# design 1

`config.mk`:
```
export PLATFORM = sky130hd
export DESIGN_NAME = regfile_wb_ctrl_flat
export DESIGN_NICKNAME = d
export VERILOG_FILES = /design/src/rtl/regfile_wb_ctrl_if.sv /design/src/rtl/regfile_wb_ctrl.sv /design/src/flat_wrapper.sv
export SDC_FILE = /design/constraint.sdc
export NUM_CORES = 1
export LEC_CHECK = 0
export ABC_AREA = 1
export CORE_UTILIZATION = 43
export CTS_CLUSTER_DIAMETER = 30
export DETAILED_ROUTE_END_ITERATION = 8
export PLACE_DENSITY_LB_ADDON = 0.05
export SYNTH_ARGS = -nofsm -noshare
export SYNTH_HDL_FRONTEND = slang
export SYNTH_SLANG_ARGS = --single-unit
```
`constraint.sdc`:
```
create_clock -name clk -period 13 [get_ports clk]
set_clock_uncertainty 0.1 [all_clocks]
set_input_delay 2.6 -clock clk [delete_from_list [all_inputs] [get_ports clk]]
set_output_delay 2.6 -clock clk [all_outputs]
set_load 0.005 [all_outputs]
```
`src/rtl/regfile_wb_ctrl_if.sv`:
```
// regfile_wb_ctrl_if: issue, writeback-requester and regfile write-port signals of the writeback controller
interface regfile_wb_ctrl_if #(parameter int XLEN = 64, parameter int NREG = 32, parameter int AW = 5);
   logic            iss_en;
   logic [AW-1:0]   iss_rd;
   logic            iss_rs1_en;
   logic [AW-1:0]   iss_rs1;
   logic            iss_rs2_en;
   logic [AW-1:0]   iss_rs2;
   logic            stall;
   logic            alu_valid;
   logic [AW-1:0]   alu_rd;
   logic [XLEN-1:0] alu_data;
   logic            alu_ready;
   logic            lsu_valid;
   logic [AW-1:0]   lsu_rd;
   logic [XLEN-1:0] lsu_data;
   logic            lsu_ready;
   logic            wr_en;
   logic [AW-1:0]   wr_addr;
   logic [XLEN-1:0] wr_data;
   logic [NREG-1:0] busy;
   logic [AW:0]     n_pending;
   logic            err_wb;
   modport slave (
      input  iss_en, iss_rd, iss_rs1_en, iss_rs1, iss_rs2_en, iss_rs2,
      input  alu_valid, alu_rd, alu_data, lsu_valid, lsu_rd, lsu_data,
      output stall, alu_ready, lsu_ready, wr_en, wr_addr, wr_data, busy, n_pending, err_wb
   );
   modport master (
      output iss_en, iss_rd, iss_rs1_en, iss_rs1, iss_rs2_en, iss_rs2,
      output alu_valid, alu_rd, alu_data, lsu_valid, lsu_rd, lsu_data,
      input  stall, alu_ready, lsu_ready, wr_en, wr_addr, wr_data, busy, n_pending, err_wb
   );
endinterface

```
`src/rtl/regfile_wb_ctrl.sv`:
```
// regfile_wb_ctrl: round-robin ALU/LSU writeback arbitration, busy scoreboard and RAW/WAW issue stall
module regfile_wb_ctrl #(parameter int XLEN = 64, parameter int NREG = 32, parameter int AW = 5) (
   input logic               clk,
   input logic               rst,
   regfile_wb_ctrl_if.slave  bus
);
   logic [NREG-1:0] busy_q, busy_d;
   logic [AW:0]     n_pend;
   logic            last_lsu, err_q, alu_gnt, lsu_gnt, xfer, accept;
   logic [AW-1:0]   g_rd;
   logic [XLEN-1:0] g_data;
   // on collision the requester that did not win last time gets the port
   assign alu_gnt = ~rst & bus.alu_valid & (~bus.lsu_valid | last_lsu);
   assign lsu_gnt = ~rst & bus.lsu_valid & ~alu_gnt;
   assign xfer    = alu_gnt | lsu_gnt;
   assign g_rd    = alu_gnt ? bus.alu_rd : bus.lsu_rd;
   assign g_data  = alu_gnt ? bus.alu_data : bus.lsu_data;
   assign bus.alu_ready = alu_gnt;
   assign bus.lsu_ready = lsu_gnt;
   assign bus.wr_en     = xfer & (g_rd != '0);
   assign bus.wr_addr   = bus.wr_en ? g_rd : '0;
   assign bus.wr_data   = bus.wr_en ? g_data : '0;
   // registered busy only: a same-cycle writeback does not release the stall
   assign bus.stall = ~rst & bus.iss_en & ((bus.iss_rs1_en & busy_q[bus.iss_rs1])
                                         | (bus.iss_rs2_en & busy_q[bus.iss_rs2])
                                         | busy_q[bus.iss_rd]);
   assign accept        = ~rst & bus.iss_en & ~bus.stall;
   assign bus.busy      = busy_q;
   assign bus.n_pending = n_pend;
   assign bus.err_wb    = err_q;
   always_comb begin
      busy_d = busy_q;
      if (bus.wr_en) busy_d[g_rd] = 1'b0;
      if (accept) busy_d[bus.iss_rd] = 1'b1;
      busy_d[0] = 1'b0;
   end
   always_comb begin
      n_pend = '0;
      for (int i = 0; i < NREG; i++) n_pend = n_pend + (AW+1)'(busy_q[i]);
   end
   always_ff @(posedge clk) begin
      if (rst) begin
         busy_q   <= '0;
         last_lsu <= 1'b1;
         err_q    <= 1'b0;
      end else begin
         busy_q <= busy_d;
         if (xfer) last_lsu <= lsu_gnt;
         if (bus.wr_en && !busy_q[g_rd]) err_q <= 1'b1;
      end
   end
endmodule

```
`src/flat_wrapper.sv`:
```
// flat-port wrapper written by rule: the top's interface ports become plain ports
module regfile_wb_ctrl_flat 
#(parameter int XLEN = 64, parameter int NREG = 32, parameter int AW = 5)
  (clk, rst, bus_iss_en, bus_iss_rd, bus_iss_rs1_en, bus_iss_rs1, bus_iss_rs2_en, bus_iss_rs2, bus_alu_valid, bus_alu_rd, bus_alu_data, bus_lsu_valid, bus_lsu_rd, bus_lsu_data, bus_stall, bus_alu_ready, bus_lsu_ready, bus_wr_en, bus_wr_addr, bus_wr_data, bus_busy, bus_n_pending, bus_err_wb);
  regfile_wb_ctrl_if #(.XLEN(XLEN), .NREG(NREG), .AW(AW)) bus_i ();
  input logic clk;
  input logic rst;
  input wire logic [$bits(bus_i.iss_en)-1:0] bus_iss_en;
  input wire logic [$bits(bus_i.iss_rd)-1:0] bus_iss_rd;
  input wire logic [$bits(bus_i.iss_rs1_en)-1:0] bus_iss_rs1_en;
  input wire logic [$bits(bus_i.iss_rs1)-1:0] bus_iss_rs1;
  input wire logic [$bits(bus_i.iss_rs2_en)-1:0] bus_iss_rs2_en;
  input wire logic [$bits(bus_i.iss_rs2)-1:0] bus_iss_rs2;
  input wire logic [$bits(bus_i.alu_valid)-1:0] bus_alu_valid;
  input wire logic [$bits(bus_i.alu_rd)-1:0] bus_alu_rd;
  input wire logic [$bits(bus_i.alu_data)-1:0] bus_alu_data;
  input wire logic [$bits(bus_i.lsu_valid)-1:0] bus_lsu_valid;
  input wire logic [$bits(bus_i.lsu_rd)-1:0] bus_lsu_rd;
  input wire logic [$bits(bus_i.lsu_data)-1:0] bus_lsu_data;
  output wire logic [$bits(bus_i.stall)-1:0] bus_stall;
  output wire logic [$bits(bus_i.alu_ready)-1:0] bus_alu_ready;
  output wire logic [$bits(bus_i.lsu_ready)-1:0] bus_lsu_ready;
  output wire logic [$bits(bus_i.wr_en)-1:0] bus_wr_en;
  output wire logic [$bits(bus_i.wr_addr)-1:0] bus_wr_addr;
  output wire logic [$bits(bus_i.wr_data)-1:0] bus_wr_data;
  output wire logic [$bits(bus_i.busy)-1:0] bus_busy;
  output wire logic [$bits(bus_i.n_pending)-1:0] bus_n_pending;
  output wire logic [$bits(bus_i.err_wb)-1:0] bus_err_wb;
  assign bus_i.iss_en = bus_iss_en;
  assign bus_i.iss_rd = bus_iss_rd;
  assign bus_i.iss_rs1_en = bus_iss_rs1_en;
  assign bus_i.iss_rs1 = bus_iss_rs1;
  assign bus_i.iss_rs2_en = bus_iss_rs2_en;
  assign bus_i.iss_rs2 = bus_iss_rs2;
  assign bus_i.alu_valid = bus_alu_valid;
  assign bus_i.alu_rd = bus_alu_rd;
  assign bus_i.alu_data = bus_alu_data;
  assign bus_i.lsu_valid = bus_lsu_valid;
  assign bus_i.lsu_rd = bus_lsu_rd;
  assign bus_i.lsu_data = bus_lsu_data;
  assign bus_stall = bus_i.stall;
  assign bus_alu_ready = bus_i.alu_ready;
  assign bus_lsu_ready = bus_i.lsu_ready;
  assign bus_wr_en = bus_i.wr_en;
  assign bus_wr_addr = bus_i.wr_addr;
  assign bus_wr_data = bus_i.wr_data;
  assign bus_busy = bus_i.busy;
  assign bus_n_pending = bus_i.n_pending;
  assign bus_err_wb = bus_i.err_wb;
  regfile_wb_ctrl #(.XLEN(XLEN), .NREG(NREG), .AW(AW)) u_core (.clk(clk), .rst(rst), .bus(bus_i));
endmodule
```
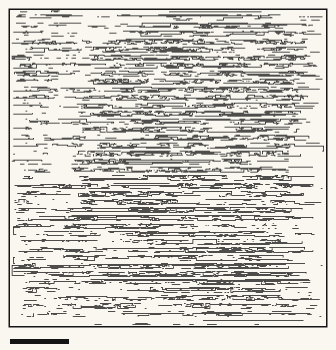
design_1/met1.png
Bar = 20 um.
share of all routed wire: 40%
longest straight run: 56.6 um
nets with wire on the layer: 1,121
wire length on this layer: 8,740 um
main direction: horizontal

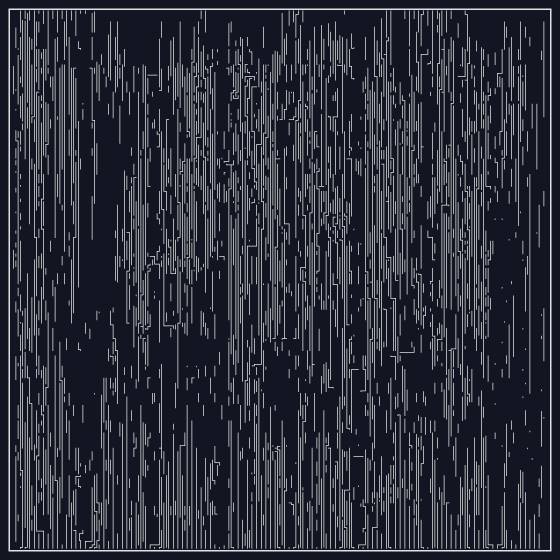
design_1/met2.png
nets with wire on the layer: 984
share of all routed wire: 43%
main direction: vertical
final wirelength: 22,100 um
total via count after detailed routing: 6,668

==> reports/metrics.yaml <==
cells_and_area:
  logic_area_sq_um: 3500
  n_clock_buffer: 7
  final-clk-cell-share_pct: 1.54
  most_common_cell_after_layout_fill_and_taps_aside: "sky130_fd_sc_hd__nand2_1"
  area.share.sequential_pct: 8.73
  final_util_pct: 69.8
  logic_gate_count: 677
  non_clock_buffer_count: 274
cts:
  numClockSinks: 33
  clk_pin_slew_worst_paths_ns: 0.06
  clk-insertion-delay-late_ns: 0.29
logic_synthesis:
  yosys-dominant-comb-family: "simple AND/OR/NAND/NOR gates"
  synthesis.instances: 854
  synth.net_count: 1044
  simple_gate_area_share_pct: 41.6
  synth_stat.cells: 854
  enable_flop_cells: 0
  numSynthFlops: 33
  synth-adder-area-share_pct: 11.5
  synth_top_area_share_pct: 22.9
  dominant_register_cell_in_the_synthesized_netlist: "sky130_fd_sc_hd__dfxtp_1"
  ys_sh_xor_pct: 0.551
  post_synth.cell_area_avg_sq_um: 5.58
worst_hold_path:
  hp-start: "u_core.bus.err_wb"
  worst_hold_path.endpoint: "u_core.bus.err_wb"
worst_setup_path:
  end_kind: "primary output"
  timing.critical_path.cells: "clkdlybuf4s50_1 -> buf_4 -> nor2_4 -> nand2_2 -> buf_4 -> nand2_1 -> nand2_2 -> nand2_1 -> inv_2 -> a21oi_4 -> inv_2 -> buf_4 -> a21oi_1 -> clkdlybuf4s50_1"
  r2r_start: "u_core.bus.busy[20]"
  setup.worst_path.class: "in2out"
timing:
  post-route-worst-setup-slack_ns: 3.78
  whs_ns: 0.360
  max_freq_mhz: 108
global_route:
  largest_net_degree_at_the_start_of_global_routing: 74
  globalRouteOverflowTotal: 0
route:
  dr_wl_met3_um: 2880
  post-route-drc-count: 0
  detailroute.wirelength.met2_um: 9600
  ant_nets: 0
run_status:
  status: "finished clean"
floorplanning:
  die_width_um: 107
  floorplanUtilization_pct: 44.0
placed_design:
  detailed_place.area_sq_um: 7450
sequential cells by signal, indices dropped and copies added (netlist names):
signal	flops
u_core.last_lsu	1
u_core.bus.busy	31
u_core.bus.err_wb	1
where the power goes:
| part | switching, W | total, W | internal [W] |
|---|---|---|---|
| clock | 0.0000387 | 0.000101 | 0.0000625 |
| sequential | 0.00000186 | 0.000104 | 0.000102 |
| combinational | 0.0000926 | 0.000188 | 0.0000952 |
| total | 0.000133 | 0.000393 | 0.000260 |
worst max-delay path by stage:
stage | startpoint | end | slack, ns | cells after the start
5_1_grt | rst | bus_wr_data[60] | 3.49 | 14
3_5_place_dp | rst | bus_wr_data[60] | 3.83 | 14
6_report | rst | bus_wr_data[8] | 3.78 | 14
2_1_floorplan | u_core.bus.busy[1] | bus_n_pending[5] | 5.76 | 16
4_1_cts | rst | bus_wr_data[60] | 3.82 | 14
3_3_place_gp | rst | bus_wr_data[58] | 3.86 | 14
routing by layer:
metal	up-vias	GRT usage [%]
li1	3188	-
met1	2927	50.7
met2	478	60.2
met3	75	9.08
met4	0	12.6
met5	-	0
critical path, delay by kind of cell:
family          cells  cell delay, ns
simple gates        5            0.80
buf+inv             7            2.70
compound gates      2            0.36

# design 2

`config.mk`:
```
export PLATFORM = sky130hd
export DESIGN_NAME = round_robin_arbiter
export DESIGN_NICKNAME = d
export VERILOG_FILES = /design/src/rtl/round_robin_arbiter.sv
export SDC_FILE = /design/constraint.sdc
export NUM_CORES = 1
export LEC_CHECK = 0
export CAP_MARGIN = 20
export CORE_MARGIN = 8
export CORE_UTILIZATION = 34
export CTS_CLUSTER_SIZE = 14
export DETAILED_ROUTE_END_ITERATION = 16
export GPL_TIMING_DRIVEN = 1
export PLACE_DENSITY = 0.7
export SLEW_MARGIN = 10
export SYNTH_ARGS = -nofsm -noshare
export SYNTH_HDL_FRONTEND = slang
export SYNTH_SLANG_ARGS = --single-unit
```
`constraint.sdc`:
```
create_clock -name clk -period 1.9 [get_ports clk]
set_input_delay 0.285 -clock clk [delete_from_list [all_inputs] [get_ports clk]]
set_output_delay 0.285 -clock clk [all_outputs]
set_load 0.02 [all_outputs]
```
`src/rtl/round_robin_arbiter.sv`:
```
// Registered N-way round-robin arbiter with hold-until-release ownership.
// Define RR_ARBITER_HOLD_LIMIT_EN to add MAX_HOLD-cycle preemption when others wait.
module round_robin_arbiter #(
  parameter int unsigned N        = 5,
  parameter int unsigned MAX_HOLD = 16
) (
  input  logic                 clk,
  input  logic                 reset,
  input  logic [N-1:0]         requests,
  output logic [N-1:0]         grant,
  output logic                 grant_valid,
  output logic [$clog2(N)-1:0] grant_index,
  output logic                 preempted
);

  localparam int unsigned IW = $clog2(N);

  if (N < 2 || N > 32) begin : g_bad_n
    $error("round_robin_arbiter: N must be in 2..32");
  end
  if (MAX_HOLD < 1 || MAX_HOLD > 255) begin : g_bad_hold
    $error("round_robin_arbiter: MAX_HOLD must be in 1..255");
  end

  typedef enum logic {StIdle, StOwned} state_e;

  state_e        state_q, state_d;
  logic [N-1:0]  grant_q, grant_d;
  logic          valid_q, valid_d;
  logic [IW-1:0] index_q, index_d;
  logic [IW-1:0] last_q, last_d;
  logic          pre_q, pre_d;

  logic          owner_req;
  logic          preempt_now;
  logic          take;
  logic [N-1:0]  arb_req;
  logic          arb_found;
  logic [IW-1:0] arb_idx;

  assign owner_req = |(requests & grant_q);

`ifdef RR_ARBITER_HOLD_LIMIT_EN
  logic [7:0] hold_q, hold_d;

  assign preempt_now = (state_q == StOwned) && (hold_q == 8'(MAX_HOLD)) && owner_req &&
                       (|(requests & ~grant_q));

  // Counter reads 1 during the first owned cycle, so the owner gets exactly MAX_HOLD cycles.
  always_comb begin
    hold_d = hold_q;
    if (take) begin
      hold_d = 8'd1;
    end else if (state_d == StIdle) begin
      hold_d = '0;
    end else if (hold_q != 8'(MAX_HOLD)) begin
      hold_d = hold_q + 8'd1;
    end
  end

  always_ff @(posedge clk or posedge reset) begin
    if (reset) begin
      hold_q <= '0;
    end else begin
      hold_q <= hold_d;
    end
  end
`else
  assign preempt_now = 1'b0;
`endif

  // A preempted owner is masked out; a released owner already has its bit low.
  assign arb_req = preempt_now ? (requests & ~grant_q) : requests;

  // Search last+1 .. N-1 first, then wrap to 0 .. last, so the last owner comes last.
  always_comb begin
    arb_found = 1'b0;
    arb_idx   = '0;
    for (int j = 0; j < N; j++) begin
      if (!arb_found && arb_req[j] && (j > int'(last_q))) begin
        arb_found = 1'b1;
        arb_idx   = IW'(j);
      end
    end
    for (int j = 0; j < N; j++) begin
      if (!arb_found && arb_req[j] && (j <= int'(last_q))) begin
        arb_found = 1'b1;
        arb_idx   = IW'(j);
      end
    end
  end

  always_comb begin
    state_d = state_q;
    grant_d = grant_q;
    valid_d = valid_q;
    index_d = index_q;
    last_d  = last_q;
    pre_d   = 1'b0;
    take    = 1'b0;
    case (state_q)
      StIdle: take = arb_found;
      StOwned: begin
        if (preempt_now) begin
          take = 1'b1;
        end else if (!owner_req) begin
          take = arb_found;
          if (!arb_found) begin
            state_d = StIdle;
            grant_d = '0;
            valid_d = 1'b0;
            index_d = '0;
          end
        end
      end
      default: state_d = StIdle;
    endcase
    if (take) begin
      state_d          = StOwned;
      grant_d          = '0;
      grant_d[arb_idx] = 1'b1;
      valid_d          = 1'b1;
      index_d          = arb_idx;
      last_d           = arb_idx;
      pre_d            = preempt_now;
    end
  end

  always_ff @(posedge clk or posedge reset) begin
    if (reset) begin
      state_q <= StIdle;
      grant_q <= '0;
      valid_q <= 1'b0;
      index_q <= '0;
      last_q  <= IW'(N - 1);
      pre_q   <= 1'b0;
    end else begin
      state_q <= state_d;
      grant_q <= grant_d;
      valid_q <= valid_d;
      index_q <= index_d;
      last_q  <= last_d;
      pre_q   <= pre_d;
    end
  end

  assign grant       = grant_q;
  assign grant_valid = valid_q;
  assign grant_index = index_q;
  assign preempted   = pre_q;

endmodule

```
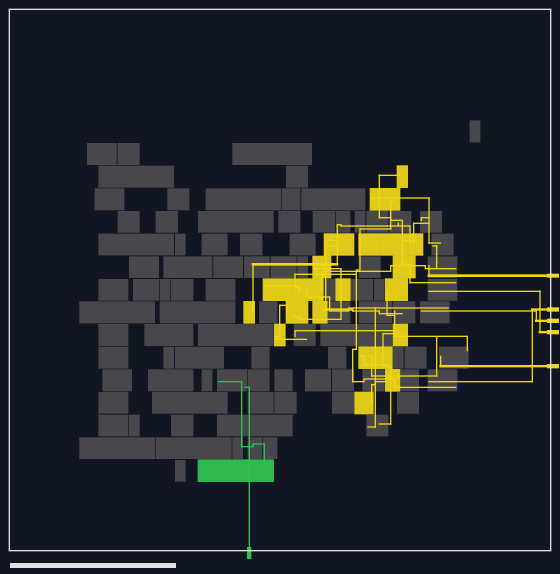
design_2/port_nets.png
Bar = 20 um.
[requests] yellow | bits: 5 | direction: input | edge: right | end cells: 21 | buffers: 13 | wire: 394 um
[grant_valid] green | bits: 1 | direction: output | edge: bottom | end cells: 1 | buffers: 1 | wire: 36.7 um

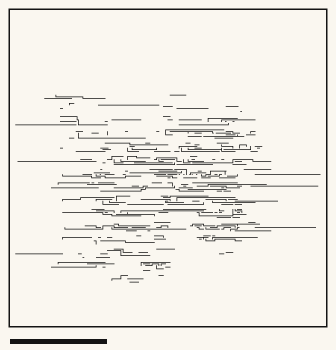
design_2/met1.png
Bar = 20 um.
nets with wire on the layer: 109
share of all routed wire: 47%
longest straight run: 17.0 um
met1 usage: 12.5%
final wirelength: 2160 um
total via count after detailed routing: 769

==> reports/metrics.yaml <==
run_status:
  status: "complete, but fails checks"
  violations: "negative setup slack"
logic_synthesis:
  synth_stat.cells: 82
  simple_gate_area_share_pct: 15.4
  synth.net_count: 89
  netlist_area_sq_um: 813
  ys_sh_xor_pct: 0
  ys_top_cells_by_area: "sky130_fd_sc_hd__dfrtp_1 (37%), sky130_fd_sc_hd__o32ai_1 (4.3%), sky130_fd_sc_hd__inv_1 (4.2%)"
flow_run:
  number_of_openroad_warnings: 28
worst_setup_path:
  critical_path_arrival_ns: 2.05
  critical-path-max-stage-delay_ns: 0.39
  rr_worst_depth: 5
cts:
  clk_pin_slew_worst_paths_ns: 0.07
  cts.root.buffer_cell: "sky130_fd_sc_hd__clkbuf_4"
global_route:
  grt_util_met2_pct: 15.9
  largest_net_degree_at_the_start_of_global_routing: 14
timing:
  finClkSkew_ns: 0.00108
  max_freq_mhz: 523
  post-route-worst-setup-slack_ns: -0.0133
  final.min_clock_period_ns: 1.91
  setup_viol: 1
placed_design:
  port_buffers: 15
  hpwlAfterDp_um: 1700
floorplanning:
  die_width_um: 64.9
cells_and_area:
  final_layout_top_logic_cells: "sky130_fd_sc_hd__buf_4 (17), sky130_fd_sc_hd__clkdlybuf4s50_1 (15), sky130_fd_sc_hd__dfrtp_1 (12)"
  synthToLayoutAreaGrowth_pct: 42.2
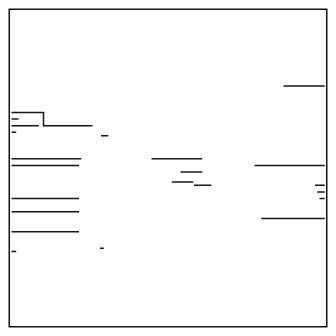
design_2/met3.png
longest straight run: 14.1 um
nets with wire on the layer: 21
wire length on this layer: 157 um
main direction: horizontal
share of all routed wire: 7.3%
routing usage on met3: 3.44%

## area by class of cell
type / instances / area [sq um] / area share, %
multi-input cells: 56 / 457 / 39.5
clock buffers: 4 / 26.3 / 2.27
well taps: 28 / 35.0 / 3.03
flip-flops and latches: 13 / 327 / 28.2
repair buffers: 32 / 278 / 24.0
inverters: 9 / 33.8 / 2.92
## metrics by stage
step | instances | setup slack [ns]
after floorplan | 82 | 0.0125
after detailed placement | 138 | -0.202
after global routing | 142 | -0.112
after CTS | 142 | -0.0178
final | 142 | -0.0133
after global placement | 138 | -0.180
## worst paths after layout
kind                           startpoint             end  slack (ns)
setup / recovery                last_q[0]        grant[0]       -0.01
hold / removal                      reset  grant_index[1]        0.33
setup reg to reg                last_q[0]        grant[0]       -0.01
hold reg to reg            grant_index[2]  grant_index[2]        0.48
max in group asynchronous           reset       last_q[2]        1.22
min in group clk           grant_index[2]  grant_index[2]        0.48
## report_power, final
group	switching (W)	leakage (nW)	internal (W)
sequential	0.0000934	0.158	0.000410
combinational	0.000709	0.339	0.000629
clock	0.0000817	0.0150	0.0000813
total	0.000885	0.512	0.00112
## registers in the layout (all words and copies together) (netlist names)
register	count
grant	5
grant_index	3
last_q	3
grant_valid	1
state_q	1

# design 3

design_3/met1.png
Bar = 20 um.
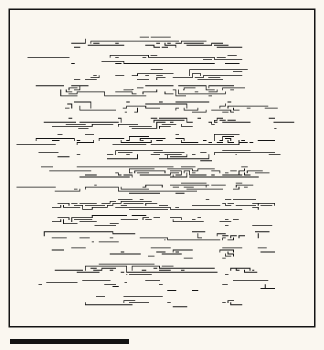
design_3/met2.png
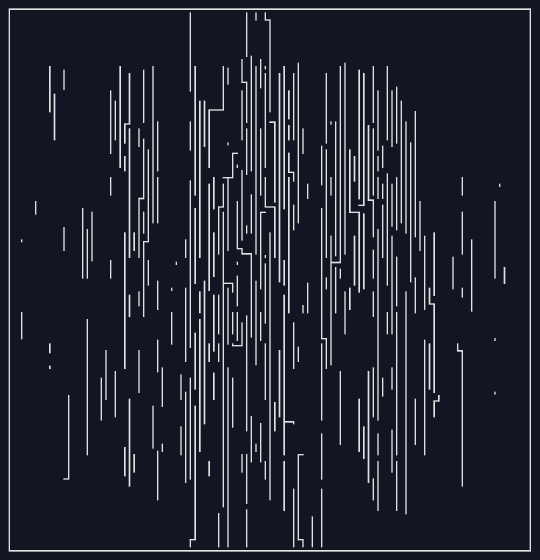
<file path="src/rtl/microcode_sequencer_if.sv">
// Bundle of the sequencer's run/flag inputs, program-memory bus and
// register-file control outputs. The sequencer is the master: it addresses
// program memory and drives the register-file controls.
interface microcode_sequencer_if;
  logic       run;
  logic       zflag;
  logic [7:0] prog_data;
  logic [3:0] prog_addr;
  logic [3:0] instr;
  logic [3:0] imm;
  logic       busy;
  logic       halt;

  modport master (
    input  run,
    input  zflag,
    input  prog_data,
    output prog_addr,
    output instr,
    output imm,
    output busy,
    output halt
  );

  modport slave (
    output run,
    output zflag,
    output prog_data,
    input  prog_addr,
    input  instr,
    input  imm,
    input  busy,
    input  halt
  );
endinterface

</file>
<file path="src/rtl/microcode_sequencer.sv">
// Microcode sequencer for the 4-bit processor: fetches 8-bit macro
// instructions, expands each into 1..3 micro-ops for the register file,
// and owns the PC, jumps and halt.
module microcode_sequencer (
  input  logic                  clk,
  input  logic                  grst,
  microcode_sequencer_if.master bus
);

  localparam logic [1:0] S_IDLE  = 2'd0;
  localparam logic [1:0] S_FETCH = 2'd1;
  localparam logic [1:0] S_EXEC  = 2'd2;
  localparam logic [1:0] S_HALT  = 2'd3;

  localparam logic [3:0] OP_LDA  = 4'h1;
  localparam logic [3:0] OP_LDB  = 4'h2;
  localparam logic [3:0] OP_LOP  = 4'h3;
  localparam logic [3:0] OP_SHOW = 4'h4;
  localparam logic [3:0] OP_CLR  = 4'h5;
  localparam logic [3:0] OP_JMP  = 4'h6;
  localparam logic [3:0] OP_JZ   = 4'h7;
  localparam logic [3:0] OP_HLT  = 4'hF;

  localparam logic [3:0] UOP_NOP    = 4'd0;
  localparam logic [3:0] UOP_WR_A   = 4'd1;
  localparam logic [3:0] UOP_WR_B   = 4'd2;
  localparam logic [3:0] UOP_WR_OP  = 4'd3;
  localparam logic [3:0] UOP_DRV_A  = 4'd4;
  localparam logic [3:0] UOP_DRV_B  = 4'd5;
  localparam logic [3:0] UOP_DRV_OP = 4'd6;
  localparam logic [3:0] UOP_CLR    = 4'd7;

  logic [1:0] state;
  logic [3:0] pc;
  logic [7:0] ir;
  logic [1:0] step;

  logic [3:0] opcode;
  logic [3:0] operand;
  logic       last_step;

  assign opcode  = ir[7:4];
  assign operand = ir[3:0];

  // SHOW is the only three-step instruction; everything else finishes in step 0.
  assign last_step = (opcode == OP_SHOW) ? (step == 2'd2) : 1'b1;

  // Sequencer state, PC, IR and step counter; grst abandons any sequence in flight.
  always_ff @(posedge clk) begin
    if (grst) begin
      state <= S_IDLE;
      pc    <= 4'd0;
      ir    <= 8'd0;
      step  <= 2'd0;
    end else begin
      case (state)
        S_IDLE: begin
          if (bus.run) state <= S_FETCH;
        end
        S_FETCH: begin
          ir    <= bus.prog_data;
          step  <= 2'd0;
          state <= S_EXEC;
        end
        S_EXEC: begin
          if (!last_step) begin
            step <= step + 2'd1;
          end else begin
            state <= S_FETCH;
            case (opcode)
              OP_JMP:  pc <= operand;
              OP_JZ:   pc <= bus.zflag ? operand : pc + 4'd1;
              OP_HLT:  state <= S_HALT;
              default: pc <= pc + 4'd1;
            endcase
          end
        end
        default: state <= S_HALT;
      endcase
    end
  end

  // Micro-op and immediate decode from registered IR/step/state only.
  always_comb begin
    bus.instr = UOP_NOP;
    bus.imm   = 4'd0;
    if (state == S_EXEC) begin
      case (opcode)
        OP_LDA: begin bus.instr = UOP_WR_A;  bus.imm = operand; end
        OP_LDB: begin bus.instr = UOP_WR_B;  bus.imm = operand; end
        OP_LOP: begin bus.instr = UOP_WR_OP; bus.imm = operand; end
        OP_SHOW: begin
          case (step)
            2'd0:    bus.instr = UOP_DRV_A;
            2'd1:    bus.instr = UOP_DRV_B;
            2'd2:    bus.instr = UOP_DRV_OP;
            default: bus.instr = UOP_NOP;
          endcase
        end
        OP_CLR:  bus.instr = UOP_CLR;
        default: bus.instr = UOP_NOP;
      endcase
    end
  end

  // Status and program-memory address.
  always_comb begin
    bus.prog_addr = pc;
    bus.busy      = (state == S_FETCH) || (state == S_EXEC);
    bus.halt      = (state == S_HALT);
  end

endmodule

</file>
<file path="src/flat_wrapper.sv">
// flat-port wrapper written by rule: the top's interface ports become plain ports
module microcode_sequencer_flat 
  (clk, grst, bus_run, bus_zflag, bus_prog_data, bus_prog_addr, bus_instr, bus_imm, bus_busy, bus_halt);
  microcode_sequencer_if bus_i ();
  input  logic clk;
  input  logic grst;
  input wire logic [$bits(bus_i.run)-1:0] bus_run;
  input wire logic [$bits(bus_i.zflag)-1:0] bus_zflag;
  input wire logic [$bits(bus_i.prog_data)-1:0] bus_prog_data;
  output wire logic [$bits(bus_i.prog_addr)-1:0] bus_prog_addr;
  output wire logic [$bits(bus_i.instr)-1:0] bus_instr;
  output wire logic [$bits(bus_i.imm)-1:0] bus_imm;
  output wire logic [$bits(bus_i.busy)-1:0] bus_busy;
  output wire logic [$bits(bus_i.halt)-1:0] bus_halt;
  assign bus_i.run = bus_run;
  assign bus_i.zflag = bus_zflag;
  assign bus_i.prog_data = bus_prog_data;
  assign bus_prog_addr = bus_i.prog_addr;
  assign bus_instr = bus_i.instr;
  assign bus_imm = bus_i.imm;
  assign bus_busy = bus_i.busy;
  assign bus_halt = bus_i.halt;
  microcode_sequencer u_core (.clk(clk), .grst(grst), .bus(bus_i));
endmodule
</file>
<file path="config.mk">
export PLATFORM = sky130hd
export DESIGN_NAME = microcode_sequencer_flat
export DESIGN_NICKNAME = d
export VERILOG_FILES = /design/src/rtl/microcode_sequencer_if.sv /design/src/rtl/microcode_sequencer.sv /design/src/flat_wrapper.sv
export SDC_FILE = /design/constraint.sdc
export NUM_CORES = 1
export LEC_CHECK = 0
export ABC_AREA = 1
export CAP_MARGIN = 20
export CORE_AREA = 2 2 49 51
export DETAILED_ROUTE_END_ITERATION = 8
export DIE_AREA = 0 0 51 53
export GPL_TIMING_DRIVEN = 0
export PLACE_DENSITY = 0.76
export SETUP_SLACK_MARGIN = 0.05
export SLEW_MARGIN = 20
export SYNTH_ARGS = -nofsm -noshare
export SYNTH_HDL_FRONTEND = slang
export SYNTH_SLANG_ARGS = --single-unit
</file>
<file path="constraint.sdc">
create_clock -name clk -period 1.6 [get_ports clk]
set_input_delay 0.24 -clock clk [delete_from_list [all_inputs] [get_ports clk]]
set_output_delay 0.24 -clock clk [all_outputs]
set_load 0.01 [all_outputs]
</file>
==> reports/metrics.yaml <==
cells_and_area:
  finish.instance_area_sq_um: 1490
  layout-drive-gt1-share_pct: 37.2
  final_layout_top_logic_cells: "sky130_fd_sc_hd__nor2_1 (22), sky130_fd_sc_hd__nand2_1 (20), sky130_fd_sc_hd__inv_1 (16)"
floorplanning:
  fp.coreArea_sq_um: 2150
  floorplanUtilization_pct: 45.9
  ports_placed_on_the_boundary: 26
  dieHeight_um: 53
worst_setup_path:
  worst_ep_required_ns: 1.36
  cp_num_cells: 5
  end_kind: "primary output"
  rr_worst_depth: 11
  timing.critical_path.from_type: "flip-flop"
  setup.worst_path.class: "reg2out"
  critical_path_arrival_ns: 1.34
cts:
  clockBufferDepth: 2
  cts_setup_buffers: 9
  cts_max_level: 1
  numClockSinks: 16
  clk-insertion-delay-late_ns: 0.30
  cts.root.buffer_cell: "sky130_fd_sc_hd__clkbuf_4"
worst_hold_path:
  timing.hold.worst_path_depth: 2
  worst_hold_path.endpoint: "u_core.ir[2]"
timing:
  setup_viol: 0
  whs_ns: 0.487
logic_synthesis:
  part_of_the_yosys_area_used_for_sequential_elements_pct: 32.5
  synth.area.mux_share_pct: 0
  count_of_synthesis_stage_warnings_from_yosys: 0
  ys_sh_xor_pct: 0.888
  synth_top_area_share_pct: 32.5
global_route:
  vias_in_the_first_global_route: 954
power_and_ir_drop:
  powerSeq_w: 0.000550
  worst_ir_drop_vdd_v: 0.000705
  intPower_w: 0.000891
run_status:
  status: "finished clean"
placed_design:
  pre_cts_slack_ns: -0.248
route:
  post-route-drc-count: 0
## Picture notes: design_3/met1.png
nets with wire on the layer: 182
longest straight run: 16.1 um
main direction: horizontal

## Picture notes: design_3/met2.png
wire length on this layer: 1,420 um
main direction: vertical
met2 Resource Use GR: 38.3%
total via count after detailed routing: 1,070
final wirelength: 2700 um

cell type report:
cell class	count	area [sq um]
Tap cell	28	35.0
Multi-Input combinational cell	103	644
Sequential cell	16	338
Timing Repair Buffer	39	317
Inverter	23	93.8
Buffer	3	23.8
Clock buffer	4	36.3
Fill cell	171	661
synth_stat cells:
library cell and instances:
sky130_fd_sc_hd__a211oi_1 1, sky130_fd_sc_hd__a21oi_1 9, sky130_fd_sc_hd__buf_2 1, sky130_fd_sc_hd__buf_4 1, sky130_fd_sc_hd__buf_6 1, sky130_fd_sc_hd__conb_1 1, sky130_fd_sc_hd__dfxtp_1 16, sky130_fd_sc_hd__ha_1 9
sky130_fd_sc_hd__inv_1 21, sky130_fd_sc_hd__inv_2 2, sky130_fd_sc_hd__nand2_1 22, sky130_fd_sc_hd__nand2_2 5, sky130_fd_sc_hd__nand3_1 4, sky130_fd_sc_hd__nand3_2 2, sky130_fd_sc_hd__nor2_1 26, sky130_fd_sc_hd__nor2_2 2
sky130_fd_sc_hd__nor2_4 1, sky130_fd_sc_hd__nor3_1 3, sky130_fd_sc_hd__o21a_1 1, sky130_fd_sc_hd__o21ai_0 16, sky130_fd_sc_hd__xor2_1 1

# design 4

design_4/met1.png
Bar = 20 um.
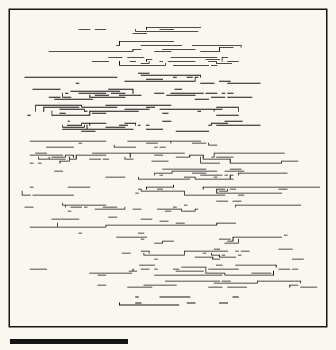
design_4/met2.png
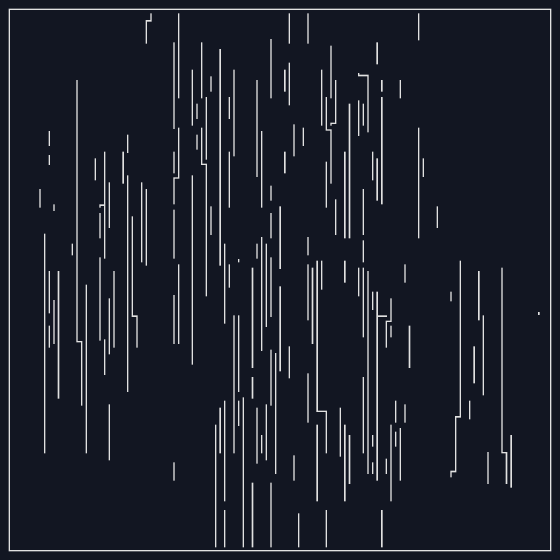
==> src/rtl/serial_pattern_tx_pkg.sv <==
// Shared types and default sizing for the serial pattern transmitter.
package serial_pattern_tx_pkg;

    localparam int unsigned DEFAULT_WIDTH = 8;
    localparam int unsigned DEFAULT_LEN_W = 4;

    typedef enum logic [1:0] {
        ST_IDLE  = 2'b00,
        ST_SHIFT = 2'b01,
        ST_GAP   = 2'b10
    } state_e;

endpackage

==> src/rtl/piso_shreg.sv <==
// Parallel-in/serial-out shift register, MSB first with zero fill.
module piso_shreg
    import serial_pattern_tx_pkg::*;
#(
    parameter int unsigned WIDTH = DEFAULT_WIDTH
) (
    input  logic             clk,
    input  logic             reset,
    input  logic             load_i,
    input  logic             shift_i,
    input  logic             clear_i,
    input  logic [WIDTH-1:0] data_i,
    output logic             msb_o
);

    logic [WIDTH-1:0] shreg_q;
    logic [WIDTH-1:0] shreg_d;

    // Clear wins so the line drops to 0 right after the last payload bit.
    always_comb begin
        shreg_d = shreg_q;
        if (clear_i) begin
            shreg_d = '0;
        end else if (load_i) begin
            shreg_d = data_i;
        end else if (shift_i) begin
            shreg_d = {shreg_q[WIDTH-2:0], 1'b0};
        end
    end

    always_ff @(posedge clk or posedge reset) begin
        if (reset) begin
            shreg_q <= '0;
        end else begin
            shreg_q <= shreg_d;
        end
    end

    assign msb_o = shreg_q[WIDTH-1];

endmodule

==> src/rtl/serial_pattern_tx.sv <==
// Serial bit-stream transmitter: load a word, shift it out MSB-first, then a one-cycle zero gap with done.
module serial_pattern_tx
    import serial_pattern_tx_pkg::*;
#(
    parameter int unsigned WIDTH = DEFAULT_WIDTH,
    parameter int unsigned LEN_W = DEFAULT_LEN_W
) (
    input  logic             clk,
    input  logic             reset,
    input  logic             load_valid,
    output logic             load_ready,
    input  logic [WIDTH-1:0] data,
    input  logic [LEN_W-1:0] len,
    output logic             out,
    output logic             out_valid,
    output logic             busy,
    output logic             done
);

    state_e           state_q, state_d;
    logic [LEN_W-1:0] cnt_q, cnt_d;
    logic             out_valid_q, out_valid_d;
    logic             busy_q, busy_d;
    logic             done_q, done_d;
    logic [LEN_W-1:0] len_clamped_c;
    logic             sh_load, sh_shift, sh_clear;

    assign len_clamped_c = (len > LEN_W'(WIDTH)) ? LEN_W'(WIDTH) : len;

    // Outputs are registered copies of what the next state implies.
    always_comb begin
        state_d  = state_q;
        cnt_d    = cnt_q;
        sh_load  = 1'b0;
        sh_shift = 1'b0;
        sh_clear = 1'b0;
        case (state_q)
            ST_IDLE: begin
                if (load_valid) begin
                    cnt_d = len_clamped_c;
                    if (len_clamped_c != '0) begin
                        state_d = ST_SHIFT;
                        sh_load = 1'b1;
                    end else begin
                        state_d  = ST_GAP;
                        sh_clear = 1'b1;
                    end
                end
            end
            ST_SHIFT: begin
                cnt_d = cnt_q - LEN_W'(1);
                if (cnt_q == LEN_W'(1)) begin
                    state_d  = ST_GAP;
                    sh_clear = 1'b1;
                end else begin
                    sh_shift = 1'b1;
                end
            end
            ST_GAP: begin
                state_d = ST_IDLE;
            end
            default: begin
                state_d = ST_IDLE;
            end
        endcase
        out_valid_d = (state_d == ST_SHIFT);
        busy_d      = (state_d != ST_IDLE);
        done_d      = (state_d == ST_GAP);
    end

    always_ff @(posedge clk or posedge reset) begin
        if (reset) begin
            state_q     <= ST_IDLE;
            cnt_q       <= '0;
            out_valid_q <= 1'b0;
            busy_q      <= 1'b0;
            done_q      <= 1'b0;
        end else begin
            state_q     <= state_d;
            cnt_q       <= cnt_d;
            out_valid_q <= out_valid_d;
            busy_q      <= busy_d;
            done_q      <= done_d;
        end
    end

    // The shift register MSB is itself a flop and is zero outside SHIFT.
    piso_shreg #(
        .WIDTH (WIDTH)
    ) u_piso_shreg (
        .clk     (clk),
        .reset   (reset),
        .load_i  (sh_load),
        .shift_i (sh_shift),
        .clear_i (sh_clear),
        .data_i  (data),
        .msb_o   (out)
    );

    assign load_ready = (state_q == ST_IDLE);
    assign out_valid  = out_valid_q;
    assign busy       = busy_q;
    assign done       = done_q;

endmodule

==> config.mk <==
export PLATFORM = sky130hd
export DESIGN_NAME = serial_pattern_tx
export DESIGN_NICKNAME = d
export VERILOG_FILES = /design/src/rtl/serial_pattern_tx_pkg.sv /design/src/rtl/piso_shreg.sv /design/src/rtl/serial_pattern_tx.sv
export SDC_FILE = /design/constraint.sdc
export NUM_CORES = 1
export LEC_CHECK = 0
export CORE_UTILIZATION = 35
export DETAILED_ROUTE_END_ITERATION = 7
export RECOVER_POWER = 50
export SYNTH_ARGS = -nofsm -noshare
export SYNTH_HDL_FRONTEND = slang
export SYNTH_HIERARCHICAL = 1
export SYNTH_SLANG_ARGS = --single-unit
==> constraint.sdc <==
create_clock -name clk -period 1.9 [get_ports clk]
set_clock_uncertainty 0.2 [all_clocks]
set_input_delay 0.57 -clock clk [delete_from_list [all_inputs] [get_ports clk]]
set_output_delay 0.57 -clock clk [all_outputs]
set_load 0.1 [all_outputs]
==> reports/metrics.yaml <==
run_status:
  status: "finished clean"
cells_and_area:
  largest_reg_flops: 8
  layout-drive-gt1-share_pct: 34.1
  n_fill_cell: 233
  ff_latch_area_sq_um: 427
  layout_top_registers: "u_piso_shreg/shreg_q x8, cnt_q x4, state_q x2"
  register_bank_with_the_most_flops: "u_piso_shreg/shreg_q"
  final_layout_top_logic_cells: "sky130_fd_sc_hd__dfrtp_1 (16), sky130_fd_sc_hd__buf_4 (12), sky130_fd_sc_hd__clkdlybuf4s50_1 (8)"
worst_setup_path:
  r2r_start: "state_q[0]"
  worst_r2r_end: "u_piso_shreg/shreg_q[7]"
  critical_path_arrival_ns: 1.87
  rr_worst_depth: 6
  slowest_stage: "sky130_fd_sc_hd__nor4_4"
  setup.worst_path.class: "in2reg"
  sum_of_buffers_and_inverters_on_the_critical_path: 1
  startpoint: "len[0]"
  worst_ep_required_ns: 1.92
timing:
  tightestPinTransition_ns: 0.367
  whs_ns: 0.384
global_route:
  grt_util_met2_pct: 28.0
  largest_net_degree_at_the_start_of_global_routing: 12
  grt_antenna_before_repair: 0
  grt_pass1_wl_um: 3550
  met3_usage_pct: 2.54
logic_synthesis:
  synth_top_cell_by_area: "sky130_fd_sc_hd__dfrtp_1"
  post_synth_arst_share_pct: 100
  yosys.cell_types.count: 32
  count_of_synthesis_stage_warnings_from_yosys: 6
  synthMostInstantiatedCell: "sky130_fd_sc_hd__dfrtp_1"
  ys_top_cells_by_area: "sky130_fd_sc_hd__dfrtp_1 (45%), sky130_fd_sc_hd__mux2i_1 (7.5%), sky130_fd_sc_hd__a211oi_1 (5.6%)"
placed_design:
  pre_cts_slack_ns: -0.585
  post-place-cells: 145
  gp_routability_congestion: 0.746
power_and_ir_drop:
  power_density_nw_per_um2: 1670
  clock_group_w: 0.000202
  total_switching_power_w: 0.00102
cts:
  clk-insertion-delay-late_ns: 0.29
worst_hold_path:
  hp-start: "cnt_q[1]"
route:
  dr_wl_met3_um: 57
  route.detailed.wl_per_inst_um: 12.9
  drt_first_iter_violations: 10
floorplanning:
  fp.coreArea_sq_um: 2500
Notes on design_4/met1.png above:
share of all routed wire: 49%
nets with wire on the layer: 125
longest straight run: 19.8 um
total via count after detailed routing: 747
met1 usage: 23.8%
final wirelength: 1970 um

Notes on design_4/met2.png above:
nets with wire on the layer: 115
longest straight run: 26.0 um
share of all routed wire: 47%

cell families after synthesis:
family | Yosys count | share of synthesized area [%]
adder cells (fa/ha/maj) | 2 | 2.67
multiplexers | 7 | 7.47
AND-OR/OR-AND | 23 | 17.7
AND/OR/NAND/NOR | 28 | 19.6
flip-flops | 17 | 45.3
buffers and inverters | 12 | 7.20
how the worst min path moves through the flow:
stage                                    to  slack, ns  cells after the start
finish                             cnt_q[1]       0.38                      2
global route                       cnt_q[1]       0.40                      2
CTS                 u_piso_shreg/shreg_q[0]       0.34                      2
detailed placement                 cnt_q[1]       0.37                      2
global placement                   cnt_q[1]       0.37                      2
floorplan           u_piso_shreg/shreg_q[0]       0.19                      1
area by class of cell:
| cell class | instances | area share [%] |
|---|---|---|
| well taps | 30 | 2.70 |
| flip-flops and latches | 17 | 30.7 |
| inverters | 8 | 2.16 |
| clock inverters | 1 | 0.540 |
| clock buffers | 3 | 1.62 |
| repair buffers | 34 | 25.7 |
| multi-input cells | 60 | 36.6 |
repair_timing:
action / 4_1_cts / 5_1_grt
resized: 12 / 7
endpoints found under the setup margin: 10 / 10
pin swaps: 2 / 2
buffers inserted: 6 / 0

# design 5

### config.mk
export PLATFORM = sky130hd
export DESIGN_NAME = qar_uart_rx_flat
export DESIGN_NICKNAME = d
export VERILOG_FILES = /design/src/rtl/qar_uart_pkg.sv /design/src/rtl/qar_uart_rx_if.sv /design/src/rtl/qar_sync_fifo.sv /design/src/rtl/qar_uart_rx.sv /design/src/flat_wrapper.sv
export SDC_FILE = /design/constraint.sdc
export NUM_CORES = 1
export LEC_CHECK = 0
export CAP_MARGIN = 10
export CORE_ASPECT_RATIO = 1.4
export CORE_MARGIN = 2
export CORE_UTILIZATION = 35
export CTS_CLUSTER_SIZE = 30
export DETAILED_ROUTE_END_ITERATION = 8
export GPL_TIMING_DRIVEN = 0
export HOLD_SLACK_MARGIN = 0.06
export PLACE_DENSITY = 0.55
export SETUP_SLACK_MARGIN = 0.4
export SLEW_MARGIN = 20
export SYNTH_ARGS = -nofsm -noshare
export SYNTH_HDL_FRONTEND = slang
export SYNTH_SLANG_ARGS = --single-unit
### constraint.sdc
create_clock -name clk -period 6.4 [get_ports clk]
set_input_delay 1.6 -clock clk [delete_from_list [all_inputs] [get_ports clk]]
set_output_delay 1.6 -clock clk [all_outputs]
set_load 0.05 [all_outputs]
### src/rtl/qar_uart_pkg.sv
// qar_uart_pkg: shared UART definitions for the RX and TX paths.
// Holds the FSM state encoding, frame width and default divider.
package qar_uart_pkg;

  localparam int UART_DATA_BITS = 8;
  localparam int CLOCK_HZ = 50_000_000;
  localparam logic [31:0] DEFAULT_BAUD_DIV =
    32'(CLOCK_HZ / 115200);

  typedef enum logic [2:0] {
    IDLE,
    START,
    DATA,
    STOP,
    WAIT_IDLE
  } uart_state_t;

endpackage

### src/rtl/qar_uart_rx_if.sv
// qar_uart_rx_if: receiver <-> register file bus.
// master: receiver (drives data/status/pulses); slave: reg file (pop).
interface qar_uart_rx_if;
  import qar_uart_pkg::*;

  logic                      pop;
  logic [UART_DATA_BITS-1:0] rx_data;
  logic                      rx_valid;
  logic                      rx_full;
  logic                      frame_err;
  logic                      overrun;

  modport master (
    input  pop,
    output rx_data, rx_valid, rx_full,
    output frame_err, overrun
  );

  modport slave (
    output pop,
    input  rx_data, rx_valid, rx_full,
    input  frame_err, overrun
  );
endinterface

### src/rtl/qar_sync_fifo.sv
// qar_sync_fifo: show-ahead synchronous FIFO, pointer-difference flags.
// Ports: push/din write, pop read, head = oldest entry, full/empty.
module qar_sync_fifo #(
  parameter int WIDTH = 8,
  parameter int DEPTH = 4
) (
  input  logic             clk,
  input  logic             rst_n,
  input  logic             push,
  input  logic             pop,
  input  logic [WIDTH-1:0] din,
  output logic             full,
  output logic             empty,
  output logic [WIDTH-1:0] head
);
  localparam int AW = $clog2(DEPTH);
  localparam logic [AW:0] FULL_CNT = (AW+1)'(DEPTH);

  logic [WIDTH-1:0] mem [DEPTH];
  logic [AW:0]      wr_ptr;
  logic [AW:0]      rd_ptr;
  logic [AW:0]      count;
  logic             do_push;
  logic             do_pop;

  assign count = wr_ptr - rd_ptr;
  assign full  = (count == FULL_CNT);
  assign empty = (count == '0);
  assign head  = mem[rd_ptr[AW-1:0]];

  // A pop on a full FIFO frees the slot the push lands in.
  assign do_pop  = pop & ~empty;
  assign do_push = push & (~full | do_pop);

  always_ff @(posedge clk or negedge rst_n) begin
    if (!rst_n) begin
      wr_ptr <= '0;
      rd_ptr <= '0;
      for (int i = 0; i < DEPTH; i++)
        mem[i] <= '0;
    end else begin
      if (do_push) begin
        mem[wr_ptr[AW-1:0]] <= din;
        wr_ptr <= wr_ptr + 1'b1;
      end
      if (do_pop)
        rd_ptr <= rd_ptr + 1'b1;
    end
  end
endmodule

### src/rtl/qar_uart_rx.sv
// qar_uart_rx: 8N1 receiver with synchronizer, FSM and RX FIFO.
// Ports: clk, rst_n, rx pin, enable, baud_div, bus (master side).
module qar_uart_rx
  import qar_uart_pkg::*;
#(
  parameter int FIFO_DEPTH = 4
) (
  input  logic                clk,
  input  logic                rst_n,
  input  logic                rx,
  input  logic                enable,
  input  logic [31:0]         baud_div,
  qar_uart_rx_if.master       bus
);
  uart_state_t state;
  uart_state_t state_nx;

  logic                      sync1;
  logic                      rx_s;
  logic                      rx_s_d;
  logic [31:0]               cnt;
  logic [2:0]                bit_idx;
  logic [UART_DATA_BITS-1:0] shreg;
  logic                      push;
  logic                      fifo_empty;
  logic                      fall;
  logic                      half_hit;
  logic                      bit_hit;
  logic                      sample;

  always_ff @(posedge clk or negedge rst_n) begin
    if (!rst_n) begin
      sync1  <= 1'b1;
      rx_s   <= 1'b1;
      rx_s_d <= 1'b1;
    end else begin
      sync1  <= rx;
      rx_s   <= sync1;
      rx_s_d <= rx_s;
    end
  end

  assign fall     = rx_s_d & ~rx_s;
  assign half_hit = (cnt == (baud_div >> 1));
  assign bit_hit  = (cnt == baud_div);
  assign sample   =
    ((state == START) & half_hit) |
    (((state == DATA) | (state == STOP)) & bit_hit);

  always_ff @(posedge clk or negedge rst_n) begin
    if (!rst_n) state <= IDLE;
    else        state <= state_nx;
  end

  always_comb begin
    state_nx = state;
    if (!enable) begin
      state_nx = IDLE;
    end else begin
      unique case (state)
        IDLE:
          if (fall) state_nx = START;
        START:
          if (half_hit)
            state_nx = rx_s ? IDLE : DATA;
        DATA:
          if (bit_hit &&
              bit_idx == 3'(UART_DATA_BITS-1))
            state_nx = STOP;
        STOP:
          if (bit_hit)
            state_nx = rx_s ? IDLE : WAIT_IDLE;
        WAIT_IDLE:
          if (rx_s) state_nx = IDLE;
        default:
          state_nx = IDLE;
      endcase
    end
  end

  // The edge-detect cycle is count 0, so the counter enters
  // START at 1 and the start sample lands exactly H after it.
  always_ff @(posedge clk or negedge rst_n) begin
    if (!rst_n) begin
      cnt     <= '0;
      bit_idx <= '0;
      shreg   <= '0;
    end else begin
      unique case (1'b1)
        (state == IDLE): cnt <= 32'd1;
        sample:          cnt <= '0;
        default:         cnt <= cnt + 32'd1;
      endcase
      if (state == START && half_hit)
        bit_idx <= '0;
      if (state == DATA && bit_hit) begin
        bit_idx <= bit_idx + 3'd1;
        shreg   <= {rx_s, shreg[UART_DATA_BITS-1:1]};
      end
    end
  end

  always_comb begin
    push          = 1'b0;
    bus.frame_err = 1'b0;
    bus.overrun   = 1'b0;
    if (state == STOP && bit_hit && enable) begin
      if (rx_s) begin
        push        = 1'b1;
        bus.overrun = bus.rx_full & ~bus.pop;
      end else begin
        bus.frame_err = 1'b1;
      end
    end
  end

  qar_sync_fifo #(
    .WIDTH (UART_DATA_BITS),
    .DEPTH (FIFO_DEPTH)
  ) u_fifo (
    .clk   (clk),
    .rst_n (rst_n),
    .push  (push),
    .pop   (bus.pop),
    .din   (shreg),
    .full  (bus.rx_full),
    .empty (fifo_empty),
    .head  (bus.rx_data)
  );

  assign bus.rx_valid = ~fifo_empty;
endmodule
### src/flat_wrapper.sv
// flat-port wrapper written by rule: the top's interface ports become plain ports
module qar_uart_rx_flat import qar_uart_pkg::*;
#(
  parameter int FIFO_DEPTH = 4
)
  (clk, rst_n, rx, enable, baud_div, bus_pop, bus_rx_data, bus_rx_valid, bus_rx_full, bus_frame_err, bus_overrun);
  qar_uart_rx_if bus_i ();
  input  logic clk;
  input  logic rst_n;
  input  logic rx;
  input  logic enable;
  input  logic [31:0] baud_div;
  input wire logic [$bits(bus_i.pop)-1:0] bus_pop;
  output wire logic [$bits(bus_i.rx_data)-1:0] bus_rx_data;
  output wire logic [$bits(bus_i.rx_valid)-1:0] bus_rx_valid;
  output wire logic [$bits(bus_i.rx_full)-1:0] bus_rx_full;
  output wire logic [$bits(bus_i.frame_err)-1:0] bus_frame_err;
  output wire logic [$bits(bus_i.overrun)-1:0] bus_overrun;
  assign bus_i.pop = bus_pop;
  assign bus_rx_data = bus_i.rx_data;
  assign bus_rx_valid = bus_i.rx_valid;
  assign bus_rx_full = bus_i.rx_full;
  assign bus_frame_err = bus_i.frame_err;
  assign bus_overrun = bus_i.overrun;
  qar_uart_rx #(.FIFO_DEPTH(FIFO_DEPTH)) u_core (.clk(clk), .rst_n(rst_n), .rx(rx), .enable(enable), .baud_div(baud_div), .bus(bus_i));
endmodule
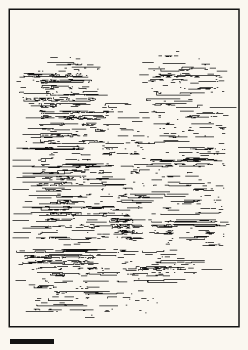
design_5/met1.png
Bar = 20 um.
wire length on this layer: 4,370 um
main direction: horizontal
longest straight run: 25.3 um
share of all routed wire: 40%

==> reports/metrics.yaml <==
power_and_ir_drop:
  worst_ir_drop_vdd_v: 0.000119
  clock_group_w: 0.000542
  comb-power_w: 0.000197
  part_of_the_total_power_dissipated_in_combinational_logic_pct: 15.0
  powerSeq_w: 0.000573
  pwr-share-clk_pct: 41.3
worst_setup_path:
  end_kind: "primary output"
  critical-path-max-stage-delay_ns: 0.57
  critical_path_arrival_ns: 4.27
  slowest_stage: "sky130_fd_sc_hd__or3_2"
  sum_of_buffers_and_inverters_on_the_critical_path: 2
timing:
  tightestPinTransition_ns: 1.20
  drv_slew: 0
  fin_setup_tns_ns: 0
  layout_worst_path_cycle_share_pct: 91.7
run_status:
  status: "finished clean"
logic_synthesis:
  synth-area-yosys_sq_um: 4780
  synth_stat.cells: 429
  synthMostInstantiatedCell: "sky130_fd_sc_hd__dfrtp_1"
  part_of_the_yosys_area_used_for_sequential_elements_pct: 45.7
  ys_top_cells_by_area: "sky130_fd_sc_hd__dfrtp_1 (44%), sky130_fd_sc_hd__xor2_1 (13%), sky130_fd_sc_hd__mux2_2 (9.7%)"
  enable_flop_cells: 0
  synth_top_cell_by_area: "sky130_fd_sc_hd__dfrtp_1"
cells_and_area:
  design.seq.count: 87
  logic_gate_count: 311
  ff_latch_area_sq_um: 2180
  most_common_cell_after_layout_fill_and_taps_aside: "sky130_fd_sc_hd__dfrtp_1"
route:
  drt_pass1_iterations: 4
  post-route-drc-count: 0
  detailroute.wirelength.met2_um: 5730
  vias_per_cell: 4.94
cts:
  cts_max_level: 3
floorplanning:
  floorplanUtilization_pct: 35.8
  dieHeight_um: 142
  chip_area_sq_um: 14600
global_route:
  grt_pass1_wl_um: 18200
placed_design:
  detailed_place.area_sq_um: 5510
flow_run:
  maximum_capacitance_violations: 0
## state kept, by name, summed over array words and instances, names as in the netlist
name,cells
u_core.cnt,32
u_core.rx_s_d,1
u_core.bit_idx,3
u_core.state,3
u_core.shreg,8
u_core.sync1,1
u_core.u_fifo.mem,32
u_core.rx_s,1
u_core.u_fifo.rd_ptr,3
u_core.u_fifo.wr_ptr,3
## worst paths after layout
check,start,endpoint,cells after the start
setup / recovery,baud_div[12],bus_frame_err,7
hold / removal,u_core.sync1,u_core.rx_s,0
setup reg to reg,u_core.cnt[6],u_core.u_fifo.mem[16],8
hold reg to reg,u_core.sync1,u_core.rx_s,0
max in group asynchronous,rst_n,u_core.rx_s_d,2
min in group asynchronous,rst_n,u_core.state[2],1
## worst reg2reg max path: stages, from the launching register on
cell and delay [ns]:
sky130_fd_sc_hd__dfrtp_1 0.38, sky130_fd_sc_hd__buf_2 0.22, sky130_fd_sc_hd__xor2_1 0.17, sky130_fd_sc_hd__nor4_1 0.39
sky130_fd_sc_hd__nand4_1 0.31, sky130_fd_sc_hd__buf_4 0.24, sky130_fd_sc_hd__nor4_4 0.51, sky130_fd_sc_hd__nand2_2 0.29
sky130_fd_sc_hd__mux2_1 0.37

# design 6

design_6/met1.png
Bar = 20 um.
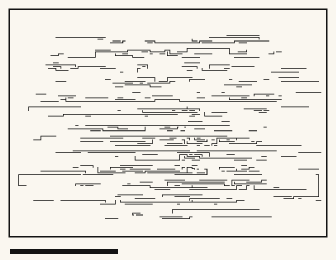
[src/rtl/gray_seq_pkg.sv]
// Shared types and constants for the Gray-code sequencer.
package gray_seq_pkg;

   localparam int unsigned GRAY_SEQ_NMIN = 2;
   localparam int unsigned GRAY_SEQ_NMAX = 16;

   typedef enum logic [1:0] {
      IDLE = 2'd0,
      RUN  = 2'd1,
      DONE = 2'd2
   } gray_seq_state_e;

endpackage

[src/rtl/bin_to_gray.sv]
// Combinational binary-to-Gray encoder from the en_de_code library.
module bin_to_gray #(
   parameter int unsigned n = 4
) (
   input  logic [n-1:0] bin,
   output logic [n-1:0] gray
);

   assign gray = bin ^ (bin >> 1);

endmodule

[src/rtl/gray_seq_ctrl.sv]
// Steps a binary count 0..limit and emits each value as a registered Gray code.
// Optional adjacency checker enabled by defining GRAY_SEQ_CHECK_EN.
module gray_seq_ctrl
   import gray_seq_pkg::*;
#(
   parameter int unsigned n = 4
) (
   input  logic         clk,
   input  logic         rst_n,
   input  logic         start,
   input  logic         stop,
   input  logic         loop,
   input  logic [n-1:0] limit,
   input  logic         step_en,
   output logic [n-1:0] gray_out,
   output logic         gray_valid,
   output logic         busy,
   output logic         done,
   output logic         wrap,
   output logic         err
);

   if (n < GRAY_SEQ_NMIN || n > GRAY_SEQ_NMAX) begin : g_bad_n
      $error("gray_seq_ctrl: n out of range");
   end

   localparam logic [n-1:0] CntOne = {{(n-1){1'b0}}, 1'b1};

   gray_seq_state_e state_q, state_d;
   logic [n-1:0]    cnt_q, cnt_d;
   logic [n-1:0]    limit_q, limit_d;
   logic            loop_q, loop_d;
   logic            wrap_pend_q, wrap_pend_d;
   logic [n-1:0]    gray_q, gray_d;
   logic            valid_q, wrap_q;
   logic [n-1:0]    gray_w;
   logic            emit;
   logic            start_acc;

   bin_to_gray #(.n(n)) u_bin_to_gray (
      .bin  (cnt_q),
      .gray (gray_w)
   );

   always_comb begin
      state_d     = state_q;
      cnt_d       = cnt_q;
      limit_d     = limit_q;
      loop_d      = loop_q;
      wrap_pend_d = wrap_pend_q;
      emit        = 1'b0;
      start_acc   = 1'b0;
      unique case (state_q)
         IDLE: begin
            if (start) begin
               start_acc   = 1'b1;
               limit_d     = limit;
               loop_d      = loop;
               cnt_d       = '0;
               wrap_pend_d = 1'b0;
               state_d     = RUN;
            end
         end
         RUN: begin
            if (stop) begin
               state_d = DONE;
            end else if (step_en) begin
               emit        = 1'b1;
               // Flag the next emission as a wrap when this one ends a lap.
               wrap_pend_d = loop_q && (cnt_q >= limit_q);
               if (cnt_q < limit_q) begin
                  cnt_d = cnt_q + CntOne;
               end else if (loop_q) begin
                  cnt_d = '0;
               end else begin
                  state_d = DONE;
               end
            end
         end
         DONE: state_d = IDLE;
         default: state_d = IDLE;
      endcase
   end

   assign gray_d = emit ? gray_w : gray_q;

   always_ff @(posedge clk or negedge rst_n) begin
      if (!rst_n) begin
         state_q     <= IDLE;
         cnt_q       <= '0;
         limit_q     <= '0;
         loop_q      <= 1'b0;
         wrap_pend_q <= 1'b0;
         gray_q      <= '0;
         valid_q     <= 1'b0;
         wrap_q      <= 1'b0;
      end else begin
         state_q     <= state_d;
         cnt_q       <= cnt_d;
         limit_q     <= limit_d;
         loop_q      <= loop_d;
         wrap_pend_q <= wrap_pend_d;
         gray_q      <= gray_d;
         valid_q     <= emit;
         wrap_q      <= emit && wrap_pend_q;
      end
   end

`ifdef GRAY_SEQ_CHECK_EN
   logic [n-1:0] prev_q, prev_d;
   logic         first_q, first_d;
   logic         err_q, err_d;

   always_comb begin
      prev_d  = prev_q;
      first_d = first_q;
      err_d   = err_q;
      if (start_acc) begin
         first_d = 1'b1;
         err_d   = 1'b0;
      end else if (emit) begin
         prev_d  = gray_w;
         first_d = 1'b0;
         // First code of a run and post-wrap codes have no valid predecessor.
         if (!first_q && !wrap_pend_q && ($countones(prev_q ^ gray_w) != 1)) begin
            err_d = 1'b1;
         end
      end
   end

   always_ff @(posedge clk or negedge rst_n) begin
      if (!rst_n) begin
         prev_q  <= '0;
         first_q <= 1'b0;
         err_q   <= 1'b0;
      end else begin
         prev_q  <= prev_d;
         first_q <= first_d;
         err_q   <= err_d;
      end
   end

   assign err = err_q;
`else
   assign err = 1'b0;
`endif

   assign gray_out   = gray_q;
   assign gray_valid = valid_q;
   assign busy       = (state_q == RUN);
   assign done       = (state_q == DONE);
   assign wrap       = wrap_q;

endmodule

[config.mk]
export PLATFORM = sky130hd
export DESIGN_NAME = gray_seq_ctrl
export DESIGN_NICKNAME = d
export VERILOG_FILES = /design/src/rtl/gray_seq_pkg.sv /design/src/rtl/bin_to_gray.sv /design/src/rtl/gray_seq_ctrl.sv
export SDC_FILE = /design/constraint.sdc
export NUM_CORES = 1
export LEC_CHECK = 0
export CORE_ASPECT_RATIO = 0.7
export CORE_MARGIN = 1.5
export CORE_UTILIZATION = 42
export CTS_BUF_LIST = sky130_fd_sc_hd__clkbuf_16
export DETAILED_ROUTE_END_ITERATION = 10
export GPL_ROUTABILITY_DRIVEN = 0
export GPL_TIMING_DRIVEN = 1
export PLACE_DENSITY = 0.7
export SYNTH_ARGS = -nofsm -noshare
export SYNTH_HDL_FRONTEND = slang
export SYNTH_SLANG_ARGS = --single-unit
[constraint.sdc]
create_clock -name clk -period 1.65 [get_ports clk]
set_input_delay 0.4125 -clock clk [delete_from_list [all_inputs] [get_ports clk]]
set_output_delay 0.4125 -clock clk [all_outputs]
set_load 0.01 [all_outputs]
==> reports/metrics.yaml <==
route:
  detailroute.wirelength.met2_um: 1100
  ant_nets: 0
cells_and_area:
  finalNonFillerCells: 143
  nets: 138
logic_synthesis:
  synth-area-yosys_sq_um: 911
  ys_top_cells_by_area: "sky130_fd_sc_hd__dfrtp_1 (49%), sky130_fd_sc_hd__ha_1 (8.2%), sky130_fd_sc_hd__mux2_2 (4.9%)"
global_route:
  met3_usage_pct: 6.54
  met1_usage_pct: 26.2
  busiest_layer: "met2"
power_and_ir_drop:
  powerSeq_w: 0.000721
floorplanning:
  chip_area_sq_um: 2460
worst_setup_path:
  timing.critical_path.cells: "inv_2 -> ha_4 -> nor2b_4 -> o211ai_1 -> nand2_2 -> a31oi_4 -> mux2i_1"
placed_design:
  hpwlAfterDp_um: 1480
cts:
  cts_buffers: 3
  cts.root.buffer_cell: "sky130_fd_sc_hd__clkbuf_16"
timing:
  post-route-worst-setup-slack_ns: -0.147
  setup_viol: 7
  finClkSkew_ns: 0.00493
flow_run:
  number_of_openroad_warnings: 28
run_status:
  status: "complete, but fails checks"
  violations: "negative setup slack"
About design_6/met1.png:
main direction: horizontal
wire length on this layer: 1,050 um
longest straight run: 26.7 um
nets with wire on the layer: 129
total via count after detailed routing: 729
final wirelength: 2270 um

-- critical path: cells and delay by family (launching register included) --
family	cells	cell delay (ns)
AND/OR/NAND/NOR	2	0.28
AND-OR/OR-AND	2	0.53
flip-flops	1	0.37
multiplexers	1	0.25
buffers and inverters	1	0.08
adder cells (fa/ha/maj)	1	0.20
-- timing repair --
item | in CTS | in global routing
pin swaps | 5 | 4
setup endpoints to repair | 8 | 10
setup buffers | 3 | 1
resized | 11 | 9
-- final cells by class --
type	instances	area, sq um	share of cell area (%)
multi-input combinational	53	474	34.3
clock inverter	1	3.75	0.271
inverter	10	37.5	2.71
clock buffer	3	75.1	5.42
tap	22	27.5	1.99
timing repair buffer	36	315	22.8
sequential	18	450	32.5
-- cells by family after synthesis --
family          Yosys count  synth area share, %
compound gates           17                 12.4
xor+xnor                  1                0.962
fa+ha+maj                 6                 8.24
buf+inv                  13                 6.73
flops                    18                 49.5
mux                       6                 7.14
other cells               1                0.412
simple gates             22                 14.7
-- sequential cells by signal, indices dropped and copies added (netlist names) --
| name | flops |
|---|---|
| cnt_q | 4 |
| gray_out | 4 |
| limit_q | 4 |
| state_q | 2 |
| gray_valid | 1 |
| loop_q | 1 |
| wrap | 1 |
| wrap_pend_q | 1 |


==> layout pictures side by side <==
Track usage over the die.
image #1
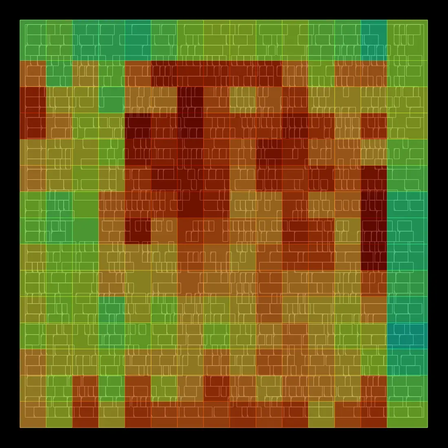
image #2
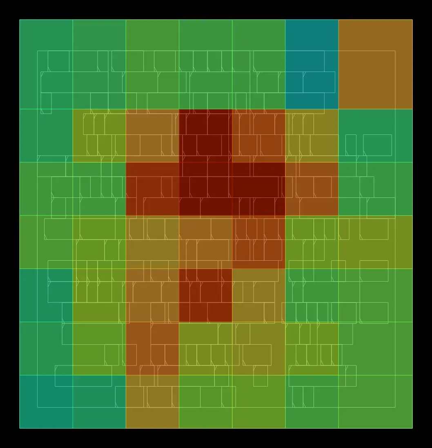
image #3
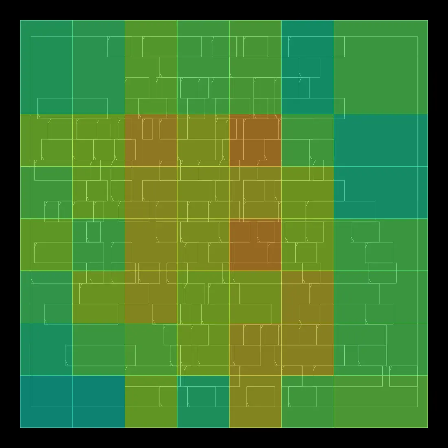
image #4
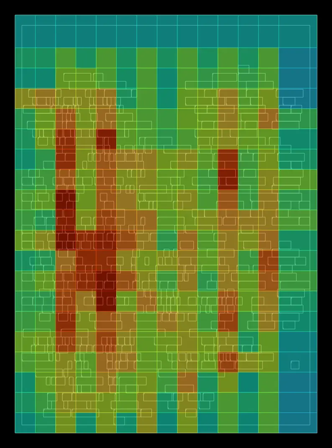
image #5
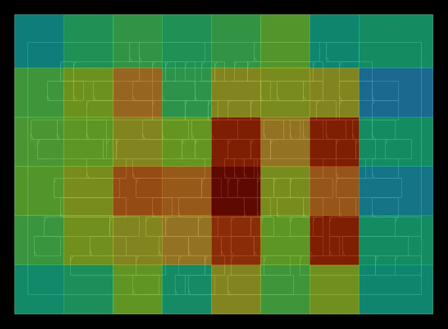
- design 1 = image #1
- design 5 = image #4
- design 3 = image #2
- design 4 = image #3
- design 6 = image #5


## Gallery

Signal wires on met3.
shot_01.png
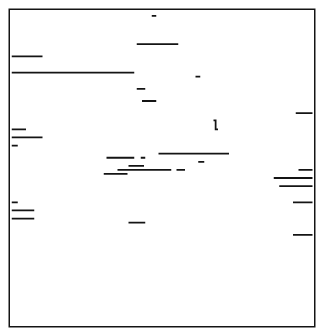
shot_02.png
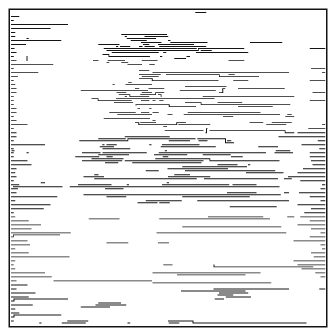
shot_03.png
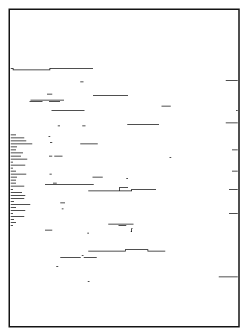
shot_04.png
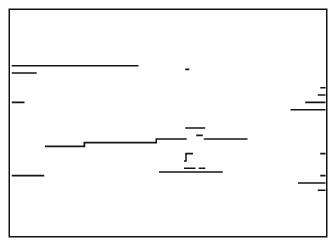
shot_05.png
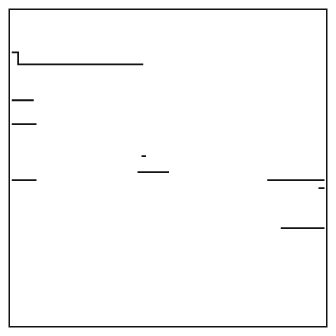
shot_05.png: design 4
shot_03.png: design 5
shot_01.png: design 3
shot_04.png: design 6
shot_02.png: design 1

Key to shot_03.png:
main direction: horizontal
share of all routed wire: 3.8%

Power and IR drop assume default switching activity.
